# block 1

### The metal 4 layer, block 1

Scale: 6 px per µm. Supply wires on this layer in grey.
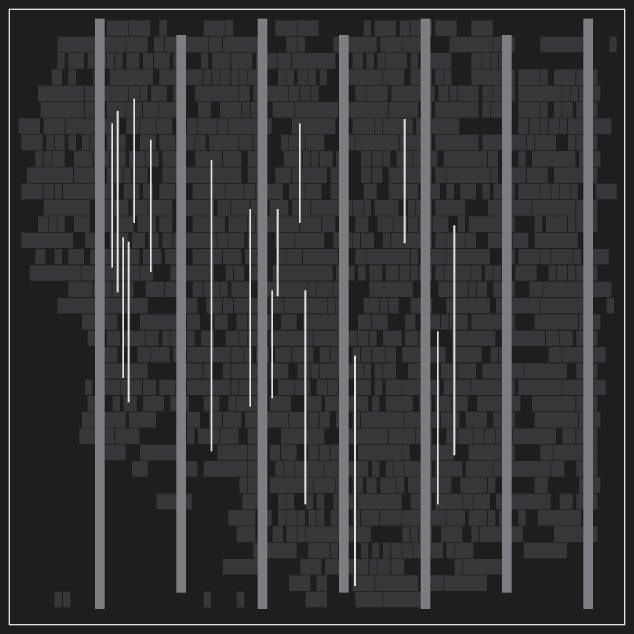
### Routed metal, one colour a layer, block 1

Scale: 4 px per µm.
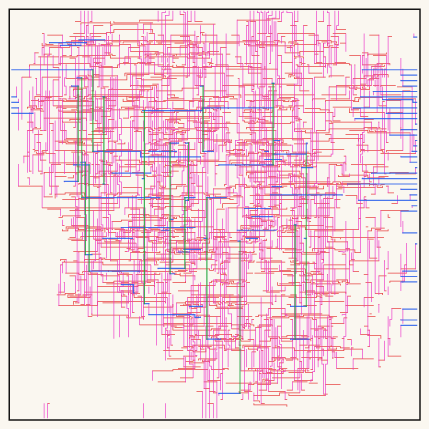
### Sequential cells grouped by signal name, block 1

Scale: 4 px per µm. Other sequential cells in the stronger grey, the rest of the logic in the fainter grey.
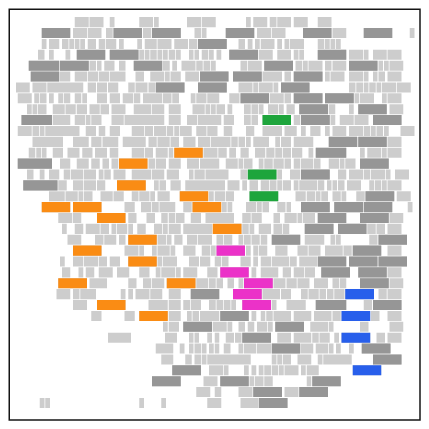
### src/rtl/sa_pkg.sv
`default_nettype none
// ============================================================================
// Module   : sa_pkg
// Brief    : Shared constants and types for the spatial-array MAC cell.
// Revision : 1.0 - initial release
// ============================================================================
package sa_pkg;

   localparam int CTRL_MUX1      = 0;
   localparam int CTRL_MUX2      = 1;
   localparam int CTRL_MUX3      = 2;
   localparam int CTRL_MUX4      = 3;
   localparam int CTRL_OSEL_LO   = 4;
   localparam int CTRL_OSEL_HI   = 5;
   localparam int CTRL_WD_PUSH   = 6;
   localparam int CTRL_IN_PUSH   = 7;
   localparam int CTRL_PART_PUSH = 8;

   localparam logic [1:0] OSEL_ADDER     = 2'b00;
   localparam logic [1:0] OSEL_MULT      = 2'b01;
   localparam logic [1:0] OSEL_PARTIALS  = 2'b10;
   localparam logic [1:0] OSEL_RESULT_IN = 2'b11;

   typedef enum logic [2:0] {
      IDLE   = 3'd0,
      LOAD_W = 3'd1,
      RUN    = 3'd2,
      DRAIN  = 3'd3,
      DONE   = 3'd4
   } sa_seq_state_t;

endpackage
`default_nettype wire

### src/rtl/sa_mod_counter.sv
`default_nettype none
// ============================================================================
// Module   : sa_mod_counter
// Brief    : Wrapping pointer with enable, load and a run-time wrap limit.
// Revision : 1.0 - initial release
// ============================================================================
module sa_mod_counter #(
   parameter int WIDTH = 4
) (
   input  logic             clk,
   input  logic             rst,
   input  logic             i_en,
   input  logic             i_load,
   input  logic [WIDTH-1:0] i_load_val,
   input  logic [WIDTH:0]   i_limit,
   output logic [WIDTH-1:0] o_value
);

   logic [WIDTH:0] w_inc;

   assign w_inc = {1'b0, o_value} + {{WIDTH{1'b0}}, 1'b1};

   // A limit of 0 pins the pointer at 0 (no weights resident yet).
   always_ff @(posedge clk) begin
      if (rst)
         o_value <= '0;
      else if (i_load)
         o_value <= i_load_val;
      else if (i_en)
         o_value <= (w_inc >= i_limit) ? '0 : w_inc[WIDTH-1:0];
   end

endmodule
`default_nettype wire

### src/rtl/sa_cell_sequencer.sv
`default_nettype none
// ============================================================================
// Module   : sa_cell_sequencer
// Brief    : Per-cell program sequencer driving one MAC cell's control word.
// Revision : 1.0 - initial release
// ============================================================================
module sa_cell_sequencer
   import sa_pkg::*;
#(
   parameter int DATA_WIDTH            = 16,
   parameter int CTRL_WIDTH            = 9,
   parameter int WD_BUFFER_DEPTH       = 16,
   parameter int INPUT_BUFFER_DEPTH    = 4,
   parameter int PARTIALS_BUFFER_DEPTH = 2,
   parameter int CNT_WIDTH             = 16
) (
   input  logic                                     clk,
   input  logic                                     rst,
   input  logic                                     start,
   input  logic [$clog2(WD_BUFFER_DEPTH):0]         cfg_num_weights,
   input  logic [CNT_WIDTH-1:0]                     cfg_num_inputs,
   input  logic                                     cfg_src_left,
   input  logic                                     cfg_sub,
   input  logic [DATA_WIDTH-1:0]                    in_data,
   input  logic                                     in_valid,
   output logic                                     in_ready,
   output logic                                     busy,
   output logic                                     done,
   output logic [CTRL_WIDTH-1:0]                    cell_ctrl,
   output logic [DATA_WIDTH-1:0]                    cell_data_in,
   output logic                                     cell_data_in_valid,
   output logic [$clog2(WD_BUFFER_DEPTH)-1:0]       cell_wd_pop_idx,
   output logic [$clog2(INPUT_BUFFER_DEPTH)-1:0]    cell_input_pop_idx,
   output logic [$clog2(PARTIALS_BUFFER_DEPTH)-1:0] cell_partials_pop_idx,
   output logic                                     cell_add_sub,
   output logic                                     cell_out_valid
);

   localparam int c_WD_W = $clog2(WD_BUFFER_DEPTH);
   localparam int c_IN_W = $clog2(INPUT_BUFFER_DEPTH);
   localparam int c_NW_W = c_WD_W + 1;
   localparam logic [c_NW_W-1:0] c_WD_LIMIT = c_NW_W'(WD_BUFFER_DEPTH);
   localparam logic [c_IN_W:0]   c_IN_LIMIT = (c_IN_W + 1)'(INPUT_BUFFER_DEPTH);

   sa_seq_state_t        r_state;
   logic [c_NW_W-1:0]    r_cfg_nw;
   logic [c_NW_W-1:0]    r_nw;
   logic [CNT_WIDTH-1:0] r_cfg_ni;
   logic [CNT_WIDTH-1:0] r_cnt;
   logic                 r_cfg_src;
   logic [c_WD_W-1:0]    r_base;
   logic [1:0]           r_drain;
   logic                 r_s1_v;
   logic [c_IN_W-1:0]    r_s1_slot;
   logic [c_WD_W-1:0]    r_s1_widx;

   logic                 w_accept;
   logic                 w_load_acc;
   logic                 w_run_acc;
   logic                 w_start;
   logic [c_WD_W-1:0]    w_wd_ptr;
   logic [c_IN_W-1:0]    w_in_ptr;
   logic [c_WD_W-1:0]    w_reuse;
   logic [CNT_WIDTH-1:0] w_nw_last;
   logic [CNT_WIDTH-1:0] w_ni_last;

   assign w_accept   = in_valid & in_ready;
   assign w_load_acc = w_accept & (r_state == LOAD_W);
   assign w_run_acc  = w_accept & (r_state == RUN);
   assign w_start    = start & (r_state == IDLE);
   assign w_nw_last  = CNT_WIDTH'(r_cfg_nw) - CNT_WIDTH'(1);
   assign w_ni_last  = r_cfg_ni - CNT_WIDTH'(1);

   assign cell_partials_pop_idx = '0;

   sa_mod_counter #(.WIDTH(c_WD_W)) u_wd_ptr (
      .clk        (clk),
      .rst        (rst),
      .i_en       (w_load_acc),
      .i_load     (1'b0),
      .i_load_val ('0),
      .i_limit    (c_WD_LIMIT),
      .o_value    (w_wd_ptr)
   );

   sa_mod_counter #(.WIDTH(c_IN_W)) u_in_ptr (
      .clk        (clk),
      .rst        (rst),
      .i_en       (w_run_acc),
      .i_load     (1'b0),
      .i_load_val ('0),
      .i_limit    (c_IN_LIMIT),
      .o_value    (w_in_ptr)
   );

   // Reuse offset k mod nw, restarted by every accepted command.
   sa_mod_counter #(.WIDTH(c_WD_W)) u_reuse_ptr (
      .clk        (clk),
      .rst        (rst),
      .i_en       (w_run_acc),
      .i_load     (w_start),
      .i_load_val ('0),
      .i_limit    (r_nw),
      .o_value    (w_reuse)
   );

   always_ff @(posedge clk) begin
      if (rst) begin
         r_state      <= IDLE;
         r_cfg_nw     <= '0;
         r_nw         <= '0;
         r_cfg_ni     <= '0;
         r_cnt        <= '0;
         r_cfg_src    <= 1'b0;
         r_base       <= '0;
         r_drain      <= '0;
         in_ready     <= 1'b0;
         busy         <= 1'b0;
         done         <= 1'b0;
         cell_add_sub <= 1'b0;
      end else begin
         done <= 1'b0;
         case (r_state)
            IDLE: begin
               if (start) begin
                  r_cfg_nw     <= cfg_num_weights;
                  r_cfg_ni     <= cfg_num_inputs;
                  r_cfg_src    <= cfg_src_left;
                  cell_add_sub <= cfg_sub;
                  busy         <= 1'b1;
                  r_cnt        <= '0;
                  if (cfg_num_inputs == '0) begin
                     r_state <= DONE;
                     done    <= 1'b1;
                  end else if (cfg_num_weights == '0) begin
                     r_state  <= RUN;
                     in_ready <= 1'b1;
                  end else begin
                     r_state  <= LOAD_W;
                     in_ready <= 1'b1;
                     r_base   <= w_wd_ptr;
                  end
               end
            end
            LOAD_W: begin
               if (w_accept) begin
                  if (r_cnt == w_nw_last) begin
                     r_cnt   <= '0;
                     r_nw    <= r_cfg_nw;
                     r_state <= RUN;
                  end else begin
                     r_cnt <= r_cnt + CNT_WIDTH'(1);
                  end
               end
            end
            RUN: begin
               if (w_accept) begin
                  if (r_cnt == w_ni_last) begin
                     r_state  <= DRAIN;
                     in_ready <= 1'b0;
                     r_drain  <= 2'd3;
                  end else begin
                     r_cnt <= r_cnt + CNT_WIDTH'(1);
                  end
               end
            end
            // Last beat needs three cycles to reach data_out, then one more.
            DRAIN: begin
               if (r_drain == 2'd0) begin
                  r_state <= DONE;
                  done    <= 1'b1;
               end else begin
                  r_drain <= r_drain - 2'd1;
               end
            end
            DONE: begin
               r_state      <= IDLE;
               busy         <= 1'b0;
               cell_add_sub <= 1'b0;
            end
            default: begin
               r_state  <= IDLE;
               busy     <= 1'b0;
               in_ready <= 1'b0;
            end
         endcase
      end
   end

   // Beat pipeline: push cycle, compute cycle, then result valid.
   always_ff @(posedge clk) begin
      if (rst) begin
         cell_ctrl          <= '0;
         cell_data_in       <= '0;
         cell_data_in_valid <= 1'b0;
         cell_wd_pop_idx    <= '0;
         cell_input_pop_idx <= '0;
         cell_out_valid     <= 1'b0;
         r_s1_v             <= 1'b0;
         r_s1_slot          <= '0;
         r_s1_widx          <= '0;
      end else begin
         cell_data_in_valid <= w_accept;
         if (w_accept)
            cell_data_in <= in_data;
         cell_ctrl                             <= '0;
         cell_ctrl[CTRL_WD_PUSH]               <= w_load_acc;
         cell_ctrl[CTRL_IN_PUSH]               <= w_run_acc;
         cell_ctrl[CTRL_MUX1]                  <= w_run_acc & r_cfg_src;
         cell_ctrl[CTRL_MUX2]                  <= r_s1_v;
         cell_ctrl[CTRL_OSEL_HI:CTRL_OSEL_LO]  <= OSEL_ADDER;
         r_s1_v             <= w_run_acc;
         r_s1_slot          <= w_in_ptr;
         r_s1_widx          <= r_base + w_reuse;
         cell_input_pop_idx <= r_s1_v ? r_s1_slot : '0;
         cell_wd_pop_idx    <= r_s1_v ? r_s1_widx : '0;
         cell_out_valid     <= cell_ctrl[CTRL_MUX2];
      end
   end

endmodule
`default_nettype wire

### config.mk
export PLATFORM = sky130hd
export DESIGN_NAME = sa_cell_sequencer
export DESIGN_NICKNAME = d
export VERILOG_FILES = /design/src/rtl/sa_pkg.sv /design/src/rtl/sa_mod_counter.sv /design/src/rtl/sa_cell_sequencer.sv
export SDC_FILE = /design/constraint.sdc
export NUM_CORES = 1
export LEC_CHECK = 0
export CAP_MARGIN = 20
export CORE_UTILIZATION = 50
export CTS_BUF_LIST = sky130_fd_sc_hd__clkbuf_4 sky130_fd_sc_hd__clkbuf_8
export CTS_CLUSTER_DIAMETER = 150
export CTS_CLUSTER_SIZE = 8
export DETAILED_ROUTE_END_ITERATION = 10
export HOLD_SLACK_MARGIN = 0.02
export PLACE_DENSITY = 0.82
export RECOVER_POWER = 50
export SLEW_MARGIN = 0
export SYNTH_ARGS = -nofsm -noshare
export SYNTH_HDL_FRONTEND = slang
export SYNTH_SLANG_ARGS = --single-unit
export TNS_END_PERCENT = 1
### constraint.sdc
create_clock -name clk -period 2.5 [get_ports clk]
set_clock_uncertainty 0.15 [all_clocks]
set_input_delay 0.5 -clock clk [delete_from_list [all_inputs] [get_ports clk]]
set_output_delay 0.5 -clock clk [all_outputs]
set_load 0.03 [all_outputs]
==> impl_metrics.json <==
{
  "intPower_mw": 3.08,
  "final.signal_inverter_count": 22,
  "synthDominantCellAreaShare_pct": 39.8,
  "worstRegToRegCells": 11,
  "worst-r2r-setup-slack_ns": -0.17,
  "grt_antenna_before_repair": 0,
  "pwr-share-seq_pct": 38.8,
  "synthSimpleGateAreaFrac_pct": 26.5,
  "nMultiInputCombCells": 456,
  "post-synth-top-area-cell": "sky130_fd_sc_hd__dfxtp_1",
  "multi_input_gate_area_um2": 2900,
  "buffers": 131,
  "post_cts.resized_instances": 17,
  "core_area_um2": 9770,
  "layout.nonclk_buf_share_pct": 18.1,
  "crit_path_max_incr_delay_ns": 0.42,
  "ys_cells": 611,
  "finalCritPeriodShare_pct": 107,
  "timing.setup.critical_path_class": "register to register",
  "critical_path.endpoint_type": "register",
  "largestRegisters": "cell_data_in: 16 flops, r_cfg_ni: 16 flops, r_cnt: 16 flops",
  "number_of_pins_with_negative_max_slew_slack_in_the_final_report": 0,
  "grt_start_max_net_pins": 40,
  "rows": 36,
  "critical_path.cell_chain": "inv_4 -> ha_4 -> nor4b_4 -> xnor2_1 -> or4_1 -> and3_4 -> and4b_4 -> a2111oi_4 -> buf_4 -> and3_4 -> o21a_1",
  "post_drt_wl_per_cell_um": 14.7,
  "data_required_critical_path_ns": 2.63,
  "post-route-drc-count": 0,
  "clock_latency_ns": 0.38,
  "fraction_of_final_layout_cells_sized_beyond_drive_strength_1_pct": 15.6,
  "final_core_util_pct": 67.1,
  "gpl.final_weighted_congestion": 0.859,
  "min_period_ns": 2.67,
  "cts.reportedPaths.clkPinSlew_ns": 0.09,
  "die_area_um2": 10500,
  "grt.total_usage_pct": 24.7,
  "n_tap_cell": 133,
  "cts-hold-fix-buffers": 0,
  "result_of_the_run": "complete, but fails checks",
  "antenna_left": 0,
  "worst_ep_arrival_time_ns": 2.80,
  "setup_viol": 16,
  "drt-vias-per-instance": 5.52,
  "timing.final.ws_setup_ns": -0.167,
  "area_delta_synth_final_pct": 30.3,
  "crit_path_frequent_cell": "sky130_fd_sc_hd__and3_4",
  "rr_startpoint": "r_cfg_ni[1]",
  "startpoint": "r_cfg_ni[1]",
  "post-route-cell-area_um2": 6560,
  "p_sw_share_pct": 35.2,
  "violations_in_the_final_reports": "setup timing"
}
About 'The metal 4 layer' of block 1:
nets with wire on the layer: 14
main direction: vertical
wire length on this layer: 435 µm
longest straight run: 48.3 µm
share of all routed wire: 3.4%

About 'Routed metal, one colour a layer' of block 1:
legend:
  magenta:
    layer: met2
    wire_length: 6620 µm
  blue:
    layer: met3
    wire_length: 562 µm
  green:
    layer: met4
    wire_length: 435 µm
  red:
    layer: met1
    wire_length: 5020 µm

About 'Sequential cells grouped by signal name' of block 1:
legend:
  blue:
    signal: r_s1_widx
    placed_flops: 4
    where: south-east
  orange:
    signal: r_cnt
    placed_flops: 16
  magenta:
    signal: r_nw
    placed_flops: 5
  green:
    signal: r_state
    placed_flops: 3
not coloured: 72

## layer usage
metal | vias to the layer above | GRT usage, % | share of wire (%)
li1 | 2329 | - | -
met1 | 2245 | 27.0 | 40
met2 | 126 | 44.5 | 52
met3 | 38 | 4.79 | 4.4
met4 | 0 | 14.3 | 3.4
met5 | - | 0 | 0
## through the flow
step,setup TNS [ns],cells,hold slack (ns)
after detailed placement,-4.20,839,0.262
final,-1.53,858,0.283
after floorplan,0,616,0.256
after CTS,-1.09,858,0.285
after global routing,-3.35,858,0.306
after global placement,-2.88,839,0.258

# block 2

## src/rtl/mch3d_pkg.sv

```systemverilog
// Shared constants and state encoding for the SPI command receiver.
package mch3d_pkg;

    localparam int CMD_BYTE_W   = 8;
    localparam int SPI_BITCNT_W = 3;

    typedef enum logic {
        SPI_IDLE  = 1'b0,
        SPI_SHIFT = 1'b1
    } spi_state_e;

endpackage

```

## src/rtl/spi_command_receiver_sync_bit.sv

```systemverilog
// N-stage single-bit synchronizer with selectable reset level.
module sync_bit #(
    parameter int   STAGES  = 2,
    parameter logic RST_VAL = 1'b0
) (
    input  logic clk,
    input  logic rst_n,
    input  logic d_i,
    output logic q_o
);

    logic [STAGES-1:0] ff_q;

    // Shift the asynchronous input through the flop chain.
    always_ff @(posedge clk or negedge rst_n) begin
        if (!rst_n) begin
            ff_q <= {STAGES{RST_VAL}};
        end else begin
            ff_q <= {ff_q[STAGES-2:0], d_i};
        end
    end

    assign q_o = ff_q[STAGES-1];

endmodule

```

## src/rtl/spi_command_receiver.sv

```systemverilog
// SPI mode-0 slave that oversamples the SPI pins in the clk domain and
// pushes each completed byte into command_fifo as a one-cycle strobe.
// Optional interrupt output enabled by defining SPI_IRQ_EN.
//
// state     | meaning
// ----------+-----------------------------------------------------------
// SPI_IDLE  | CS deasserted; bit counter held at 0, sclk edges ignored
// SPI_SHIFT | CS asserted; each sclk rise shifts one MOSI bit in
module spi_command_receiver
    import mch3d_pkg::*;
#(
    parameter int SYNC_STAGES = 2,
    parameter bit MSB_FIRST   = 1'b1
) (
    input  logic                  clk,
    input  logic                  rst_n,
    input  logic                  spi_clk,
    input  logic                  spi_cs_n,
    input  logic                  spi_mosi,
    input  logic                  command_full,
    output logic [CMD_BYTE_W-1:0] command_wrdata,
    output logic                  command_push,
    output logic                  frame_active,
    output logic                  overflow,
    output logic                  irq_n
);

    logic sclk_s, cs_s, mosi_s;
    logic sclk_h_q, cs_h_q, mosi_h_q;

    spi_state_e              state_q, state_d;
    logic [SPI_BITCNT_W-1:0] bit_cnt_q, bit_cnt_d;
    logic [CMD_BYTE_W-1:0]   shreg_q, shreg_d;
    logic [CMD_BYTE_W-1:0]   wrdata_q, wrdata_d;
    logic                    push_q, push_d;
    logic                    ovf_q, ovf_d;

    logic                    sclk_rise, cs_fall;
    logic [CMD_BYTE_W-1:0]   shift_val;

    sync_bit #(.STAGES(SYNC_STAGES), .RST_VAL(1'b0)) u_sync_sclk (
        .clk(clk), .rst_n(rst_n), .d_i(spi_clk),  .q_o(sclk_s)
    );
    sync_bit #(.STAGES(SYNC_STAGES), .RST_VAL(1'b1)) u_sync_cs (
        .clk(clk), .rst_n(rst_n), .d_i(spi_cs_n), .q_o(cs_s)
    );
    sync_bit #(.STAGES(SYNC_STAGES), .RST_VAL(1'b0)) u_sync_mosi (
        .clk(clk), .rst_n(rst_n), .d_i(spi_mosi), .q_o(mosi_s)
    );

    // History flops, one per input, so all three paths see equal delay.
    always_ff @(posedge clk or negedge rst_n) begin
        if (!rst_n) begin
            sclk_h_q <= 1'b0;
            cs_h_q   <= 1'b1;
            mosi_h_q <= 1'b0;
        end else begin
            sclk_h_q <= sclk_s;
            cs_h_q   <= cs_s;
            mosi_h_q <= mosi_s;
        end
    end

    assign sclk_rise = sclk_s & ~sclk_h_q;
    assign cs_fall   = cs_h_q & ~cs_s;

    // MOSI is taken from the history stage: the level held just before the
    // sclk rise, which is the mode-0 sampling point.
    assign shift_val = MSB_FIRST ? {shreg_q[CMD_BYTE_W-2:0], mosi_h_q}
                                 : {mosi_h_q, shreg_q[CMD_BYTE_W-1:1]};

    // State, shift register and output registers.
    always_ff @(posedge clk or negedge rst_n) begin
        if (!rst_n) begin
            state_q   <= SPI_IDLE;
            bit_cnt_q <= '0;
            shreg_q   <= '0;
            wrdata_q  <= '0;
            push_q    <= 1'b0;
            ovf_q     <= 1'b0;
        end else begin
            state_q   <= state_d;
            bit_cnt_q <= bit_cnt_d;
            shreg_q   <= shreg_d;
            wrdata_q  <= wrdata_d;
            push_q    <= push_d;
            ovf_q     <= ovf_d;
        end
    end

    // Next-state logic: bit assembly, push generation and overflow tracking.
    always_comb begin
        state_d   = state_q;
        bit_cnt_d = bit_cnt_q;
        shreg_d   = shreg_q;
        wrdata_d  = wrdata_q;
        push_d    = 1'b0;
        ovf_d     = ovf_q;

        // Clear first so that a drop in the same cycle still sets the flag.
        if (cs_fall) begin
            ovf_d = 1'b0;
        end

        case (state_q)
            SPI_IDLE: begin
                bit_cnt_d = '0;
                if (cs_fall) begin
                    state_d = SPI_SHIFT;
                end
            end
            SPI_SHIFT: begin
                // The state reflects CS from the previous cycle, so a byte
                // completing on the CS-rise cycle is still accepted.
                if (sclk_rise) begin
                    shreg_d   = shift_val;
                    bit_cnt_d = bit_cnt_q + SPI_BITCNT_W'(1);
                    if (bit_cnt_q == {SPI_BITCNT_W{1'b1}}) begin
                        if (!command_full) begin
                            push_d   = 1'b1;
                            wrdata_d = shift_val;
                        end else begin
                            ovf_d = 1'b1;
                        end
                    end
                end
                if (cs_s) begin
                    state_d   = SPI_IDLE;
                    bit_cnt_d = '0;
                end
            end
            default: begin
                state_d   = SPI_IDLE;
                bit_cnt_d = '0;
            end
        endcase
    end

    assign command_wrdata = wrdata_q;
    assign command_push   = push_q;
    assign frame_active   = ~cs_s;
    assign overflow       = ovf_q;

`ifdef SPI_IRQ_EN
    logic irq_n_q;

    // Registered interrupt: low while a drop is pending or the FIFO is full.
    always_ff @(posedge clk or negedge rst_n) begin
        if (!rst_n) begin
            irq_n_q <= 1'b1;
        end else begin
            irq_n_q <= ~(ovf_q | command_full);
        end
    end

    assign irq_n = irq_n_q;
`else
    assign irq_n = 1'b1;
`endif

endmodule

```

## config.mk

```make
export PLATFORM = sky130hd
export DESIGN_NAME = spi_command_receiver
export DESIGN_NICKNAME = d
export VERILOG_FILES = /design/src/rtl/mch3d_pkg.sv /design/src/rtl/spi_command_receiver_sync_bit.sv /design/src/rtl/spi_command_receiver.sv
export SDC_FILE = /design/constraint.sdc
export NUM_CORES = 1
export LEC_CHECK = 0
export CAP_MARGIN = 20
export CORE_MARGIN = 1
export CORE_UTILIZATION = 53
export CTS_BUF_LIST = sky130_fd_sc_hd__clkbuf_4 sky130_fd_sc_hd__clkbuf_8
export CTS_CLUSTER_DIAMETER = 120
export CTS_CLUSTER_SIZE = 8
export DETAILED_ROUTE_END_ITERATION = 6
export PLACE_DENSITY = 0.81
export SLEW_MARGIN = 20
export SYNTH_ARGS = -nofsm -noshare
export SYNTH_HDL_FRONTEND = slang
export SYNTH_HIERARCHICAL = 1
export SYNTH_SLANG_ARGS = --single-unit
```

## constraint.sdc

```tcl
create_clock -name clk -period 2 [get_ports clk]
set_clock_uncertainty 0.2 [all_clocks]
set_input_delay 0.4 -clock clk [delete_from_list [all_inputs] [get_ports clk]]
set_output_delay 0.4 -clock clk [all_outputs]
set_load 0.03 [all_outputs]
```

### Local utilization, block 2

Scale: 8 px per µm. 9 x 9 tiles, from white (low) to dark blue (high), 0 to 100% covered.
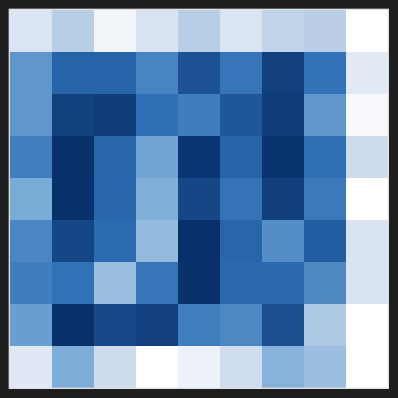
nearly empty tiles: 6.2%
tiles over 75% full: 36%
fullest tile: 100%

==> impl_metrics.json <==
{
  "grt_start_max_net_pins": 31,
  "sequential_cell_area_um2": 754,
  "comb_share_pct": 22.8,
  "hold_path.class": "register to register",
  "grt_busiest_layer": "met2",
  "yosysChipArea_um2": 1080,
  "power.total_mw": 1.13,
  "worst_path_dominant_cell_family": "buffers and inverters",
  "cpMaxStageDelayCell": "sky130_fd_sc_hd__clkdlybuf4s50_1",
  "grt_antenna_before_repair": 0,
  "cts.reportedPaths.clkPinSlew_ns": 0.08,
  "rr_startpoint": "bit_cnt_q[0]",
  "worst-r2r-setup-slack_ns": 0.30,
  "fin_tns_setup_ns": 0,
  "comb_cell_power_uw": 89.7,
  "fraction_of_final_layout_cells_sized_beyond_drive_strength_1_pct": 32.2,
  "post-synth-top-area-cell": "sky130_fd_sc_hd__dfrtp_1",
  "crit_path_max_incr_delay_ns": 0.67,
  "synth.mux.area_fraction_pct": 17.5,
  "power.sequential.total_uw": 710,
  "synth-edff-count": 0,
  "drt-vias-per-instance": 4.97,
  "data_required_critical_path_ns": 1.40,
  "syn_avg_cell_area_um2": 16.2,
  "floorplan.initialDensity_pct": 59.5,
  "crit_path_start_kind": "register",
  "part_of_the_power_in_the_clock_network_pct": 29.1,
  "maxPowerGroup": "registers",
  "asyncSetResetFlopFracSynth_pct": 100,
  "startpoint_of_the_most_critical_hold_path": "u_sync_mosi/ff_q[1]",
  "cap_violations": 0,
  "synth_xor_xnor_area_share_pct": 0.809,
  "critical_path_end": "command_wrdata[4]",
  "tritoncts_clock_tree": "done",
  "buffers": 18,
  "critical_path.cell_chain": "clkdlybuf4s50_1",
  "cts-buffers-inserted": 5,
  "sequential_share_of_cell_area_pct": 57.1,
  "n_tap_cell": 25,
  "clock_latency_ns": 0.30,
  "most-common-layout-cells": "27 x sky130_fd_sc_hd__dfrtp_1, 15 x sky130_fd_sc_hd__mux2_2, 15 x sky130_fd_sc_hd__clkdlybuf4s50_1",
  "critical_path_buf_inv_count": 1,
  "antenna_left": 0,
  "number_of_pins_with_negative_max_slew_slack_in_the_final_report": 0,
  "ys_cells": 67,
  "final.signal_inverter_count": 2,
  "post_drt_wl_per_cell_um": 12.2,
  "log.warning_count": 26,
  "synth_warnings": 6,
  "intPower_uw": 883,
  "antenna_cells": 0,
  "layout_top_cell": "sky130_fd_sc_hd__dfrtp_1",
  "die_y_um": 47.2,
  "setup_viol": 0,
  "drt-met1-wl_um": 583,
  "compound_area_share_pct": 0.925,
  "result_of_the_run": "completed",
  "grtUsageMet3_pct": 8.08,
  "power.static_leakage_nw": 0.652,
  "synth_top_cell_by_count": "sky130_fd_sc_hd__dfrtp_1",
  "route.top_layer_used": "met4",
  "synth.logic.top_family": "multiplexers",
  "layout.area.top_class": "flip-flops and latches",
  "critical_path_depth": 1
}
### Routed metal, one colour a layer, block 2

Scale: 10 px per µm.
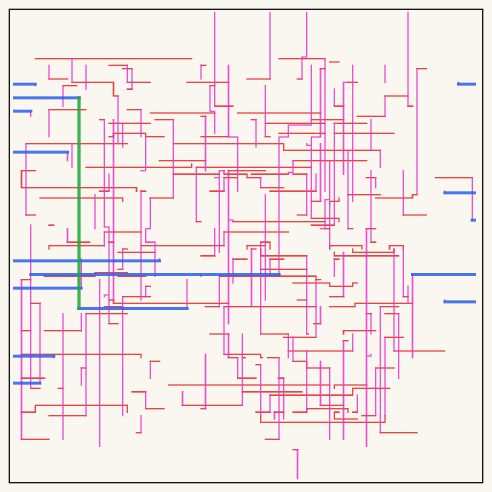
legend:
  magenta:
    layer: met2
    wire_length: 704 µm
  green:
    layer: met4
    wire_length: 21.1 µm
  blue:
    layer: met3
    wire_length: 92.7 µm
  red:
    layer: met1
    wire_length: 583 µm

what timing repair did:
action | CTS | global route
endpoints found under the setup margin | 1 | 0
buffers inserted | 0 | 0
gates resized | 1 | 0
stage by stage:
step / cell area (µm²) / utilization (%) / std cells
4_1_cts: 1320 / 72.6 / 115
3_3_place_gp: 1270 / 69.8 / 108
5_1_grt: 1320 / 72.6 / 115
6_report: 1320 / 72.6 / 115
3_5_place_dp: 1270 / 69.8 / 108
2_1_floorplan: 1080 / - / 67

# block 3

### Sequential cells grouped by signal name, block 3

Scale: 4 px per µm. Other sequential cells in the stronger grey, the rest of the logic in the fainter grey.
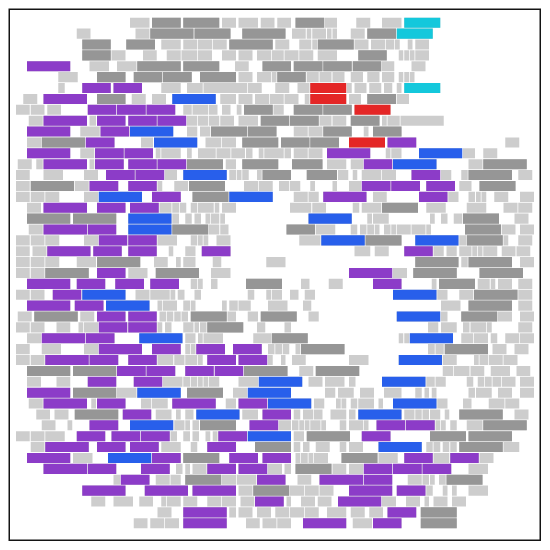
**src/rtl/hive_alu_result_align_pkg.sv**
```systemverilog
// Shared ALU definitions: result-source select, control word, unit latencies
// and the result-flag helper used by the writeback stage.
package hive_alu_result_align_pkg;

    localparam int ALU_W  = 32;
    localparam int THRD_W = 3;
    localparam int STK_W  = 2;
    localparam int FLG_W  = 4;
    localparam int LG_LAT = 3;
    localparam int AS_LAT = 3;
    localparam int MS_LAT = 4;

    typedef enum logic [2:0] {
        sel_none = 3'd0,
        sel_lg   = 3'd1,
        sel_as   = 3'd2,
        sel_ms   = 3'd3,
        sel_lit  = 3'd4
    } ALU_SEL_T;

    typedef struct packed {
        logic [THRD_W-1:0] thrd;
        ALU_SEL_T          sel;
        logic [STK_W-1:0]  dst;
    } ctl_dat_t;

    // Encodings 5..7 are not sources and therefore never write back.
    function automatic logic sel_writes(input ALU_SEL_T s);
        return s inside {sel_lg, sel_as, sel_ms, sel_lit};
    endfunction

    // {neg, zero, odd, unit flag bit 0}
    function automatic logic [FLG_W-1:0] calc_flg(input logic [ALU_W-1:0] res,
                                                  input logic unit_b0);
        return {res[ALU_W-1], (res == '0), res[0], unit_b0};
    endfunction

endpackage

```
**src/rtl/hive_ctl_pipe.sv**
```systemverilog
// N-stage {vld, thrd, sel, dst} delay line with per-thread kill. Stage 0 is the
// issue input; live_o[k] is stage k's valid with this cycle's kill applied.
module hive_ctl_pipe
    import hive_alu_result_align_pkg::*;
#(
    parameter int N = MS_LAT
) (
    input  logic                 clk_i,
    input  logic                 rst_i,
    input  logic                 vld_i,
    input  ctl_dat_t             dat_i,
    input  logic                 kill_vld_i,
    input  logic [THRD_W-1:0]    kill_thrd_i,
    output logic [N:0]           live_o,
    output ctl_dat_t [N:0]       dat_o
);

    logic [N:1]     vld_q;
    ctl_dat_t [N:1] dat_q;
    logic [N:0]     vld_raw;

    assign vld_raw = {vld_q, vld_i};
    assign dat_o   = {dat_q, dat_i};

    always_comb begin
        live_o = '0;
        for (int k = 0; k <= N; k++) begin
            live_o[k] = vld_raw[k] & ~(kill_vld_i && (dat_o[k].thrd == kill_thrd_i));
        end
    end

    always_ff @(posedge clk_i or posedge rst_i) begin
        if (rst_i) begin
            vld_q <= '0;
        end else begin
            vld_q <= live_o[N-1:0];
        end
    end

    // Payload is only meaningful alongside a set valid, so it carries no reset.
    always_ff @(posedge clk_i) begin
        dat_q <= dat_o[N-1:0];
    end

endmodule

```
**src/rtl/hive_alu_result_align.sv**
```systemverilog
// ALU writeback aligner: delays issued control to the slowest unit's latency,
// holds each unit result from its arrival stage and emits one registered word.
module hive_alu_result_align
    import hive_alu_result_align_pkg::*;
(
    input  logic              clk_i,
    input  logic              rst_i,
    input  logic              vld_i,
    input  logic [THRD_W-1:0] thrd_i,
    input  ALU_SEL_T          sel_i,
    input  logic [STK_W-1:0]  dst_i,
    input  logic [ALU_W-1:0]  lit_i,
    input  logic              kill_vld_i,
    input  logic [THRD_W-1:0] kill_thrd_i,
    input  logic [ALU_W-1:0]  lg_res_i,
    input  logic [FLG_W-1:0]  lg_flg_i,
    input  logic [ALU_W-1:0]  as_res_i,
    input  logic [ALU_W-1:0]  ms_res_i,
    output logic              wr_o,
    output logic [THRD_W-1:0] thrd_o,
    output logic [STK_W-1:0]  dst_o,
    output logic [ALU_W-1:0]  result_o,
    output logic [FLG_W-1:0]  flg_o
);

    localparam int LG_D = MS_LAT - LG_LAT;
    localparam int AS_D = MS_LAT - AS_LAT;

    ctl_dat_t              dat_in;
    logic [MS_LAT:0]       live;
    ctl_dat_t [MS_LAT:0]   dat;
    logic                  lg_cap;
    logic                  as_cap;
    logic [ALU_W-1:0]      lg_ms;
    logic                  lg_ub_ms;
    logic [ALU_W-1:0]      as_ms;
    logic [MS_LAT:1][ALU_W-1:0] lit_q;
    logic                  unused_ctl;
    logic                  unused_flg;

    assign dat_in = '{thrd: thrd_i, sel: sel_i, dst: dst_i};

    hive_ctl_pipe #(.N(MS_LAT)) u_ctl_pipe (
        .clk_i       (clk_i),
        .rst_i       (rst_i),
        .vld_i       (vld_i),
        .dat_i       (dat_in),
        .kill_vld_i  (kill_vld_i),
        .kill_thrd_i (kill_thrd_i),
        .live_o      (live),
        .dat_o       (dat)
    );

    assign unused_ctl = ^{dat, live};
    assign unused_flg = ^lg_flg_i[FLG_W-1:1];

    assign lg_cap = live[LG_LAT] && (dat[LG_LAT].sel == sel_lg);
    assign as_cap = live[AS_LAT] && (dat[AS_LAT].sel == sel_as);

    // Hold registers load only at their unit's arrival stage, then ride along.
    if (LG_D == 0) begin : g_lg_direct
        assign lg_ms    = lg_res_i;
        assign lg_ub_ms = lg_flg_i[0];
    end else begin : g_lg_hold
        logic [LG_D-1:0][ALU_W-1:0] res_q;
        logic [LG_D-1:0]            ub_q;
        always_ff @(posedge clk_i) begin
            if (lg_cap) begin
                res_q[0] <= lg_res_i;
                ub_q[0]  <= lg_flg_i[0];
            end
            for (int i = 1; i < LG_D; i++) begin
                res_q[i] <= res_q[i-1];
                ub_q[i]  <= ub_q[i-1];
            end
        end
        assign lg_ms    = res_q[LG_D-1];
        assign lg_ub_ms = ub_q[LG_D-1];
    end

    if (AS_D == 0) begin : g_as_direct
        assign as_ms = as_res_i;
    end else begin : g_as_hold
        logic [AS_D-1:0][ALU_W-1:0] res_q;
        always_ff @(posedge clk_i) begin
            if (as_cap) begin
                res_q[0] <= as_res_i;
            end
            for (int i = 1; i < AS_D; i++) begin
                res_q[i] <= res_q[i-1];
            end
        end
        assign as_ms = res_q[AS_D-1];
    end

    always_ff @(posedge clk_i) begin
        if (vld_i && (sel_i == sel_lit)) begin
            lit_q[1] <= lit_i;
        end
        for (int k = 2; k <= MS_LAT; k++) begin
            lit_q[k] <= lit_q[k-1];
        end
    end

    // Stage MS_LAT: pick the source and form the registered writeback.
    logic              wr_d;
    logic [ALU_W-1:0]  res_d;
    logic              ub_d;
    logic [FLG_W-1:0]  flg_d;
    logic              wr_q;
    logic [THRD_W-1:0] thrd_q;
    logic [STK_W-1:0]  dst_q;
    logic [ALU_W-1:0]  res_q;
    logic [FLG_W-1:0]  flg_q;

    always_comb begin
        res_d = '0;
        ub_d  = 1'b0;
        case (dat[MS_LAT].sel)
            sel_lg: begin
                res_d = lg_ms;
                ub_d  = lg_ub_ms;
            end
            sel_as:  res_d = as_ms;
            sel_ms:  res_d = ms_res_i;
            sel_lit: res_d = lit_q[MS_LAT];
            default: res_d = '0;
        endcase
        wr_d  = live[MS_LAT] && sel_writes(dat[MS_LAT].sel);
        flg_d = calc_flg(res_d, ub_d);
    end

    // Data outputs hold their last writeback while no write is in progress.
    always_ff @(posedge clk_i or posedge rst_i) begin
        if (rst_i) begin
            wr_q   <= 1'b0;
            thrd_q <= '0;
            dst_q  <= '0;
            res_q  <= '0;
            flg_q  <= '0;
        end else begin
            wr_q <= wr_d;
            if (wr_d) begin
                thrd_q <= dat[MS_LAT].thrd;
                dst_q  <= dat[MS_LAT].dst;
                res_q  <= res_d;
                flg_q  <= flg_d;
            end
        end
    end

    assign wr_o     = wr_q;
    assign thrd_o   = thrd_q;
    assign dst_o    = dst_q;
    assign result_o = res_q;
    assign flg_o    = flg_q;

endmodule

```
**config.mk**
```make
export PLATFORM = sky130hd
export DESIGN_NAME = hive_alu_result_align
export DESIGN_NICKNAME = d
export VERILOG_FILES = /design/src/rtl/hive_alu_result_align_pkg.sv /design/src/rtl/hive_ctl_pipe.sv /design/src/rtl/hive_alu_result_align.sv
export SDC_FILE = /design/constraint.sdc
export NUM_CORES = 1
export LEC_CHECK = 0
export ABC_CLOCK_PERIOD_IN_PS = 5800
export CORE_UTILIZATION = 50
export CTS_BUF_LIST = sky130_fd_sc_hd__clkbuf_8
export DETAILED_ROUTE_END_ITERATION = 8
export HOLD_SLACK_MARGIN = 0.1
export PLACE_DENSITY = 0.85
export REMOVE_ABC_BUFFERS = 1
export SYNTH_ARGS = -nofsm -noshare
export SYNTH_HDL_FRONTEND = slang
export SYNTH_SLANG_ARGS = --single-unit
```
**constraint.sdc**
```tcl
create_clock -name clk_i -period 5.8 [get_ports clk_i]
set_input_delay 1.16 -clock clk_i [delete_from_list [all_inputs] [get_ports clk_i]]
set_output_delay 1.16 -clock clk_i [all_outputs]
set_load 0.02 [all_outputs]
```
==> impl_metrics.json <==
{
  "result_of_the_run": "completed",
  "part_of_the_power_in_the_clock_network_pct": 36.6,
  "most-common-layout-cells": "185 x sky130_fd_sc_hd__clkdlybuf4s50_1, 126 x sky130_fd_sc_hd__dfxtp_1, 97 x sky130_fd_sc_hd__edfxtp_1",
  "ys_cells": 583,
  "startpoint_of_the_most_critical_hold_path": "lit_q[87]",
  "rows": 47,
  "drt-vias-per-instance": 5.19,
  "data_required_critical_path_ns": 6.27,
  "clockBufferDepth": 3,
  "grt_start_max_net_pins": 63,
  "layout.nonclk_buf_share_pct": 16.9,
  "fill_cells": 1135,
  "io_buffer_count": 185,
  "synthSimpleGateAreaFrac_pct": 6.11,
  "nMultiInputCombCells": 276,
  "number_of_flip_flops_and_latches": 269,
  "top_cells_by_area": "sky130_fd_sc_hd__edfxtp_1 34%, sky130_fd_sc_hd__dfxtp_1 30%, sky130_fd_sc_hd__dfrtp_1 13%",
  "yosysSeqAreaShare_pct": 77.4,
  "timing.critical_path.fanout_max": 23
}
Notes on 'Sequential cells grouped by signal name' of block 3 above:
legend:
  red:
    signal: u_ctl_pipe.vld_q
    placed_flops: 4
  blue:
    signal: as_ms
    placed_flops: 32
  purple:
    signal: lit_q
    placed_flops: 128
    where: widely spread
  cyan:
    signal: thrd_o
    placed_flops: 3
not coloured: 102

[metal layers]
metal	global-route usage [%]	vias to the layer above	part of all wire, %
met2	38.4	254	49
met3	6.23	49	7.9
met4	10.3	0	3.3
met1	28.4	2585	40
met5	0	-	0
li1	-	2517	-
[metrics by stage]
| step | total power, mW | instances |
|---|---|---|
| floorplan | 2.37 | 552 |
| global placement | 2.66 | 967 |
| detailed placement | 2.68 | 967 |
| CTS | 4.20 | 1042 |
| global route | 4.32 | 1042 |
| finish | 4.16 | 1042 |

# block 4

### Clock nets, block 4

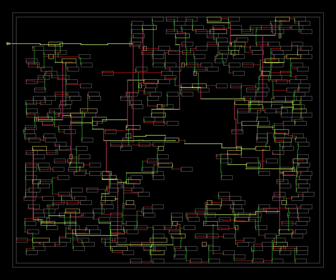
### Local utilization, block 4

Scale: 2 px per µm. 20 x 17 tiles, from white (low) to dark blue (high), 0 to 100% covered.
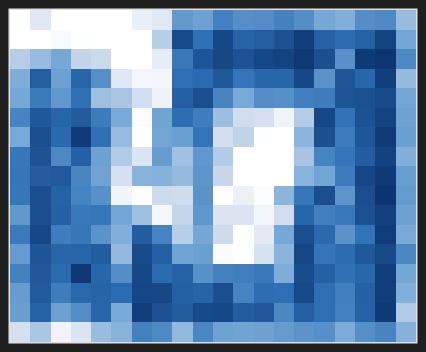
### src/rtl/axi_line_master_if.sv
// AXI4 channel bundle for axi_line_master: the master modport drives AW/W/AR and the
// B/R ready signals, the slave modport drives the responses.
interface axi_line_master_if #(
  parameter int WIDTH_AD = 32,
  parameter int WIDTH_DA = 32
);
  logic [WIDTH_AD-1:0]   M_AXI_AWADDR;
  logic [3:0]            M_AXI_AWLEN;
  logic [2:0]            M_AXI_AWSIZE;
  logic [1:0]            M_AXI_AWBURST;
  logic                  M_AXI_AWVALID;
  logic                  M_AXI_AWREADY;
  logic [WIDTH_DA-1:0]   M_AXI_WDATA;
  logic [WIDTH_DA/8-1:0] M_AXI_WSTRB;
  logic                  M_AXI_WLAST;
  logic                  M_AXI_WVALID;
  logic                  M_AXI_WREADY;
  logic [1:0]            M_AXI_BRESP;
  logic                  M_AXI_BVALID;
  logic                  M_AXI_BREADY;
  logic [WIDTH_AD-1:0]   M_AXI_ARADDR;
  logic [3:0]            M_AXI_ARLEN;
  logic [2:0]            M_AXI_ARSIZE;
  logic [1:0]            M_AXI_ARBURST;
  logic                  M_AXI_ARVALID;
  logic                  M_AXI_ARREADY;
  logic [WIDTH_DA-1:0]   M_AXI_RDATA;
  logic [1:0]            M_AXI_RRESP;
  logic                  M_AXI_RLAST;
  logic                  M_AXI_RVALID;
  logic                  M_AXI_RREADY;

  modport master (
    output M_AXI_AWADDR, M_AXI_AWLEN, M_AXI_AWSIZE, M_AXI_AWBURST, M_AXI_AWVALID,
    input  M_AXI_AWREADY,
    output M_AXI_WDATA, M_AXI_WSTRB, M_AXI_WLAST, M_AXI_WVALID,
    input  M_AXI_WREADY,
    input  M_AXI_BRESP, M_AXI_BVALID,
    output M_AXI_BREADY,
    output M_AXI_ARADDR, M_AXI_ARLEN, M_AXI_ARSIZE, M_AXI_ARBURST, M_AXI_ARVALID,
    input  M_AXI_ARREADY,
    input  M_AXI_RDATA, M_AXI_RRESP, M_AXI_RLAST, M_AXI_RVALID,
    output M_AXI_RREADY
  );

  modport slave (
    input  M_AXI_AWADDR, M_AXI_AWLEN, M_AXI_AWSIZE, M_AXI_AWBURST, M_AXI_AWVALID,
    output M_AXI_AWREADY,
    input  M_AXI_WDATA, M_AXI_WSTRB, M_AXI_WLAST, M_AXI_WVALID,
    output M_AXI_WREADY,
    output M_AXI_BRESP, M_AXI_BVALID,
    input  M_AXI_BREADY,
    input  M_AXI_ARADDR, M_AXI_ARLEN, M_AXI_ARSIZE, M_AXI_ARBURST, M_AXI_ARVALID,
    output M_AXI_ARREADY,
    output M_AXI_RDATA, M_AXI_RRESP, M_AXI_RLAST, M_AXI_RVALID,
    input  M_AXI_RREADY
  );
endinterface

### src/rtl/axi_line_master.sv
// Line-granular AXI4 master: moves one LINE_W-bit line per INCR burst, one transaction at a time.
// Define AXI_M_WSTRB_EN to add the req_wstrb input for per-byte write strobes.
module axi_line_master #(
  parameter int WIDTH_AD = 32,
  parameter int WIDTH_DA = 32,
  parameter int LINE_W   = 128
) (
  input  logic                M_AXI_ACLK,
  input  logic                M_AXI_ARESETN,
  input  logic                req_valid,
  output logic                req_ready,
  input  logic                req_rw,
  input  logic [WIDTH_AD-1:0] req_addr,
  input  logic [LINE_W-1:0]   req_wdata,
`ifdef AXI_M_WSTRB_EN
  input  logic [LINE_W/8-1:0] req_wstrb,
`endif
  output logic [LINE_W-1:0]   rsp_rdata,
  output logic                rsp_rd_done,
  output logic                rsp_wr_done,
  output logic                rsp_err,
  axi_line_master_if.master   m_axi
);

  localparam int BEATS = LINE_W / WIDTH_DA;
  localparam int BW    = WIDTH_DA / 8;
  localparam int OFF   = $clog2(LINE_W / 8);
  localparam logic [3:0]          LAST_BEAT  = 4'(BEATS - 1);
  localparam logic [WIDTH_AD-1:0] ALIGN_MASK = {WIDTH_AD{1'b1}} << OFF;

  typedef enum logic [2:0] {
    IDLE  = 3'd0,
    RADDR = 3'd1,
    RDATA = 3'd2,
    WADDR = 3'd3,
    WDATA = 3'd4,
    WRESP = 3'd5
  } state_t;

  state_t              state_r, next_state_s;
  logic [3:0]          cnt_r, next_cnt_s;
  logic                req_ready_r, arvalid_r, awvalid_r, wvalid_r, wlast_r, bready_r, rready_r;
  logic [WIDTH_AD-1:0] araddr_r, awaddr_r;
  logic [LINE_W-1:0]   wdata_r, rdata_r;
  logic [WIDTH_DA-1:0] wdata_out_r;
  logic                rd_done_r, wr_done_r, rsp_err_r, rd_err_acc_r;
  logic                accept_s, ar_hs_s, aw_hs_s, w_hs_s, b_hs_s, r_hs_s;
  logic                rd_last_s, beat_err_s;

  assign accept_s   = req_valid & req_ready_r;
  assign ar_hs_s    = arvalid_r & m_axi.M_AXI_ARREADY;
  assign aw_hs_s    = awvalid_r & m_axi.M_AXI_AWREADY;
  assign w_hs_s     = wvalid_r & m_axi.M_AXI_WREADY;
  assign b_hs_s     = bready_r & m_axi.M_AXI_BVALID;
  assign r_hs_s     = rready_r & m_axi.M_AXI_RVALID;
  // A read burst ends on the expected final beat or on an early RLAST; a mismatch is an error.
  assign rd_last_s  = (cnt_r == LAST_BEAT) | m_axi.M_AXI_RLAST;
  assign beat_err_s = (m_axi.M_AXI_RRESP >= 2'b10) | (m_axi.M_AXI_RLAST != (cnt_r == LAST_BEAT));

  // Next-state and next beat-count decode
  always_comb begin
    next_state_s = state_r;
    next_cnt_s   = cnt_r;
    case (state_r)
      IDLE: begin
        next_cnt_s = 4'd0;
        if (accept_s) begin
          next_state_s = req_rw ? RADDR : WADDR;
        end else begin
          next_state_s = IDLE;
        end
      end
      RADDR: begin
        if (ar_hs_s) begin
          next_state_s = RDATA;
        end else begin
          next_state_s = RADDR;
        end
      end
      RDATA: begin
        if (r_hs_s && rd_last_s) begin
          next_state_s = IDLE;
          next_cnt_s   = 4'd0;
        end else if (r_hs_s) begin
          next_state_s = RDATA;
          next_cnt_s   = cnt_r + 4'd1;
        end else begin
          next_state_s = RDATA;
          next_cnt_s   = cnt_r;
        end
      end
      WADDR: begin
        if (aw_hs_s) begin
          next_state_s = WDATA;
        end else begin
          next_state_s = WADDR;
        end
      end
      WDATA: begin
        if (w_hs_s && (cnt_r == LAST_BEAT)) begin
          next_state_s = WRESP;
          next_cnt_s   = 4'd0;
        end else if (w_hs_s) begin
          next_state_s = WDATA;
          next_cnt_s   = cnt_r + 4'd1;
        end else begin
          next_state_s = WDATA;
          next_cnt_s   = cnt_r;
        end
      end
      WRESP: begin
        if (b_hs_s) begin
          next_state_s = IDLE;
        end else begin
          next_state_s = WRESP;
        end
      end
      default: begin
        next_state_s = IDLE;
        next_cnt_s   = 4'd0;
      end
    endcase
  end

  // FSM state, beat counter and handshake outputs, registered from the next state
  always_ff @(posedge M_AXI_ACLK) begin
    if (!M_AXI_ARESETN) begin
      state_r     <= IDLE;
      cnt_r       <= 4'd0;
      req_ready_r <= 1'b1;
      arvalid_r   <= 1'b0;
      awvalid_r   <= 1'b0;
      wvalid_r    <= 1'b0;
      wlast_r     <= 1'b0;
      bready_r    <= 1'b0;
      rready_r    <= 1'b0;
    end else begin
      state_r     <= next_state_s;
      cnt_r       <= next_cnt_s;
      req_ready_r <= (next_state_s == IDLE);
      arvalid_r   <= (next_state_s == RADDR);
      awvalid_r   <= (next_state_s == WADDR);
      wvalid_r    <= (next_state_s == WDATA);
      wlast_r     <= (next_state_s == WDATA) && (next_cnt_s == LAST_BEAT);
      bready_r    <= (next_state_s == WRESP);
      rready_r    <= (next_state_s == RDATA);
    end
  end

  // Request capture, read-line assembly and completion reporting
  always_ff @(posedge M_AXI_ACLK) begin
    if (!M_AXI_ARESETN) begin
      araddr_r     <= '0;
      awaddr_r     <= '0;
      wdata_r      <= '0;
      wdata_out_r  <= '0;
      rdata_r      <= '0;
      rd_err_acc_r <= 1'b0;
      rd_done_r    <= 1'b0;
      wr_done_r    <= 1'b0;
      rsp_err_r    <= 1'b0;
    end else begin
      if (accept_s && req_rw) begin
        araddr_r <= req_addr & ALIGN_MASK;
      end
      if (accept_s && !req_rw) begin
        awaddr_r <= req_addr & ALIGN_MASK;
        wdata_r  <= req_wdata;
      end
      wdata_out_r <= wdata_r[next_cnt_s*WIDTH_DA +: WIDTH_DA];
      if (r_hs_s) begin
        rdata_r[cnt_r*WIDTH_DA +: WIDTH_DA] <= m_axi.M_AXI_RDATA;
      end
      if (accept_s) begin
        rd_err_acc_r <= 1'b0;
      end else if (r_hs_s) begin
        rd_err_acc_r <= rd_err_acc_r | beat_err_s;
      end
      rd_done_r <= r_hs_s & rd_last_s;
      wr_done_r <= b_hs_s;
      if (r_hs_s && rd_last_s) begin
        rsp_err_r <= rd_err_acc_r | beat_err_s;
      end else if (b_hs_s) begin
        rsp_err_r <= (m_axi.M_AXI_BRESP >= 2'b10);
      end else begin
        rsp_err_r <= 1'b0;
      end
    end
  end

`ifdef AXI_M_WSTRB_EN
  logic [LINE_W/8-1:0] wstrb_r;
  logic [BW-1:0]       wstrb_out_r;

  // Byte strobes follow the same beat slicing as the write data
  always_ff @(posedge M_AXI_ACLK) begin
    if (!M_AXI_ARESETN) begin
      wstrb_r     <= '0;
      wstrb_out_r <= '0;
    end else begin
      if (accept_s && !req_rw) begin
        wstrb_r <= req_wstrb;
      end
      wstrb_out_r <= wstrb_r[next_cnt_s*BW +: BW];
    end
  end

  assign m_axi.M_AXI_WSTRB = wstrb_out_r;
`else
  assign m_axi.M_AXI_WSTRB = {BW{1'b1}};
`endif

  assign req_ready     = req_ready_r;
  assign rsp_rdata     = rdata_r;
  assign rsp_rd_done   = rd_done_r;
  assign rsp_wr_done   = wr_done_r;
  assign rsp_err       = rsp_err_r;

  assign m_axi.M_AXI_AWADDR  = awaddr_r;
  assign m_axi.M_AXI_AWLEN   = LAST_BEAT;
  assign m_axi.M_AXI_AWSIZE  = 3'($clog2(BW));
  assign m_axi.M_AXI_AWBURST = 2'b01;
  assign m_axi.M_AXI_AWVALID = awvalid_r;
  assign m_axi.M_AXI_WDATA   = wdata_out_r;
  assign m_axi.M_AXI_WLAST   = wlast_r;
  assign m_axi.M_AXI_WVALID  = wvalid_r;
  assign m_axi.M_AXI_BREADY  = bready_r;
  assign m_axi.M_AXI_ARADDR  = araddr_r;
  assign m_axi.M_AXI_ARLEN   = LAST_BEAT;
  assign m_axi.M_AXI_ARSIZE  = 3'($clog2(BW));
  assign m_axi.M_AXI_ARBURST = 2'b01;
  assign m_axi.M_AXI_ARVALID = arvalid_r;
  assign m_axi.M_AXI_RREADY  = rready_r;

endmodule

### src/flat_wrapper.sv
// flat-port wrapper written by rule: the top's interface ports become plain ports
module axi_line_master_flat 
#(
  parameter int WIDTH_AD = 32,
  parameter int WIDTH_DA = 32,
  parameter int LINE_W   = 128
)
  (M_AXI_ACLK, M_AXI_ARESETN, req_valid, req_ready, req_rw, req_addr, req_wdata, rsp_rdata, rsp_rd_done, rsp_wr_done, rsp_err, m_axi_M_AXI_AWADDR, m_axi_M_AXI_AWLEN, m_axi_M_AXI_AWSIZE, m_axi_M_AXI_AWBURST, m_axi_M_AXI_AWVALID, m_axi_M_AXI_AWREADY, m_axi_M_AXI_WDATA, m_axi_M_AXI_WSTRB, m_axi_M_AXI_WLAST, m_axi_M_AXI_WVALID, m_axi_M_AXI_WREADY, m_axi_M_AXI_BRESP, m_axi_M_AXI_BVALID, m_axi_M_AXI_BREADY, m_axi_M_AXI_ARADDR, m_axi_M_AXI_ARLEN, m_axi_M_AXI_ARSIZE, m_axi_M_AXI_ARBURST, m_axi_M_AXI_ARVALID, m_axi_M_AXI_ARREADY, m_axi_M_AXI_RDATA, m_axi_M_AXI_RRESP, m_axi_M_AXI_RLAST, m_axi_M_AXI_RVALID, m_axi_M_AXI_RREADY);
  axi_line_master_if #(.WIDTH_AD(WIDTH_AD), .WIDTH_DA(WIDTH_DA)) m_axi_i ();
  input  logic M_AXI_ACLK;
  input  logic M_AXI_ARESETN;
  input  logic req_valid;
  output logic req_ready;
  input  logic req_rw;
  input  logic [WIDTH_AD-1:0] req_addr;
  input  logic [LINE_W-1:0] req_wdata;
  output logic [LINE_W-1:0] rsp_rdata;
  output logic rsp_rd_done;
  output logic rsp_wr_done;
  output logic rsp_err;
  output wire logic [$bits(m_axi_i.M_AXI_AWADDR)-1:0] m_axi_M_AXI_AWADDR;
  output wire logic [$bits(m_axi_i.M_AXI_AWLEN)-1:0] m_axi_M_AXI_AWLEN;
  output wire logic [$bits(m_axi_i.M_AXI_AWSIZE)-1:0] m_axi_M_AXI_AWSIZE;
  output wire logic [$bits(m_axi_i.M_AXI_AWBURST)-1:0] m_axi_M_AXI_AWBURST;
  output wire logic [$bits(m_axi_i.M_AXI_AWVALID)-1:0] m_axi_M_AXI_AWVALID;
  input wire logic [$bits(m_axi_i.M_AXI_AWREADY)-1:0] m_axi_M_AXI_AWREADY;
  output wire logic [$bits(m_axi_i.M_AXI_WDATA)-1:0] m_axi_M_AXI_WDATA;
  output wire logic [$bits(m_axi_i.M_AXI_WSTRB)-1:0] m_axi_M_AXI_WSTRB;
  output wire logic [$bits(m_axi_i.M_AXI_WLAST)-1:0] m_axi_M_AXI_WLAST;
  output wire logic [$bits(m_axi_i.M_AXI_WVALID)-1:0] m_axi_M_AXI_WVALID;
  input wire logic [$bits(m_axi_i.M_AXI_WREADY)-1:0] m_axi_M_AXI_WREADY;
  input wire logic [$bits(m_axi_i.M_AXI_BRESP)-1:0] m_axi_M_AXI_BRESP;
  input wire logic [$bits(m_axi_i.M_AXI_BVALID)-1:0] m_axi_M_AXI_BVALID;
  output wire logic [$bits(m_axi_i.M_AXI_BREADY)-1:0] m_axi_M_AXI_BREADY;
  output wire logic [$bits(m_axi_i.M_AXI_ARADDR)-1:0] m_axi_M_AXI_ARADDR;
  output wire logic [$bits(m_axi_i.M_AXI_ARLEN)-1:0] m_axi_M_AXI_ARLEN;
  output wire logic [$bits(m_axi_i.M_AXI_ARSIZE)-1:0] m_axi_M_AXI_ARSIZE;
  output wire logic [$bits(m_axi_i.M_AXI_ARBURST)-1:0] m_axi_M_AXI_ARBURST;
  output wire logic [$bits(m_axi_i.M_AXI_ARVALID)-1:0] m_axi_M_AXI_ARVALID;
  input wire logic [$bits(m_axi_i.M_AXI_ARREADY)-1:0] m_axi_M_AXI_ARREADY;
  input wire logic [$bits(m_axi_i.M_AXI_RDATA)-1:0] m_axi_M_AXI_RDATA;
  input wire logic [$bits(m_axi_i.M_AXI_RRESP)-1:0] m_axi_M_AXI_RRESP;
  input wire logic [$bits(m_axi_i.M_AXI_RLAST)-1:0] m_axi_M_AXI_RLAST;
  input wire logic [$bits(m_axi_i.M_AXI_RVALID)-1:0] m_axi_M_AXI_RVALID;
  output wire logic [$bits(m_axi_i.M_AXI_RREADY)-1:0] m_axi_M_AXI_RREADY;
  assign m_axi_M_AXI_AWADDR = m_axi_i.M_AXI_AWADDR;
  assign m_axi_M_AXI_AWLEN = m_axi_i.M_AXI_AWLEN;
  assign m_axi_M_AXI_AWSIZE = m_axi_i.M_AXI_AWSIZE;
  assign m_axi_M_AXI_AWBURST = m_axi_i.M_AXI_AWBURST;
  assign m_axi_M_AXI_AWVALID = m_axi_i.M_AXI_AWVALID;
  assign m_axi_i.M_AXI_AWREADY = m_axi_M_AXI_AWREADY;
  assign m_axi_M_AXI_WDATA = m_axi_i.M_AXI_WDATA;
  assign m_axi_M_AXI_WSTRB = m_axi_i.M_AXI_WSTRB;
  assign m_axi_M_AXI_WLAST = m_axi_i.M_AXI_WLAST;
  assign m_axi_M_AXI_WVALID = m_axi_i.M_AXI_WVALID;
  assign m_axi_i.M_AXI_WREADY = m_axi_M_AXI_WREADY;
  assign m_axi_i.M_AXI_BRESP = m_axi_M_AXI_BRESP;
  assign m_axi_i.M_AXI_BVALID = m_axi_M_AXI_BVALID;
  assign m_axi_M_AXI_BREADY = m_axi_i.M_AXI_BREADY;
  assign m_axi_M_AXI_ARADDR = m_axi_i.M_AXI_ARADDR;
  assign m_axi_M_AXI_ARLEN = m_axi_i.M_AXI_ARLEN;
  assign m_axi_M_AXI_ARSIZE = m_axi_i.M_AXI_ARSIZE;
  assign m_axi_M_AXI_ARBURST = m_axi_i.M_AXI_ARBURST;
  assign m_axi_M_AXI_ARVALID = m_axi_i.M_AXI_ARVALID;
  assign m_axi_i.M_AXI_ARREADY = m_axi_M_AXI_ARREADY;
  assign m_axi_i.M_AXI_RDATA = m_axi_M_AXI_RDATA;
  assign m_axi_i.M_AXI_RRESP = m_axi_M_AXI_RRESP;
  assign m_axi_i.M_AXI_RLAST = m_axi_M_AXI_RLAST;
  assign m_axi_i.M_AXI_RVALID = m_axi_M_AXI_RVALID;
  assign m_axi_M_AXI_RREADY = m_axi_i.M_AXI_RREADY;
  axi_line_master #(.WIDTH_AD(WIDTH_AD), .WIDTH_DA(WIDTH_DA), .LINE_W(LINE_W)) u_core (.M_AXI_ACLK(M_AXI_ACLK), .M_AXI_ARESETN(M_AXI_ARESETN), .req_valid(req_valid), .req_ready(req_ready), .req_rw(req_rw), .req_addr(req_addr), .req_wdata(req_wdata), .rsp_rdata(rsp_rdata), .rsp_rd_done(rsp_rd_done), .rsp_wr_done(rsp_wr_done), .rsp_err(rsp_err), .m_axi(m_axi_i));
endmodule
### config.mk
export PLATFORM = sky130hd
export DESIGN_NAME = axi_line_master_flat
export DESIGN_NICKNAME = d
export VERILOG_FILES = /design/src/rtl/axi_line_master_if.sv /design/src/rtl/axi_line_master.sv /design/src/flat_wrapper.sv
export SDC_FILE = /design/constraint.sdc
export NUM_CORES = 1
export LEC_CHECK = 0
export CORE_AREA = 2 2 201 164
export CTS_CLUSTER_DIAMETER = 40
export DETAILED_ROUTE_END_ITERATION = 8
export DIE_AREA = 0 0 203 166
export GPL_ROUTABILITY_DRIVEN = 0
export PLACE_DENSITY = 0.84
export SLEW_MARGIN = 20
export SYNTH_ARGS = -nofsm -noshare
export SYNTH_HDL_FRONTEND = slang
export SYNTH_SLANG_ARGS = --single-unit
### constraint.sdc
create_clock -name M_AXI_ACLK -period 3.7 [get_ports M_AXI_ACLK]
set_clock_uncertainty 0.1 [all_clocks]
set_input_delay 0.74 -clock M_AXI_ACLK [delete_from_list [all_inputs] [get_ports M_AXI_ACLK]]
set_output_delay 0.74 -clock M_AXI_ACLK [all_outputs]
set_load 0.02 [all_outputs]
==> impl_metrics.json <==
{
  "result_of_the_run": "completed",
  "grt_use_met2_pct": 43.2,
  "drt-met1-wl_um": 17100,
  "antenna_left": 0,
  "worst_r2r_endpoint": "u_core.m_axi.M_AXI_WDATA[21]",
  "comb_cell_power_mw": 1.21,
  "startpoint_of_the_most_critical_hold_path": "u_core.m_axi.M_AXI_AWADDR[23]",
  "number_of_standard_cells_after_synthesis": 1757,
  "timing.final.ws_setup_ns": 0.272,
  "area_delta_synth_final_pct": 42.0,
  "number_of_distinct_library_cell_variants_in_the_gate_level_netlist_after_synthesis": 49,
  "startpoint": "u_core.cnt_r[1]",
  "total_via_count_in_the_routed_design": 13800,
  "sequential_share_of_cell_area_pct": 36.3,
  "worst_ep_arrival_time_ns": 3.77,
  "hold-path-cell-count": 2,
  "synth_warnings": 0,
  "pwr-share-seq_pct": 42.6
}
Notes on 'Clock nets' of block 4 above:
CTS Buf Count: 42
clock group total power: 4.48 mW

Notes on 'Local utilization' of block 4 above:
nearly empty tiles: 7.9%
mean over tiles: 58%
fullest tile: 98%
tiles over 75% full: 34%

==> worst register-to-register path, cell delays in order (launching register included) <==
cell	delay, ns
sky130_fd_sc_hd__dfxtp_1	0.46
sky130_fd_sc_hd__ha_1	0.27
sky130_fd_sc_hd__or3b_4	0.43
sky130_fd_sc_hd__ha_1	0.23
sky130_fd_sc_hd__and3b_1	0.28
sky130_fd_sc_hd__nor2_1	0.08
sky130_fd_sc_hd__and4_1	0.21
sky130_fd_sc_hd__a211oi_2	0.35
sky130_fd_sc_hd__nand4_4	0.39
sky130_fd_sc_hd__buf_12	0.34
sky130_fd_sc_hd__a211oi_2	0.21

# block 5

**config.mk**
```make
export PLATFORM = sky130hd
export DESIGN_NAME = lii_tx_arbiter
export DESIGN_NICKNAME = d
export VERILOG_FILES = /design/src/rtl/lii_tx_arbiter.sv
export SDC_FILE = /design/constraint.sdc
export NUM_CORES = 1
export LEC_CHECK = 0
export CAP_MARGIN = 20
export CORE_AREA = 2 2 162 164
export CTS_BUF_LIST = sky130_fd_sc_hd__clkbuf_2
export DETAILED_ROUTE_END_ITERATION = 7
export DIE_AREA = 0 0 164 166
export HOLD_SLACK_MARGIN = 0.02
export PLACE_DENSITY = 0.65
export SLEW_MARGIN = 20
export SYNTH_ARGS = -nofsm -noshare
export SYNTH_HDL_FRONTEND = slang
export SYNTH_SLANG_ARGS = --single-unit
```
**constraint.sdc**
```tcl
create_clock -name aclk -period 2.6 [get_ports aclk]
set_clock_uncertainty 0.15 [all_clocks]
set_input_delay 0.26 -clock aclk [delete_from_list [all_inputs] [get_ports aclk]]
set_output_delay 0.26 -clock aclk [all_outputs]
set_load 0.005 [all_outputs]
```
**src/rtl/lii_tx_arbiter.sv**
```systemverilog
// Round-robin arbiter sharing one LII phy transmit channel between N_REQ streams.
// Grants are bounded to MAX_BURST beats; one registered output stage forwards data/src/dst.
module lii_tx_arbiter #(
  parameter int unsigned N_REQ     = 4,
  parameter int unsigned PW        = 64,
  parameter int unsigned MAX_BURST = 4,
  localparam int unsigned GW       = (N_REQ > 1) ? $clog2(N_REQ) : 1
) (
  input  logic               aclk,
  input  logic               arst,
  input  logic [N_REQ*PW-1:0] lii_req_tdata,
  input  logic [N_REQ-1:0]   lii_req_tvalid,
  output logic [N_REQ-1:0]   lii_req_tready,
  input  logic [N_REQ*8-1:0] lii_req_src,
  input  logic [N_REQ*8-1:0] lii_req_dst,
  output logic [PW-1:0]      lii_out_p0_tdata,
  output logic               lii_out_p0_tvalid,
  input  logic               lii_out_p0_tready,
  output logic [7:0]         lii_out_p0_src,
  output logic [7:0]         lii_out_p0_dst,
  output logic [GW-1:0]      grant_id,
  output logic               busy
);

  localparam int unsigned BW = $clog2(MAX_BURST + 1);

  localparam logic [0:0] ST_IDLE  = 1'b0;
  localparam logic [0:0] ST_GRANT = 1'b1;

  logic [0:0]    state_q, state_d;
  logic [GW-1:0] grant_q, grant_d;
  logic [GW-1:0] rr_q, rr_d;
  logic [BW-1:0] beat_q, beat_d;

  logic          out_full_q;
  logic [PW-1:0] out_data_q;
  logic [7:0]    out_src_q;
  logic [7:0]    out_dst_q;

  logic          load_ok;
  logic          xfer;
  logic [GW-1:0] pick;
  logic          pick_vld;

  logic [PW-1:0] req_data [N_REQ];
  logic [7:0]    req_src  [N_REQ];
  logic [7:0]    req_dst  [N_REQ];

  // Unpacked views of the packed requester buses
  for (genvar i = 0; i < N_REQ; i++) begin : g_unpack
    assign req_data[i] = lii_req_tdata[i*PW +: PW];
    assign req_src[i]  = lii_req_src[i*8 +: 8];
    assign req_dst[i]  = lii_req_dst[i*8 +: 8];
  end

  assign load_ok = ~out_full_q | lii_out_p0_tready;

  // First valid requester searching from rr_q upward, wrapping at N_REQ
  always_comb begin
    logic [GW-1:0] idx;
    idx      = rr_q;
    pick     = '0;
    pick_vld = 1'b0;
    for (int unsigned k = 0; k < N_REQ; k++) begin
      if (!pick_vld && lii_req_tvalid[idx]) begin
        pick     = idx;
        pick_vld = 1'b1;
      end
      idx = (idx == GW'(N_REQ - 1)) ? '0 : idx + GW'(1);
    end
  end

  // Next-state and ready generation; backpressure never releases a grant
  always_comb begin
    state_d        = state_q;
    grant_d        = grant_q;
    rr_d           = rr_q;
    beat_d         = beat_q;
    lii_req_tready = '0;
    xfer           = 1'b0;
    case (state_q)
      ST_IDLE: begin
        if (pick_vld) begin
          grant_d = pick;
          beat_d  = '0;
          state_d = ST_GRANT;
        end
      end
      ST_GRANT: begin
        lii_req_tready[grant_q] = load_ok;
        xfer = lii_req_tvalid[grant_q] & load_ok;
        if (xfer) begin
          beat_d = beat_q + BW'(1);
        end
        if (!lii_req_tvalid[grant_q] || (xfer && (beat_q == BW'(MAX_BURST - 1)))) begin
          state_d = ST_IDLE;
          beat_d  = '0;
          rr_d    = (grant_q == GW'(N_REQ - 1)) ? '0 : grant_q + GW'(1);
        end
      end
      default: begin
        state_d = ST_IDLE;
      end
    endcase
  end

  always_ff @(posedge aclk) begin
    if (arst) begin
      state_q <= ST_IDLE;
      grant_q <= '0;
      rr_q    <= '0;
      beat_q  <= '0;
    end else begin
      state_q <= state_d;
      grant_q <= grant_d;
      rr_q    <= rr_d;
      beat_q  <= beat_d;
    end
  end

  // Output register: a simultaneous drain and load keeps it full with the new beat
  always_ff @(posedge aclk) begin
    if (arst) begin
      out_full_q <= 1'b0;
      out_data_q <= '0;
      out_src_q  <= '0;
      out_dst_q  <= '0;
    end else if (xfer) begin
      out_full_q <= 1'b1;
      out_data_q <= req_data[grant_q];
      out_src_q  <= req_src[grant_q];
      out_dst_q  <= req_dst[grant_q];
    end else if (lii_out_p0_tready) begin
      out_full_q <= 1'b0;
    end
  end

  assign lii_out_p0_tvalid = out_full_q;
  assign lii_out_p0_tdata  = out_data_q;
  assign lii_out_p0_src    = out_src_q;
  assign lii_out_p0_dst    = out_dst_q;
  assign grant_id          = grant_q;
  assign busy              = (state_q == ST_GRANT) | out_full_q;

endmodule

```
### Routed metal, one colour a layer, block 5

Scale: 3 px per µm.
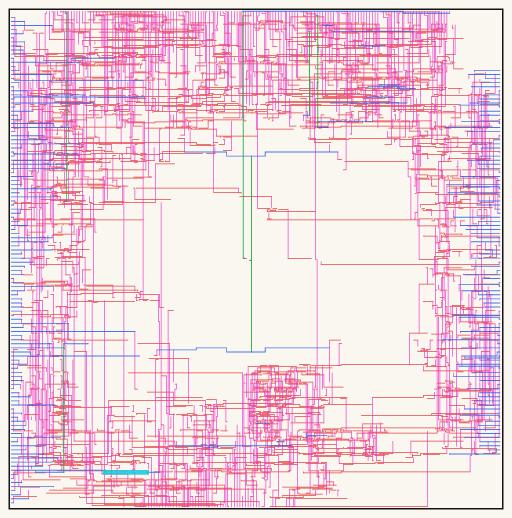
legend:
  red:
    layer: met1
    wire_length: 9810 µm
  cyan:
    layer: met5
    wire_length: 13.8 µm
  green:
    layer: met4
    wire_length: 319 µm
  magenta:
    layer: met2
    wire_length: 12300 µm
  blue:
    layer: met3
    wire_length: 2110 µm

### Sequential cells grouped by signal name, block 5

Scale: 3 px per µm. Other sequential cells in the stronger grey, the rest of the logic in the fainter grey.
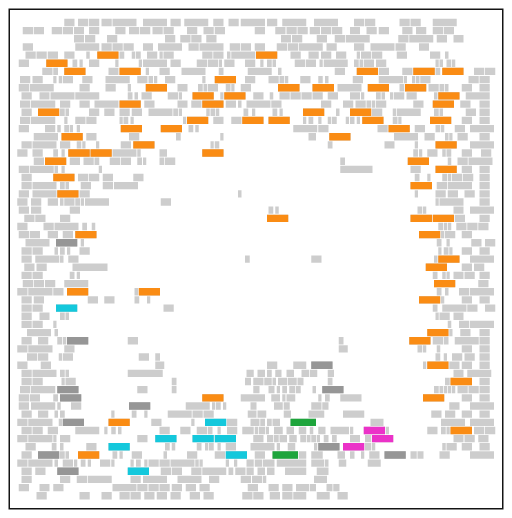
legend:
  green:
    signal: grant_id
    placed_flops: 2
  orange:
    signal: lii_out_p0_tdata
    placed_flops: 64
  cyan:
    signal: lii_out_p0_dst
    placed_flops: 8
  magenta:
    signal: beat_q
    placed_flops: 3
not coloured: 12

==> impl_metrics.json <==
{
  "comb_cell_power_mw": 3.11,
  "yosysChipArea_um2": 5460,
  "grtUsageMet3_pct": 4.95,
  "syn_nets": 880,
  "startpoint_of_the_most_critical_hold_path": "lii_out_p0_tdata[48]",
  "critical_path.cell_chain": "buf_4 -> buf_4 -> mux4_2 -> and3_4 -> nand2_1 -> a21oi_1",
  "clock-root-buffer": "sky130_fd_sc_hd__clkbuf_2",
  "flip_flop_count_of_the_largest_register_all_copies_and_words_added": 64,
  "number_of_distinct_library_cell_variants_in_the_gate_level_netlist_after_synthesis": 41,
  "startpoint": "grant_id[0]",
  "clock_tree_sinks": 89,
  "critical_path_buf_inv_count": 2,
  "total_via_count_in_the_routed_design": 5935,
  "cap_violations": 0,
  "ys_cells": 546,
  "dpl-instance-area_um2": 9970,
  "synth-main-ff-cell": "sky130_fd_sc_hd__dfxtp_1",
  "result_of_the_run": "completed",
  "detailedPlace.worstSlack_ns": 0.151,
  "hold_viol_final": 0,
  "crit_path_frequent_cell": "sky130_fd_sc_hd__buf_4",
  "syn_avg_cell_area_um2": 9.99,
  "rows": 59,
  "intPower_mw": 3.64,
  "dp_hpwl_um": 19200,
  "hold-path-cell-count": 2,
  "layout_top_cell": "sky130_fd_sc_hd__clkdlybuf4s50_1",
  "grt_use_met2_pct": 31.0,
  "worstRegToRegCells": 6,
  "synth_top_cell_by_count": "sky130_fd_sc_hd__nand2_1",
  "nets": 1276,
  "met2_wirelength_um": 12300,
  "buffers": 436,
  "post-route-cell-area_um2": 10200,
  "grt_start_max_net_pins": 81,
  "core_area_um2": 25600,
  "first_global_vias": 6008,
  "rr_startpoint": "grant_id[0]",
  "htreeDepth": 3,
  "cellPowerDensity_nw_per_um2": 547,
  "fraction_of_final_layout_cells_sized_beyond_drive_strength_1_pct": 13.7,
  "yosysSeqAreaShare_pct": 32.7
}
## kinds of logic (layout without fill, tap and decap cells)
| family | Yosys count | after routing | share of synthesized area (%) |
|---|---|---|---|
| other | 0 | 3 | 0 |
| buffers and inverters | 61 | 461 | 5.09 |
| muxes | 88 | 88 | 35.0 |
| AOI/OAI and AO/OA | 110 | 110 | 11.3 |
| and+or+nand+nor | 190 | 190 | 14.2 |
| adders and majority gates | 7 | 7 | 1.61 |
| xor gates and xnor gates | 1 | 1 | 0.161 |
| DFF | 89 | 89 | 32.7 |

# block 6

$ cat config.mk
export PLATFORM = sky130hd
export DESIGN_NAME = spi_slave_core_flat
export DESIGN_NICKNAME = d
export VERILOG_FILES = /design/src/rtl/spi_slave_core_if.sv /design/src/rtl/spi_slave_core.sv /design/src/flat_wrapper.sv
export SDC_FILE = /design/constraint.sdc
export NUM_CORES = 1
export LEC_CHECK = 0
export ABC_AREA = 1
export CORE_UTILIZATION = 40
export CTS_CLUSTER_DIAMETER = 200
export DETAILED_ROUTE_END_ITERATION = 12
export HOLD_SLACK_MARGIN = 0.03
export PLACE_DENSITY_LB_ADDON = 0.2
export SYNTH_ARGS = -nofsm -noshare
export SYNTH_HDL_FRONTEND = slang
export SYNTH_SLANG_ARGS = --single-unit
$ cat constraint.sdc
create_clock -name clk_i -period 1.8 [get_ports clk_i]
set_input_delay 0.36 -clock clk_i [delete_from_list [all_inputs] [get_ports clk_i]]
set_output_delay 0.36 -clock clk_i [all_outputs]
set_load 0.03 [all_outputs]
$ cat src/rtl/spi_slave_core_if.sv
// spi_slave_core_if
//   FIFO-side handshake bundle of the SPI slave core.
//   tx_valid_i / tx_ready_o / tx_data_i : TX word offer into the holding register
//   rx_valid_o / rx_ready_i / rx_data_o : received word out of the holding register
//   modport slave  : core side
//   modport master : FIFO / peripheral side
interface spi_slave_core_if;
  localparam int unsigned SPI_DATA_WIDTH = 32;

  logic                      tx_valid_i;
  logic                      tx_ready_o;
  logic [SPI_DATA_WIDTH-1:0] tx_data_i;
  logic                      rx_valid_o;
  logic                      rx_ready_i;
  logic [SPI_DATA_WIDTH-1:0] rx_data_o;

  modport slave (
    input  tx_valid_i, tx_data_i, rx_ready_i,
    output tx_ready_o, rx_valid_o, rx_data_o
  );

  modport master (
    output tx_valid_i, tx_data_i, rx_ready_i,
    input  tx_ready_o, rx_valid_o, rx_data_o
  );
endinterface

$ cat src/rtl/spi_slave_core.sv
// spi_slave_core
//   SPI target datapath running entirely on clk_i. SCK, CS_N and MOSI are
//   synchronised, SCK edges are detected, words of 8/16/24/32 bits are
//   deserialised into an RX holding register and serialised from a TX
//   holding register onto MISO.
// Ports
//   clk_i, rst_i        : system clock, synchronous active-high reset
//   cpol_i, cpha_i      : SPI mode, latched when a CS-low period starts
//   lsb_i, dtb_i        : bit order and word length (00=8 .. 11=32)
//   busy_o              : chip-select active (FSM out of IDLE)
//   bus (slave modport) : TX/RX valid/ready handshakes
//   ovr_o, udr_o        : sticky RX overrun / TX underrun, cleared by err_clr_i
//   spi_*               : pad-side SCK, CS_N, MOSI, MISO and MISO enable
// Configuration
//   SPI_SLAVE_ERR_FLAG_EN : when defined, ovr_o/udr_o are sticky registers;
//                           otherwise both are tied to 0.
module spi_slave_core (
  input  logic                    clk_i,
  input  logic                    rst_i,
  input  logic                    cpol_i,
  input  logic                    cpha_i,
  input  logic                    lsb_i,
  input  logic [1:0]              dtb_i,
  output logic                    busy_o,
  spi_slave_core_if.slave         bus,
  output logic                    ovr_o,
  output logic                    udr_o,
  input  logic                    err_clr_i,
  input  logic                    spi_clk_i,
  input  logic                    spi_cs_n_i,
  input  logic                    spi_mosi_i,
  output logic                    spi_miso_o,
  output logic                    spi_miso_en_o
);
  typedef enum logic [1:0] {IDLE, LOAD, SHIFT} state_t;

  state_t      state_q, state_d;
  logic [2:0]  sck_sync;
  logic [1:0]  cs_sync, mosi_sync;
  logic        armed_q;
  logic        cpol_q, cpha_q, lsb_q;
  logic [1:0]  dtb_q;
  logic [5:0]  bit_cnt;
  logic        skip_q;
  logic [31:0] tx_sr, rx_sr;
  logic [31:0] hold_data;
  logic        hold_full_q, hold_full_d, tx_ready_q;
  logic        rx_valid_q;
  logic [31:0] rx_data_q;

  logic        cs_high, sck_rise, sck_fall, lead, trail, sample_edge, shift_edge;
  logic        load_en, word_done;
  logic [1:0]  ld_dtb;
  logic        ld_lsb;
  logic [2:0]  ld_words, q_words;
  logic [5:0]  ld_bits, word_bits;
  logic [31:0] rx_aligned;
  logic        ovr_set, udr_set;

  assign cs_high = cs_sync[1];

  always_comb begin
    sck_rise    = sck_sync[1] & ~sck_sync[2];
    sck_fall    = ~sck_sync[1] & sck_sync[2];
    lead        = cpol_q ? sck_fall : sck_rise;
    trail       = cpol_q ? sck_rise : sck_fall;
    sample_edge = cpha_q ? trail : lead;
    shift_edge  = cpha_q ? lead : trail;
    // First word of a CS-low period takes its format straight from the inputs.
    ld_dtb      = (state_q == IDLE) ? dtb_i : dtb_q;
    ld_lsb      = (state_q == IDLE) ? lsb_i : lsb_q;
    ld_words    = {1'b0, ld_dtb} + 3'd1;
    ld_bits     = {ld_words, 3'b000};
    q_words     = {1'b0, dtb_q} + 3'd1;
    word_bits   = {q_words, 3'b000};
    rx_aligned  = lsb_q ? (rx_sr >> (6'd32 - word_bits)) : rx_sr;
  end

  // Next-state logic. LOAD work is done on the edge that enters LOAD so the
  // first MISO bit is already on the line while busy_o first reads 1.
  always_comb begin
    state_d   = state_q;
    word_done = 1'b0;
    unique case (state_q)
      IDLE:  if (armed_q && !cs_high) state_d = LOAD;
      LOAD:  state_d = SHIFT;
      SHIFT: if (bit_cnt == 6'd0) begin
               word_done = 1'b1;
               state_d   = LOAD;
             end
      default: state_d = IDLE;
    endcase
    if (cs_high) state_d = IDLE;
    load_en = (state_d == LOAD) && (state_q != LOAD);
  end

  always_comb begin
    hold_full_d = hold_full_q;
    if (load_en) hold_full_d = 1'b0;
    if (bus.tx_valid_i && tx_ready_q) hold_full_d = 1'b1;
  end

  assign ovr_set = word_done && rx_valid_q && !bus.rx_ready_i;
  assign udr_set = load_en && !hold_full_q;

  always_ff @(posedge clk_i) begin
    if (rst_i) begin
      state_q     <= IDLE;
      sck_sync    <= '0;
      cs_sync     <= '0;
      mosi_sync   <= '0;
      armed_q     <= 1'b0;
      cpol_q      <= 1'b0;
      cpha_q      <= 1'b0;
      lsb_q       <= 1'b0;
      dtb_q       <= '0;
      bit_cnt     <= '0;
      skip_q      <= 1'b0;
      tx_sr       <= '0;
      rx_sr       <= '0;
      hold_data   <= '0;
      hold_full_q <= 1'b0;
      tx_ready_q  <= 1'b0;
      rx_valid_q  <= 1'b0;
      rx_data_q   <= '0;
    end else begin
      state_q     <= state_d;
      sck_sync    <= {sck_sync[1:0], spi_clk_i};
      cs_sync     <= {cs_sync[0], spi_cs_n_i};
      mosi_sync   <= {mosi_sync[0], spi_mosi_i};
      // After reset CS must be seen high before a new frame is accepted.
      if (cs_high) armed_q <= 1'b1;

      hold_full_q <= hold_full_d;
      tx_ready_q  <= ~hold_full_d;
      if (bus.tx_valid_i && tx_ready_q) hold_data <= bus.tx_data_i;

      if (load_en) begin
        if (state_q == IDLE) begin
          cpol_q <= cpol_i;
          cpha_q <= cpha_i;
          lsb_q  <= lsb_i;
          dtb_q  <= dtb_i;
        end
        bit_cnt <= ld_bits;
        rx_sr   <= '0;
        skip_q  <= 1'b1;
        if (hold_full_q)
          tx_sr <= ld_lsb ? hold_data : (hold_data << (6'd32 - ld_bits));
        else
          tx_sr <= '0;
      end else if (state_q == SHIFT) begin
        // A shift edge arriving before any sample edge of the word would push
        // the first bit off the line; that covers cpha=1 at frame start and
        // back-to-back words in either phase.
        if (sample_edge && bit_cnt != 6'd0) begin
          rx_sr   <= lsb_q ? {mosi_sync[1], rx_sr[31:1]} : {rx_sr[30:0], mosi_sync[1]};
          bit_cnt <= bit_cnt - 6'd1;
          skip_q  <= 1'b0;
        end else if (shift_edge) begin
          if (skip_q)
            skip_q <= 1'b0;
          else
            tx_sr <= lsb_q ? {1'b0, tx_sr[31:1]} : {tx_sr[30:0], 1'b0};
        end
      end

      if (word_done) begin
        if (!rx_valid_q || bus.rx_ready_i) begin
          rx_data_q  <= rx_aligned;
          rx_valid_q <= 1'b1;
        end
      end else if (rx_valid_q && bus.rx_ready_i) begin
        rx_valid_q <= 1'b0;
      end
    end
  end

`ifdef SPI_SLAVE_ERR_FLAG_EN
  logic ovr_q, udr_q;
  always_ff @(posedge clk_i) begin
    if (rst_i) begin
      ovr_q <= 1'b0;
      udr_q <= 1'b0;
    end else begin
      if (ovr_set)        ovr_q <= 1'b1;
      else if (err_clr_i) ovr_q <= 1'b0;
      if (udr_set)        udr_q <= 1'b1;
      else if (err_clr_i) udr_q <= 1'b0;
    end
  end
  assign ovr_o = ovr_q;
  assign udr_o = udr_q;
`else
  logic unused_flags;
  assign unused_flags = err_clr_i | ovr_set | udr_set;
  assign ovr_o = 1'b0;
  assign udr_o = 1'b0;
`endif

  assign busy_o         = (state_q != IDLE);
  assign spi_miso_en_o  = busy_o;
  assign spi_miso_o     = busy_o & (lsb_q ? tx_sr[0] : tx_sr[31]);
  assign bus.tx_ready_o = tx_ready_q;
  assign bus.rx_valid_o = rx_valid_q;
  assign bus.rx_data_o  = rx_data_q;
endmodule

$ cat src/flat_wrapper.sv
// flat-port wrapper written by rule: the top's interface ports become plain ports
module spi_slave_core_flat 
  (clk_i, rst_i, cpol_i, cpha_i, lsb_i, dtb_i, busy_o, ovr_o, udr_o, err_clr_i, spi_clk_i, spi_cs_n_i, spi_mosi_i, spi_miso_o, spi_miso_en_o, bus_tx_valid_i, bus_tx_data_i, bus_rx_ready_i, bus_tx_ready_o, bus_rx_valid_o, bus_rx_data_o);
  spi_slave_core_if bus_i ();
  input  logic clk_i;
  input  logic rst_i;
  input  logic cpol_i;
  input  logic cpha_i;
  input  logic lsb_i;
  input  logic [1:0] dtb_i;
  output logic busy_o;
  output logic ovr_o;
  output logic udr_o;
  input  logic err_clr_i;
  input  logic spi_clk_i;
  input  logic spi_cs_n_i;
  input  logic spi_mosi_i;
  output logic spi_miso_o;
  output logic spi_miso_en_o;
  input wire logic [$bits(bus_i.tx_valid_i)-1:0] bus_tx_valid_i;
  input wire logic [$bits(bus_i.tx_data_i)-1:0] bus_tx_data_i;
  input wire logic [$bits(bus_i.rx_ready_i)-1:0] bus_rx_ready_i;
  output wire logic [$bits(bus_i.tx_ready_o)-1:0] bus_tx_ready_o;
  output wire logic [$bits(bus_i.rx_valid_o)-1:0] bus_rx_valid_o;
  output wire logic [$bits(bus_i.rx_data_o)-1:0] bus_rx_data_o;
  assign bus_i.tx_valid_i = bus_tx_valid_i;
  assign bus_i.tx_data_i = bus_tx_data_i;
  assign bus_i.rx_ready_i = bus_rx_ready_i;
  assign bus_tx_ready_o = bus_i.tx_ready_o;
  assign bus_rx_valid_o = bus_i.rx_valid_o;
  assign bus_rx_data_o = bus_i.rx_data_o;
  spi_slave_core u_core (.clk_i(clk_i), .rst_i(rst_i), .cpol_i(cpol_i), .cpha_i(cpha_i), .lsb_i(lsb_i), .dtb_i(dtb_i), .busy_o(busy_o), .bus(bus_i), .ovr_o(ovr_o), .udr_o(udr_o), .err_clr_i(err_clr_i), .spi_clk_i(spi_clk_i), .spi_cs_n_i(spi_cs_n_i), .spi_mosi_i(spi_mosi_i), .spi_miso_o(spi_miso_o), .spi_miso_en_o(spi_miso_en_o));
endmodule
==> impl_metrics.json <==
{
  "worst_path_dominant_cell_family": "simple AND/OR/NAND/NOR gates",
  "timing.final.ws_setup_ns": -0.0154,
  "htreeDepth": 4,
  "result_of_the_run": "complete, but fails checks",
  "nMultiInputCombCells": 881,
  "first_global_vias": 7381,
  "n_tap_cell": 260,
  "synth_flops": 153,
  "clockBufferDepth": 2,
  "finalCritPeriodShare_pct": 101,
  "violations_in_the_final_reports": "setup timing",
  "yosysChipArea_um2": 7830,
  "grt_use_met2_pct": 37.8,
  "grt.total_usage_pct": 23.0,
  "layout.cells.non_filler": 1551,
  "most-common-layout-cells": "295 x sky130_fd_sc_hd__nand2_1, 199 x sky130_fd_sc_hd__o21ai_0, 148 x sky130_fd_sc_hd__dfxtp_1",
  "post_cts.resized_instances": 27,
  "critical_path.endpoint_type": "register",
  "drt-met1-wl_um": 10400,
  "post-cts-setup-buffer-count": 1,
  "setup_viol": 3,
  "post-route-drc-count": 0,
  "cts.reportedPaths.clkPinSlew_ns": 0.06,
  "number_of_pins_with_negative_max_slew_slack_in_the_final_report": 0,
  "log.warning_count": 29,
  "floorplan.initialDensity_pct": 41.3,
  "grt_use_met1_pct": 29.8
}
[registers in the layout, summed over array words and instances (netlist names)]
signal	count
u_core.bus.rx_data_o	32
u_core.hold_data	32
u_core.rx_sr	32
u_core.tx_sr	32
u_core.bit_cnt	6
u_core.sck_sync	3
u_core.cs_sync	2
u_core.dtb_q	2
u_core.mosi_sync	2
u_core.state_q	2
u_core.armed_q	1
u_core.bus.rx_valid_o	1
u_core.bus.tx_ready_o	1
u_core.cpha_q	1
u_core.cpol_q	1
u_core.hold_full_q	1
u_core.lsb_q	1
u_core.skip_q	1
### Clock nets, block 6

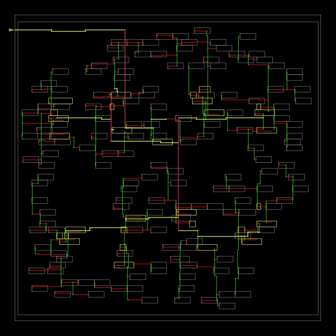
CTS Buf Count: 17
number of flip-flops and latches: 153
Worst Skew: 0.00700 ns
Clock buffer cells: 18
clock group total power: 3.34 mW

### The metal 4 layer, block 6

Scale: 4 px per µm. Supply wires on this layer in grey.
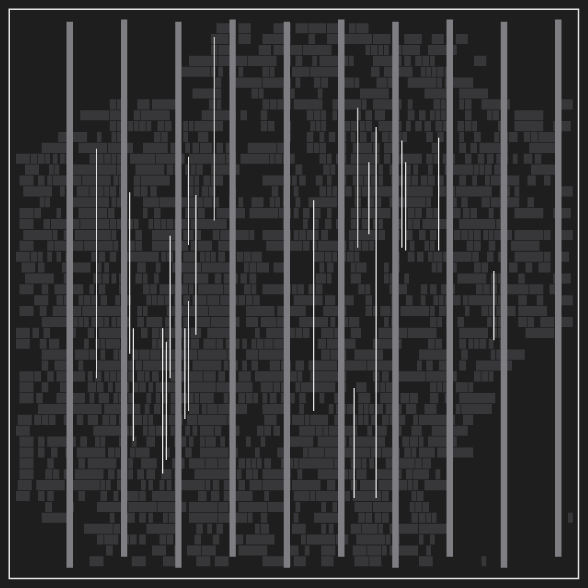
nets with wire on the layer: 19
share of all routed wire: 2.9%


# block 7

### Sequential cells grouped by signal name, block 7

Scale: 8 px per µm. Other sequential cells in the stronger grey, the rest of the logic in the fainter grey.
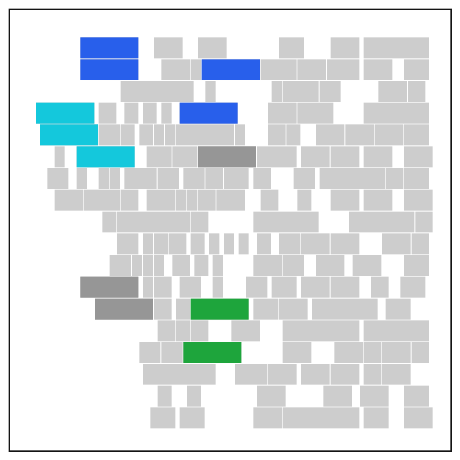
--- src/rtl/mux4to1_rr_sched.sv ---
// mux4to1_rr_sched: round-robin owner of one shared 4:1 data mux.
// A winner keeps the mux for QUANTUM accepted beats while others wait.
module mux4to1_rr_sched #(
  parameter int DATA_W  = 8,
  parameter int QUANTUM = 4
) (
  input  logic                clk,
  input  logic                rst,
  input  logic [3:0]          req,
  input  logic [4*DATA_W-1:0] in_data,
  input  logic                out_ready,
  output logic [DATA_W-1:0]   out_data,
  output logic                out_valid,
  output logic [3:0]          gnt,
  output logic [1:0]          sel,
  output logic [3:0]          ack
);

  localparam int CW = $clog2(QUANTUM + 1);
  localparam logic [CW-1:0] QMAX = CW'(QUANTUM - 1);

  typedef enum logic {
    IDLE,
    BUSY
  } state_t;

  state_t        state;
  logic [1:0]    lg;
  logic [CW-1:0] cnt;
  logic          busy;
  logic          xfer;
  logic [3:0]    others;
  logic [1:0]    win;
  logic [1:0]    idx;
  logic          found;

  assign busy = (state == BUSY);

  // Mux path and handshake; everything is quiet while rst is high.
  always_comb begin
    out_valid = busy & req[sel] & ~rst;
    out_data  = '0;
    if (busy && !rst)
      out_data = in_data[int'(sel)*DATA_W +: DATA_W];
    xfer   = out_valid & out_ready;
    ack    = xfer ? (4'b0001 << sel) : 4'b0000;
    others = req & ~(4'b0001 << sel);
  end

  // Pick the first requester after the last grant, wrapping to lg.
  always_comb begin
    win   = lg;
    idx   = lg;
    found = 1'b0;
    for (int k = 1; k <= 4; k++) begin
      idx = lg + 2'(k);
      if (!found && req[idx]) begin
        win   = idx;
        found = 1'b1;
      end
    end
  end

  // Grant FSM: quantum counts accepted beats only.
  always_ff @(posedge clk) begin
    if (rst) begin
      state <= IDLE;
      gnt   <= '0;
      sel   <= '0;
      lg    <= 2'd3;
      cnt   <= '0;
    end else begin
      unique case (state)
        IDLE: begin
          if (|req) begin
            gnt   <= 4'b0001 << win;
            sel   <= win;
            lg    <= win;
            cnt   <= '0;
            state <= BUSY;
          end
        end
        BUSY: begin
          if (!req[sel]) begin
            gnt   <= '0;
            cnt   <= '0;
            state <= IDLE;
          end else if (xfer) begin
            if (cnt == QMAX) begin
              cnt <= '0;
              if (|others) begin
                gnt   <= '0;
                state <= IDLE;
              end
            end else begin
              cnt <= cnt + CW'(1);
            end
          end
        end
        default: begin
          gnt   <= '0;
          cnt   <= '0;
          state <= IDLE;
        end
      endcase
    end
  end

endmodule

--- config.mk ---
export PLATFORM = sky130hd
export DESIGN_NAME = mux4to1_rr_sched
export DESIGN_NICKNAME = d
export VERILOG_FILES = /design/src/rtl/mux4to1_rr_sched.sv
export SDC_FILE = /design/constraint.sdc
export NUM_CORES = 1
export LEC_CHECK = 0
export CAP_MARGIN = 20
export CORE_MARGIN = 2
export CORE_UTILIZATION = 37
export CTS_BUF_LIST = sky130_fd_sc_hd__clkbuf_16
export DETAILED_ROUTE_END_ITERATION = 8
export GPL_TIMING_DRIVEN = 0
export PLACE_DENSITY = 0.83
export SLEW_MARGIN = 40
export SYNTH_ARGS = -nofsm -noshare
export SYNTH_HDL_FRONTEND = slang
export SYNTH_SLANG_ARGS = --single-unit
--- constraint.sdc ---
create_clock -name clk -period 2.6 [get_ports clk]
set_input_delay 0.52 -clock clk [delete_from_list [all_inputs] [get_ports clk]]
set_output_delay 0.52 -clock clk [all_outputs]
set_load 0.03 [all_outputs]
==> impl_metrics.json <==
{
  "numPlacedInstances": 192,
  "critical_path.endpoint_type": "output pin",
  "worst-r2r-setup-slack_ns": 0.60,
  "floorplan.die.width_um": 55.1,
  "setup_viol": 0,
  "multi_input_gate_area_um2": 708,
  "intPower_uw": 575,
  "post_cts.resized_instances": 30,
  "grt_pass1_wl_um": 4340,
  "grt.total_usage_pct": 20.2,
  "antenna_cells": 0,
  "io-pin-count": 58,
  "clock_tree_sinks": 12,
  "grt-ovfl-total": 0,
  "number_of_distinct_library_cell_variants_in_the_gate_level_netlist_after_synthesis": 30,
  "antenna_left": 0,
  "power.sequential.total_uw": 220,
  "switchingPower_uw": 244,
  "nMultiInputCombCells": 84,
  "max_freq_ghz": 0.397,
  "yosysChipArea_um2": 965,
  "startpoint_of_the_most_critical_hold_path": "cnt[2]",
  "floorplan.initialDensity_pct": 38.9,
  "cts.reportedPaths.clkPinSlew_ns": 0.04,
  "top_cells_by_area": "sky130_fd_sc_hd__dfxtp_1 25%, sky130_fd_sc_hd__mux4_2 16%, sky130_fd_sc_hd__nor2b_1 7.8%",
  "number_of_pins_with_negative_max_slew_slack_in_the_final_report": 0,
  "die_y_um": 55.1,
  "grt_busiest_layer": "met2",
  "largestRegisters": "gnt: 4 flops, cnt: 3 flops",
  "crit_path_max_incr_delay_ns": 0.49,
  "buffers": 63,
  "worstRegToRegCells": 7,
  "synth_xor_xnor_area_share_pct": 0,
  "result_of_the_run": "completed",
  "p_sw_share_pct": 29.8,
  "drt-met1-wl_um": 1020,
  "total_via_count_in_the_routed_design": 1057,
  "clock_latency_ns": 0.24,
  "grt_start_max_net_pins": 11,
  "synthDominantCellAreaShare_pct": 24.9,
  "grt_use_met2_pct": 38.3,
  "clockBufferDepth": 2,
  "synth.logic.top_family": "simple AND/OR/NAND/NOR gates",
  "critical_path_depth": 6,
  "layout.nonclk_buf_share_pct": 35.0,
  "synth_warnings": 0,
  "asyncSetResetFlopFracSynth_pct": 0,
  "final.signal_inverter_count": 3,
  "timing.setup.critical_path_class": "primary input to output pin",
  "hold-path-cell-count": 1,
  "number_of_flip_flops_and_latches": 12,
  "cts-hold-fix-buffers": 0,
  "post_drt_wl_per_cell_um": 14.8,
  "gpl.final_weighted_congestion": 0.749,
  "timing.critical_path.fanout_max": 6,
  "sequential_share_of_cell_area_pct": 14.5
}
## Picture notes: 'Sequential cells grouped by signal name' of block 7
legend:
  cyan:
    signal: cnt
    placed_flops: 3
  green:
    signal: sel
    placed_flops: 2
  blue:
    signal: gnt
    placed_flops: 4
not coloured: 3

==> metrics by stage <==
stage | total power [mW] | util (%) | hold WS [ns] | instance area [µm²] | setup slack [ns]
detailed placement | 0.543 | 64.2 | 0.470 | 1590 | -0.705
global route | 0.859 | 66.8 | 0.514 | 1660 | 0.00877
global placement | 0.536 | 64.2 | 0.455 | 1590 | -0.674
CTS | 0.826 | 67.6 | 0.485 | 1680 | -0.0593
floorplan | 0.414 | - | 0.449 | 982 | 0.0363
finish | 0.819 | 66.8 | 0.479 | 1660 | 0.0780

# block 8

**src/rtl/minhash_pkg.sv**
```systemverilog
// rtl/minhash_pkg.sv - shared widths, sentinel and types for the MinHash sketch accumulator
package minhash_pkg;

  localparam int HASHER_DATA_BITS = 32;
  localparam logic [HASHER_DATA_BITS-1:0] MAX_SIG = {HASHER_DATA_BITS{1'b1}};

  // Wide enough to carry any seed index so out-of-range tags can be detected.
  localparam int SIG_IDX_MAX_W = 8;

  typedef enum logic {ACCUM, DRAIN} state_t;

  typedef struct packed {
    logic [HASHER_DATA_BITS-1:0] data;
    logic [SIG_IDX_MAX_W-1:0]    idx;
    logic                        last;
  } sig_beat_t;

endpackage

```
**src/rtl/minhash_min_regfile.sv**
```systemverilog
// rtl/minhash_min_regfile.sv - per-seed running minimum array with compare-and-update write,
// drain read port and per-entry clear back to the all-ones sentinel
module minhash_min_regfile
  import minhash_pkg::*;
#(
  parameter int DATA_W = HASHER_DATA_BITS,
  parameter int NUM    = 4,
  parameter int IDX_W  = $clog2(NUM)
) (
  input  logic              clk,
  input  logic              rst_n,
  input  logic              wr_en,
  input  logic [IDX_W-1:0]  wr_idx,
  input  logic [DATA_W-1:0] wr_data,
  input  logic              clr_en,
  input  logic [IDX_W-1:0]  clr_idx,
  input  logic [IDX_W-1:0]  rd_idx,
  output logic [DATA_W-1:0] rd_data
);

  logic [DATA_W-1:0] mem [NUM];

  always_ff @(posedge clk or negedge rst_n) begin
    if (!rst_n) begin
      for (int i = 0; i < NUM; i++) mem[i] <= '1;
    end else begin
      // Clear and update never coincide: one happens only while draining, the other only while accumulating.
      for (int i = 0; i < NUM; i++) begin
        if (clr_en && clr_idx == IDX_W'(i))
          mem[i] <= '1;
        else if (wr_en && wr_idx == IDX_W'(i) && wr_data < mem[i])
          mem[i] <= wr_data;
      end
    end
  end

  assign rd_data = mem[rd_idx];

endmodule

```
**src/rtl/minhash_sketch_accum.sv**
```systemverilog
// rtl/minhash_sketch_accum.sv - accumulates per-seed minimum signatures over a sequence and
// drains the finished MinHash sketch one entry per beat
module minhash_sketch_accum
  import minhash_pkg::*;
#(
  parameter int HASHER_DATA_BITS = minhash_pkg::HASHER_DATA_BITS,
  parameter int NUM_HASHES       = 4,
  parameter int IDX_W            = $clog2(NUM_HASHES),
  parameter int CNT_W            = 16
) (
  input  logic                        clk,
  input  logic                        rst_n,
  input  logic                        sig_valid,
  output logic                        sig_ready,
  input  logic [HASHER_DATA_BITS-1:0] sig_data,
  input  logic [IDX_W-1:0]            sig_idx,
  input  logic                        sig_last,
  output logic                        sk_valid,
  input  logic                        sk_ready,
  output logic [HASHER_DATA_BITS-1:0] sk_data,
  output logic [IDX_W-1:0]            sk_idx,
  output logic                        sk_last,
  output logic [CNT_W-1:0]            sk_count
);

  localparam logic [IDX_W-1:0] LAST_IDX = IDX_W'(NUM_HASHES - 1);

  state_t                      state;
  sig_beat_t                   beat;
  logic [IDX_W-1:0]            ptr;
  logic [CNT_W-1:0]            count;
  logic [HASHER_DATA_BITS-1:0] rd_data;
  logic                        accept;
  logic                        sk_hs;
  logic                        idx_ok;

  assign beat   = '{data: sig_data, idx: SIG_IDX_MAX_W'(sig_idx), last: sig_last};
  assign accept = sig_valid && sig_ready;
  assign sk_hs  = sk_valid && sk_ready;
  assign idx_ok = beat.idx < SIG_IDX_MAX_W'(NUM_HASHES);

  minhash_min_regfile #(
    .DATA_W (HASHER_DATA_BITS),
    .NUM    (NUM_HASHES),
    .IDX_W  (IDX_W)
  ) u_regfile (
    .clk     (clk),
    .rst_n   (rst_n),
    .wr_en   (accept && idx_ok),
    .wr_idx  (beat.idx[IDX_W-1:0]),
    .wr_data (beat.data),
    .clr_en  (sk_hs),
    .clr_idx (ptr),
    .rd_idx  (ptr),
    .rd_data (rd_data)
  );

  always_ff @(posedge clk or negedge rst_n) begin
    if (!rst_n) begin
      state     <= ACCUM;
      ptr       <= '0;
      count     <= '0;
      sig_ready <= 1'b1;
      sk_valid  <= 1'b0;
    end else begin
      case (state)
        ACCUM: begin
          if (accept) begin
            if (count != '1) count <= count + 1'b1;
            if (beat.last) begin
              state     <= DRAIN;
              sig_ready <= 1'b0;
              sk_valid  <= 1'b1;
            end
          end
        end
        DRAIN: begin
          if (sk_hs) begin
            if (ptr == LAST_IDX) begin
              ptr       <= '0;
              count     <= '0;
              state     <= ACCUM;
              sig_ready <= 1'b1;
              sk_valid  <= 1'b0;
            end else begin
              ptr <= ptr + 1'b1;
            end
          end
        end
        default: state <= ACCUM;
      endcase
    end
  end

  assign sk_idx   = ptr;
  assign sk_data  = rd_data;
  assign sk_last  = (ptr == LAST_IDX);
  assign sk_count = count;

endmodule

```
**config.mk**
```make
export PLATFORM = sky130hd
export DESIGN_NAME = minhash_sketch_accum
export DESIGN_NICKNAME = d
export VERILOG_FILES = /design/src/rtl/minhash_pkg.sv /design/src/rtl/minhash_min_regfile.sv /design/src/rtl/minhash_sketch_accum.sv
export SDC_FILE = /design/constraint.sdc
export NUM_CORES = 1
export LEC_CHECK = 0
export CAP_MARGIN = 40
export CORE_MARGIN = 2
export CORE_UTILIZATION = 59
export DETAILED_ROUTE_END_ITERATION = 6
export PLACE_DENSITY = 0.85
export SYNTH_ARGS = -nofsm -noshare
export SYNTH_HDL_FRONTEND = slang
export SYNTH_HIERARCHICAL = 1
export SYNTH_SLANG_ARGS = --single-unit
```
**constraint.sdc**
```tcl
create_clock -name clk -period 3.79 [get_ports clk]
set_input_delay 0.5685 -clock clk [delete_from_list [all_inputs] [get_ports clk]]
set_output_delay 0.5685 -clock clk [all_outputs]
set_load 0.005 [all_outputs]
```
### Local utilization, block 8

Scale: 3 px per µm. 14 x 14 tiles, from white (low) to dark blue (high), 0 to 100% covered.
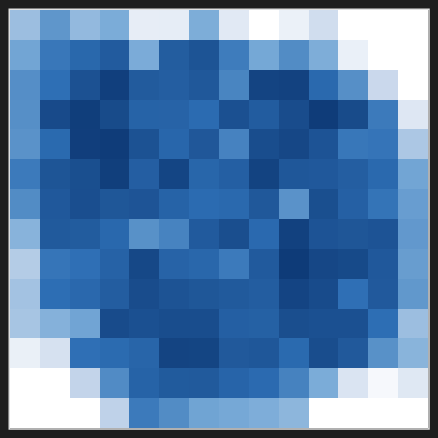
tiles over 75% full: 55%
nearly empty tiles: 8.2%
fullest tile: 96%
mean over tiles: 65%

### The metal 4 layer, block 8

Scale: 4 px per µm. Supply wires on this layer in grey.
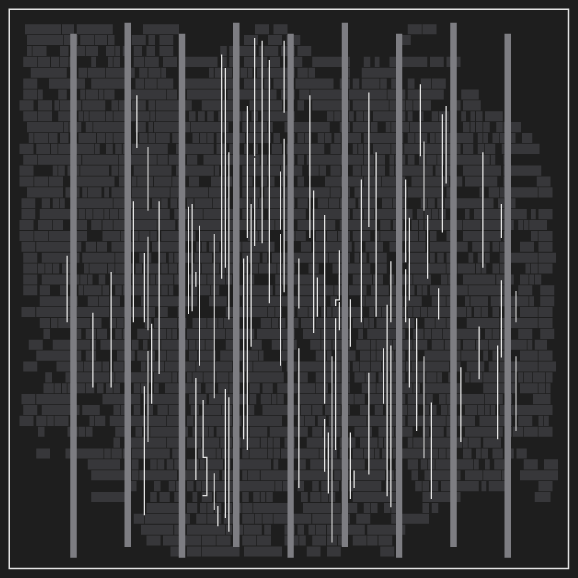
nets with wire on the layer: 62
longest straight run: 60.5 µm

### Sequential cells grouped by signal name, block 8

Scale: 3 px per µm. Other sequential cells in the stronger grey, the rest of the logic in the fainter grey.
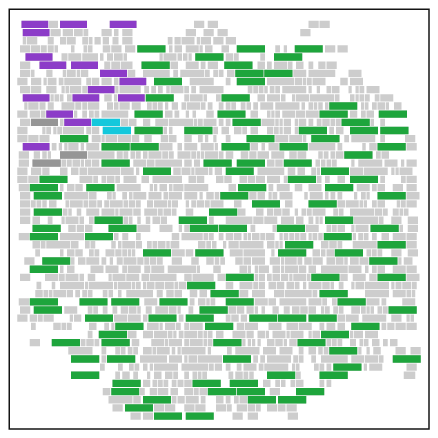
legend:
  purple:
    signal: sk_count
    placed_flops: 16
    where: north-west
  green:
    signal: u_regfile/mem
    placed_flops: 128
    where: widely spread
  cyan:
    signal: sk_idx
    placed_flops: 2
not coloured: 3

==> impl_metrics.json <==
{
  "result_of_the_run": "complete, but fails checks",
  "violations_in_the_final_reports": "DRC",
  "worst_voltage_drop_across_the_vdd_grid_mv": 0.304,
  "yosysChipArea_um2": 10800,
  "totalWireLength_um": 33800,
  "data_required_critical_path_ns": 4.17,
  "relSlewSlack_pct": 39.7,
  "hold_path.class": "primary input to asynchronous set/reset pin",
  "layout.cells.non_filler": 1483,
  "critical_path.cell_chain": "clkdlybuf4s50_1 -> ha_1 -> nand4_1 -> or3_1 -> a2111oi_0 -> buf_4 -> o311a_1 -> buf_12 -> o21ai_0 -> nand3b_1",
  "grt.total_usage_pct": 35.2,
  "synthSimpleGateAreaFrac_pct": 17.7,
  "synth.logic.top_family": "simple AND/OR/NAND/NOR gates",
  "startpoint": "sig_data[15]",
  "detailedRoute.firstPassIterationCount": 7,
  "cpMaxStageDelayCell": "sky130_fd_sc_hd__clkdlybuf4s50_1",
  "ys_cells": 1148,
  "crit_path_start_kind": "primary input",
  "critical_path.endpoint_type": "register",
  "multi_input_gate_area_um2": 6180,
  "met2_wirelength_um": 15500,
  "cts-buffers-inserted": 17,
  "post-route-drc-count": 3,
  "max_freq_ghz": 0.315,
  "post-synth-top-area-cell": "sky130_fd_sc_hd__dfstp_2",
  "grt-ovfl-total": 0,
  "route.top_layer_used": "met4",
  "most-common-layout-cells": "149 x sky130_fd_sc_hd__nand3_1, 137 x sky130_fd_sc_hd__inv_1, 129 x sky130_fd_sc_hd__dfstp_2",
  "final_core_util_pct": 71.4,
  "critical_path_depth": 10,
  "compound_area_share_pct": 16.9,
  "synth-main-ff-cell": "sky130_fd_sc_hd__dfstp_2",
  "power.static_leakage_nw": 5.34,
  "rows": 49,
  "syn_avg_cell_area_um2": 9.43,
  "grtUsageMet3_pct": 7.78
}
registers in the layout, indices dropped and copies added, names as in the netlist:
| name | flops |
|---|---|
| sig_ready | 1 |
| sk_count | 16 |
| sk_idx | 2 |
| sk_valid | 1 |
| state | 1 |
| u_regfile/mem | 128 |
report_power, final:
part / internal [mW] / switching, mW
logic: 0.111 / 0.174
clock network: 0.936 / 0.787
registers: 1.60 / 0
area by class of cell:
cell class / count / share of cell area (%)
well taps: 229 / 2.24
inverters: 137 / 4.01
clock buffers: 17 / 3.32
multi-input cells: 791 / 48.2
repair buffers: 145 / 10.6
flip-flops and latches: 149 / 30.4
clock inverters: 15 / 1.26

# block 9

### The metal 4 layer, block 9

Scale: 4 px per µm. Supply wires on this layer in grey.
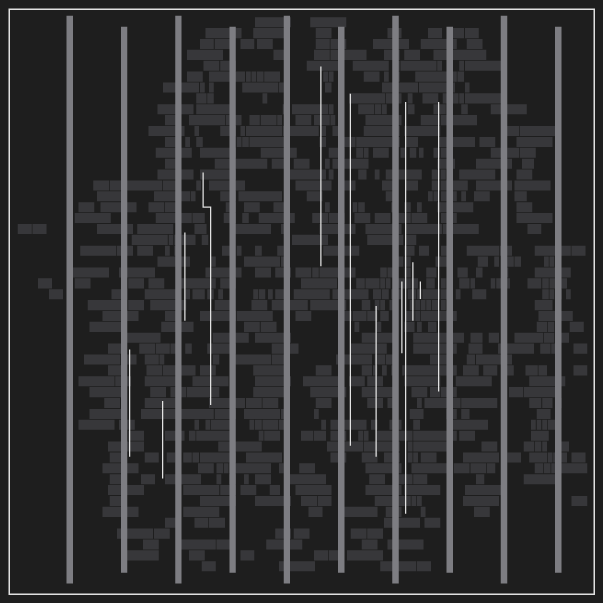
### Sequential cells grouped by signal name, block 9

Scale: 3 px per µm. Other sequential cells in the stronger grey, the rest of the logic in the fainter grey.
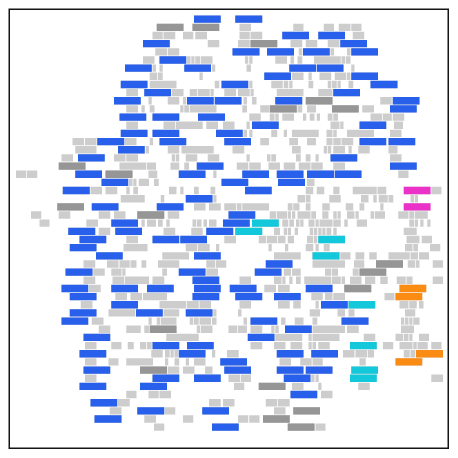
### Routed metal, one colour a layer, block 9

Scale: 3 px per µm.
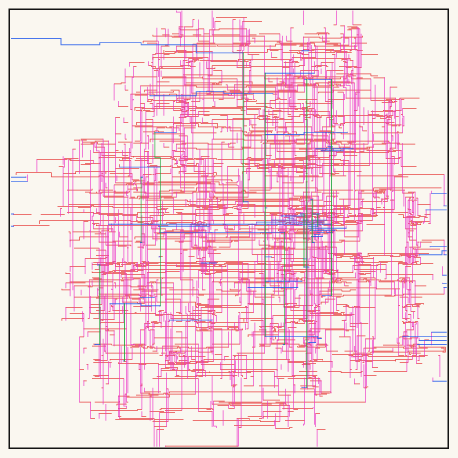
## src/rtl/apb_pkg.sv

```systemverilog
// Shared APB definitions: bus width defaults, FSM state encoding and register map constants.
package apb_pkg;

  localparam int          APB_ADDR_W   = 8;
  localparam int          APB_DATA_W   = 8;
  localparam logic [7:0]  APB_ID_VALUE = 8'hA5;

  localparam logic [7:0]  REG_ID       = 8'h00;
  localparam logic [7:0]  REG_FIRST_RW = 8'h01;

  typedef enum logic [1:0] {
    IDLE   = 2'd0,
    SETUP  = 2'd1,
    ACCESS = 2'd2
  } apb_state_t;

endpackage

```

## src/rtl/apb_reg_file.sv

```systemverilog
// Byte-wide register file behind the APB slave: storage, read mux and address decode.
module apb_reg_file
  import apb_pkg::*;
#(
  parameter int                ADDR_W   = APB_ADDR_W,
  parameter int                DATA_W   = APB_DATA_W,
  parameter int                NUM_REGS = 16,
  parameter logic [DATA_W-1:0] ID_VALUE = DATA_W'(APB_ID_VALUE)
) (
  input  logic              i_clk,
  input  logic              i_rst_n,
  input  logic              i_we,
  input  logic [ADDR_W-1:0] i_waddr,
  input  logic [DATA_W-1:0] i_wdata,
  input  logic [ADDR_W-1:0] i_raddr,
  output logic [DATA_W-1:0] o_rdata,
  output logic              o_addr_valid,
  output logic              o_read_only
);

  localparam int IDX_W = (NUM_REGS > 1) ? $clog2(NUM_REGS) : 1;

  logic [DATA_W-1:0] r_regs [NUM_REGS];
  logic              w_wvalid;
  logic              w_wro;

  assign w_wvalid = int'(i_waddr) < NUM_REGS;
  assign w_wro    = i_waddr < ADDR_W'(REG_FIRST_RW);

  // Entry 0 is never written; the ID constant is muxed in on reads instead.
  always_ff @(posedge i_clk or negedge i_rst_n) begin
    if (!i_rst_n) begin
      for (int i = 0; i < NUM_REGS; i++) begin
        r_regs[i] <= '0;
      end
    end else if (i_we && w_wvalid && !w_wro) begin
      r_regs[i_waddr[IDX_W-1:0]] <= i_wdata;
    end
  end

  always_comb begin
    o_addr_valid = int'(i_raddr) < NUM_REGS;
    o_read_only  = i_raddr < ADDR_W'(REG_FIRST_RW);
    o_rdata      = '0;
    if (i_raddr == ADDR_W'(REG_ID)) begin
      o_rdata = ID_VALUE;
    end else if (o_addr_valid) begin
      o_rdata = r_regs[i_raddr[IDX_W-1:0]];
    end
  end

endmodule

```

## src/rtl/apb_reg_slave.sv

```systemverilog
// APB completer with programmable wait states; outputs are registered one cycle ahead of use.
module apb_reg_slave
  import apb_pkg::*;
#(
  parameter int                ADDR_W      = APB_ADDR_W,
  parameter int                DATA_W      = APB_DATA_W,
  parameter int                NUM_REGS    = 16,
  parameter int                WAIT_CYCLES = 1,
  parameter logic [DATA_W-1:0] ID_VALUE    = DATA_W'(APB_ID_VALUE)
) (
  input  logic              pclk,
  input  logic              preset_n,
  input  logic              psel,
  input  logic              penable,
  input  logic              pwrite,
  input  logic [ADDR_W-1:0] paddr,
  input  logic [DATA_W-1:0] pwdata,
  output logic              pready,
  output logic [DATA_W-1:0] prdata,
  output logic              pslverr
);

  localparam logic [3:0] WAIT_LD = 4'(WAIT_CYCLES);

  apb_state_t        r_state;
  apb_state_t        w_stateNext;
  logic [3:0]        r_cnt;
  logic [3:0]        w_cntNext;
  logic              r_pready;
  logic [DATA_W-1:0] r_prdata;
  logic              r_pslverr;
  logic [ADDR_W-1:0] r_addr;
  logic              r_write;
  logic [DATA_W-1:0] r_wdata;

  logic              w_capture;
  logic              w_readyNext;
  logic [ADDR_W-1:0] w_addr;
  logic              w_write;
  logic [DATA_W-1:0] w_rdata;
  logic              w_valid;
  logic              w_ro;
  logic              w_err;
  logic              w_we;

  // SETUP covers the first penable cycle after capture; pready is decided one edge early
  // so that it is a flop output in the completing cycle.
  always_comb begin
    w_stateNext = r_state;
    w_cntNext   = r_cnt;
    w_capture   = 1'b0;
    w_readyNext = 1'b0;
    case (r_state)
      IDLE: begin
        if (psel && !penable) begin
          w_stateNext = SETUP;
          w_capture   = 1'b1;
          w_cntNext   = WAIT_LD;
          w_readyNext = (WAIT_CYCLES == 0);
        end
      end
      SETUP, ACCESS: begin
        if (r_pready || !psel) begin
          w_stateNext = IDLE;
        end else begin
          w_stateNext = ACCESS;
          w_cntNext   = r_cnt - 4'd1;
          w_readyNext = (r_cnt <= 4'd1);
        end
      end
      default: w_stateNext = IDLE;
    endcase
  end

  assign w_addr  = w_capture ? paddr  : r_addr;
  assign w_write = w_capture ? pwrite : r_write;
  assign w_err   = !w_valid || (w_write && w_ro);
  assign w_we    = r_pready && r_write && !r_pslverr;

  apb_reg_file #(
    .ADDR_W  (ADDR_W),
    .DATA_W  (DATA_W),
    .NUM_REGS(NUM_REGS),
    .ID_VALUE(ID_VALUE)
  ) u_regs (
    .i_clk       (pclk),
    .i_rst_n     (preset_n),
    .i_we        (w_we),
    .i_waddr     (r_addr),
    .i_wdata     (r_wdata),
    .i_raddr     (w_addr),
    .o_rdata     (w_rdata),
    .o_addr_valid(w_valid),
    .o_read_only (w_ro)
  );

  always_ff @(posedge pclk or negedge preset_n) begin
    if (!preset_n) begin
      r_state   <= IDLE;
      r_cnt     <= '0;
      r_pready  <= 1'b0;
      r_prdata  <= '0;
      r_pslverr <= 1'b0;
      r_addr    <= '0;
      r_write   <= 1'b0;
      r_wdata   <= '0;
    end else begin
      r_state   <= w_stateNext;
      r_cnt     <= w_cntNext;
      r_pready  <= w_readyNext;
      r_pslverr <= w_readyNext && w_err;
      r_prdata  <= (w_readyNext && !w_err && !w_write) ? w_rdata : '0;
      if (w_capture) begin
        r_addr  <= paddr;
        r_write <= pwrite;
        r_wdata <= pwdata;
      end
    end
  end

  assign pready  = r_pready;
  assign prdata  = r_prdata;
  assign pslverr = r_pslverr;

endmodule

```

## config.mk

```make
export PLATFORM = sky130hd
export DESIGN_NAME = apb_reg_slave
export DESIGN_NICKNAME = d
export VERILOG_FILES = /design/src/rtl/apb_pkg.sv /design/src/rtl/apb_reg_file.sv /design/src/rtl/apb_reg_slave.sv
export SDC_FILE = /design/constraint.sdc
export NUM_CORES = 1
export LEC_CHECK = 0
export CORE_UTILIZATION = 34
export CTS_CLUSTER_DIAMETER = 200
export CTS_CLUSTER_SIZE = 30
export DETAILED_ROUTE_END_ITERATION = 7
export HOLD_SLACK_MARGIN = 0.02
export PLACE_DENSITY = 0.51
export SLEW_MARGIN = 20
export SYNTH_ARGS = -nofsm -noshare
export SYNTH_HDL_FRONTEND = slang
export SYNTH_SLANG_ARGS = --single-unit
export TNS_END_PERCENT = 50
```

## constraint.sdc

```tcl
create_clock -name pclk -period 3.8 [get_ports pclk]
set_clock_uncertainty 0.2 [all_clocks]
set_input_delay 0.76 -clock pclk [delete_from_list [all_inputs] [get_ports pclk]]
set_output_delay 0.76 -clock pclk [all_outputs]
set_load 0.02 [all_outputs]
```

==> impl_metrics.json <==
{
  "ys_sh_adder_pct": 0.889,
  "grt-ovfl-total": 0,
  "n_tap_cell": 270,
  "p_sw_share_pct": 34.7,
  "sequential_cell_area_um2": 3830,
  "gpl.final_weighted_congestion": 0.821,
  "layout.nonclk_buf_share_pct": 5.61,
  "comb_cell_power_mw": 1.34,
  "critical_path_buf_inv_count": 2,
  "clock_latency_ns": 0.43,
  "grt_setup_unrepaired": "false",
  "total_via_count_in_the_routed_design": 4689,
  "asyncSetResetFlopFracSynth_pct": 100,
  "synth-main-ff-cell": "sky130_fd_sc_hd__dfrtp_1",
  "synth-edff-count": 0,
  "timing.setup.critical_path_class": "primary input to register",
  "fin_tns_setup_ns": 0,
  "critical_path.endpoint_type": "register",
  "yosysSeqAreaShare_pct": 54.4,
  "clock-root-buffer": "sky130_fd_sc_hd__clkbuf_16",
  "numPlacedInstances": 868,
  "yosysChipArea_um2": 7040,
  "cts-hold-fix-buffers": 0,
  "totalWireLength_um": 18100,
  "result_of_the_run": "completed",
  "intPower_mw": 3.45,
  "floorplan.initialDensity_pct": 34.8,
  "post_synth_instance_area_um2": 7040,
  "relSlewSlack_pct": 46.6,
  "crit_path_max_incr_delay_ns": 0.51
}
About 'The metal 4 layer' of block 9:
main direction: vertical
longest straight run: 103 µm
nets with wire on the layer: 10
share of all routed wire: 2.8%
wire length on this layer: 513 µm

About 'Sequential cells grouped by signal name' of block 9:
legend:
  magenta:
    signal: r_state
    placed_flops: 2
  orange:
    signal: r_cnt
    placed_flops: 4
    where: south-east
  blue:
    signal: u_regs.r_regs
    placed_flops: 120
  cyan:
    signal: r_addr
    placed_flops: 8

About 'Routed metal, one colour a layer' of block 9:
legend:
  red:
    layer: met1
    wire_length: 8580 µm
  green:
    layer: met4
    wire_length: 513 µm
  blue:
    layer: met3
    wire_length: 635 µm
  magenta:
    layer: met2
    wire_length: 8340 µm

[flip-flops by register name, summed over array words and instances (netlist names)]
register	flops
pready	1
r_addr	8
r_state	2
r_write	1
r_cnt	4
pslverr	1
r_wdata	8
prdata	8
u_regs.r_regs	120
[layer usage]
metal | up-vias | global-route usage [%]
met3 | 33 | 3.64
met2 | 105 | 28.0
met5 | - | 0
li1 | 2153 | -
met4 | 0 | 7.47
met1 | 2398 | 24.8
[kinds of logic after synthesis]
kind of cell,Yosys count
muxes,154
and+or+nand+nor,154
DFF,153
AOI/OAI and AO/OA,70
buffers and inverters,40
adders and majority gates,5


## Gallery

The metal 4 layer.
shot_01.png
Scale: 3 px per µm. Supply wires on this layer in grey.
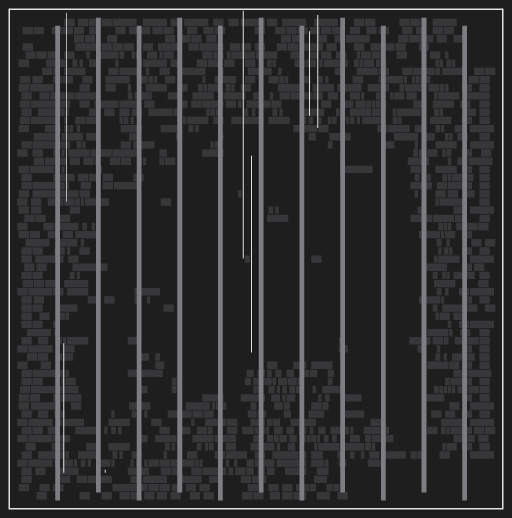
shot_02.png
Scale: 4 px per µm. Supply wires on this layer in grey.
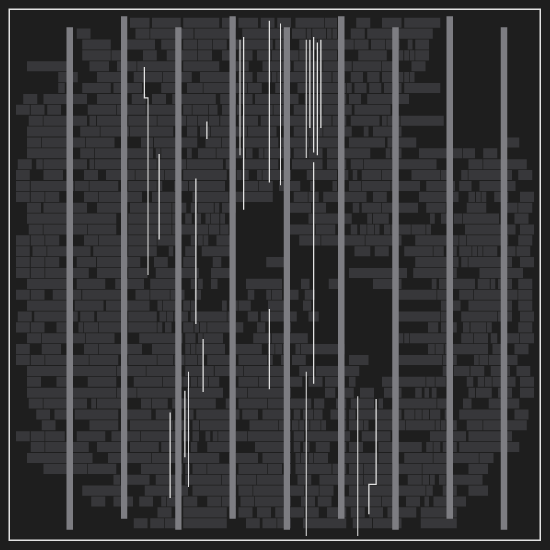
shot_03.png
Scale: 3 px per µm. Supply wires on this layer in grey.
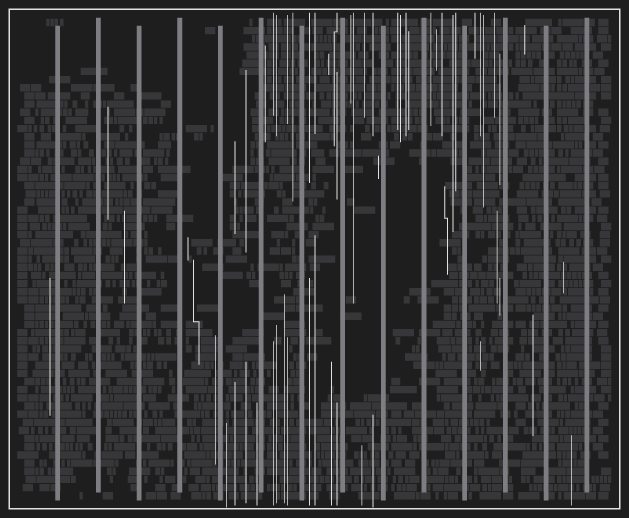
- shot_03.png = block 4
- shot_01.png = block 5
- shot_02.png = block 3


==> screenshots <==
Local utilization.
panel A
Scale: 2 px per µm. 16 x 17 tiles, from white (low) to dark blue (high), 0 to 100% covered.
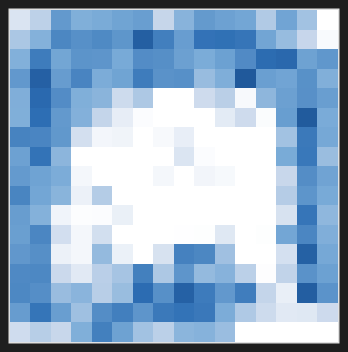
panel B
Scale: 4 px per µm. 10 x 10 tiles, from white (low) to dark blue (high), 0 to 100% covered.
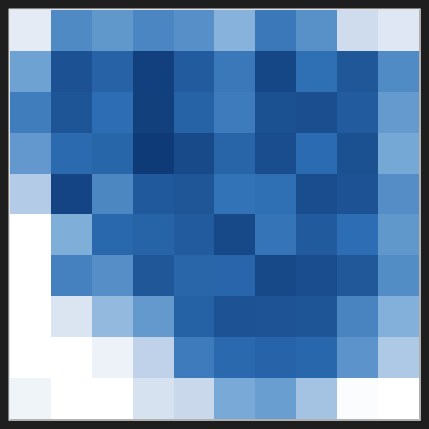
panel C
Scale: 6 px per µm. 11 x 11 tiles, from white (low) to dark blue (high), 0 to 100% covered.
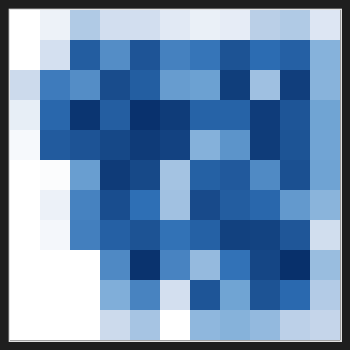
panel D
Scale: 3 px per µm. 14 x 14 tiles, from white (low) to dark blue (high), 0 to 100% covered.
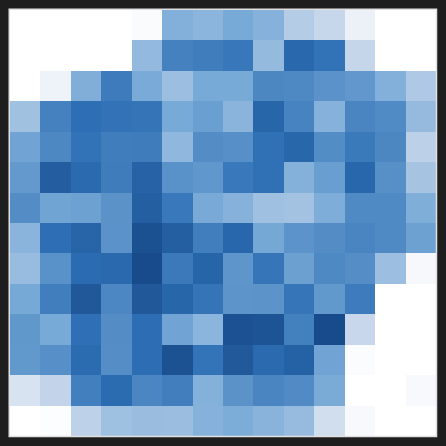
panel E
Scale: 3 px per µm. 13 x 13 tiles, from white (low) to dark blue (high), 0 to 100% covered.
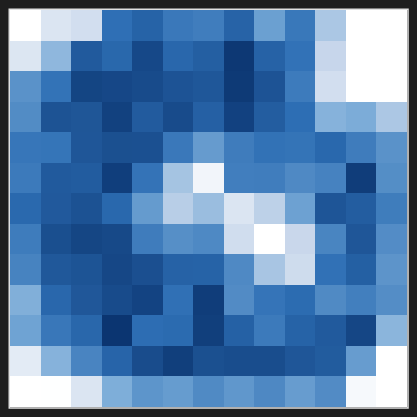
panel F
Scale: 2 px per µm. 15 x 15 tiles, from white (low) to dark blue (high), 0 to 100% covered.
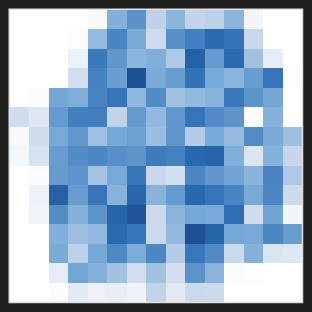
| from | picture |
|---|---|
| block 7 | panel C |
| block 9 | panel F |
| block 1 | panel B |
| block 3 | panel E |
| block 6 | panel D |
| block 5 | panel A |
- smallest die: panel C
- largest die: panel A

Key to panel C:
tiles over 75% full: 38%
emptiest ninth of the die: south-west
nearly empty tiles: 12%

Power and IR drop assume default switching activity.
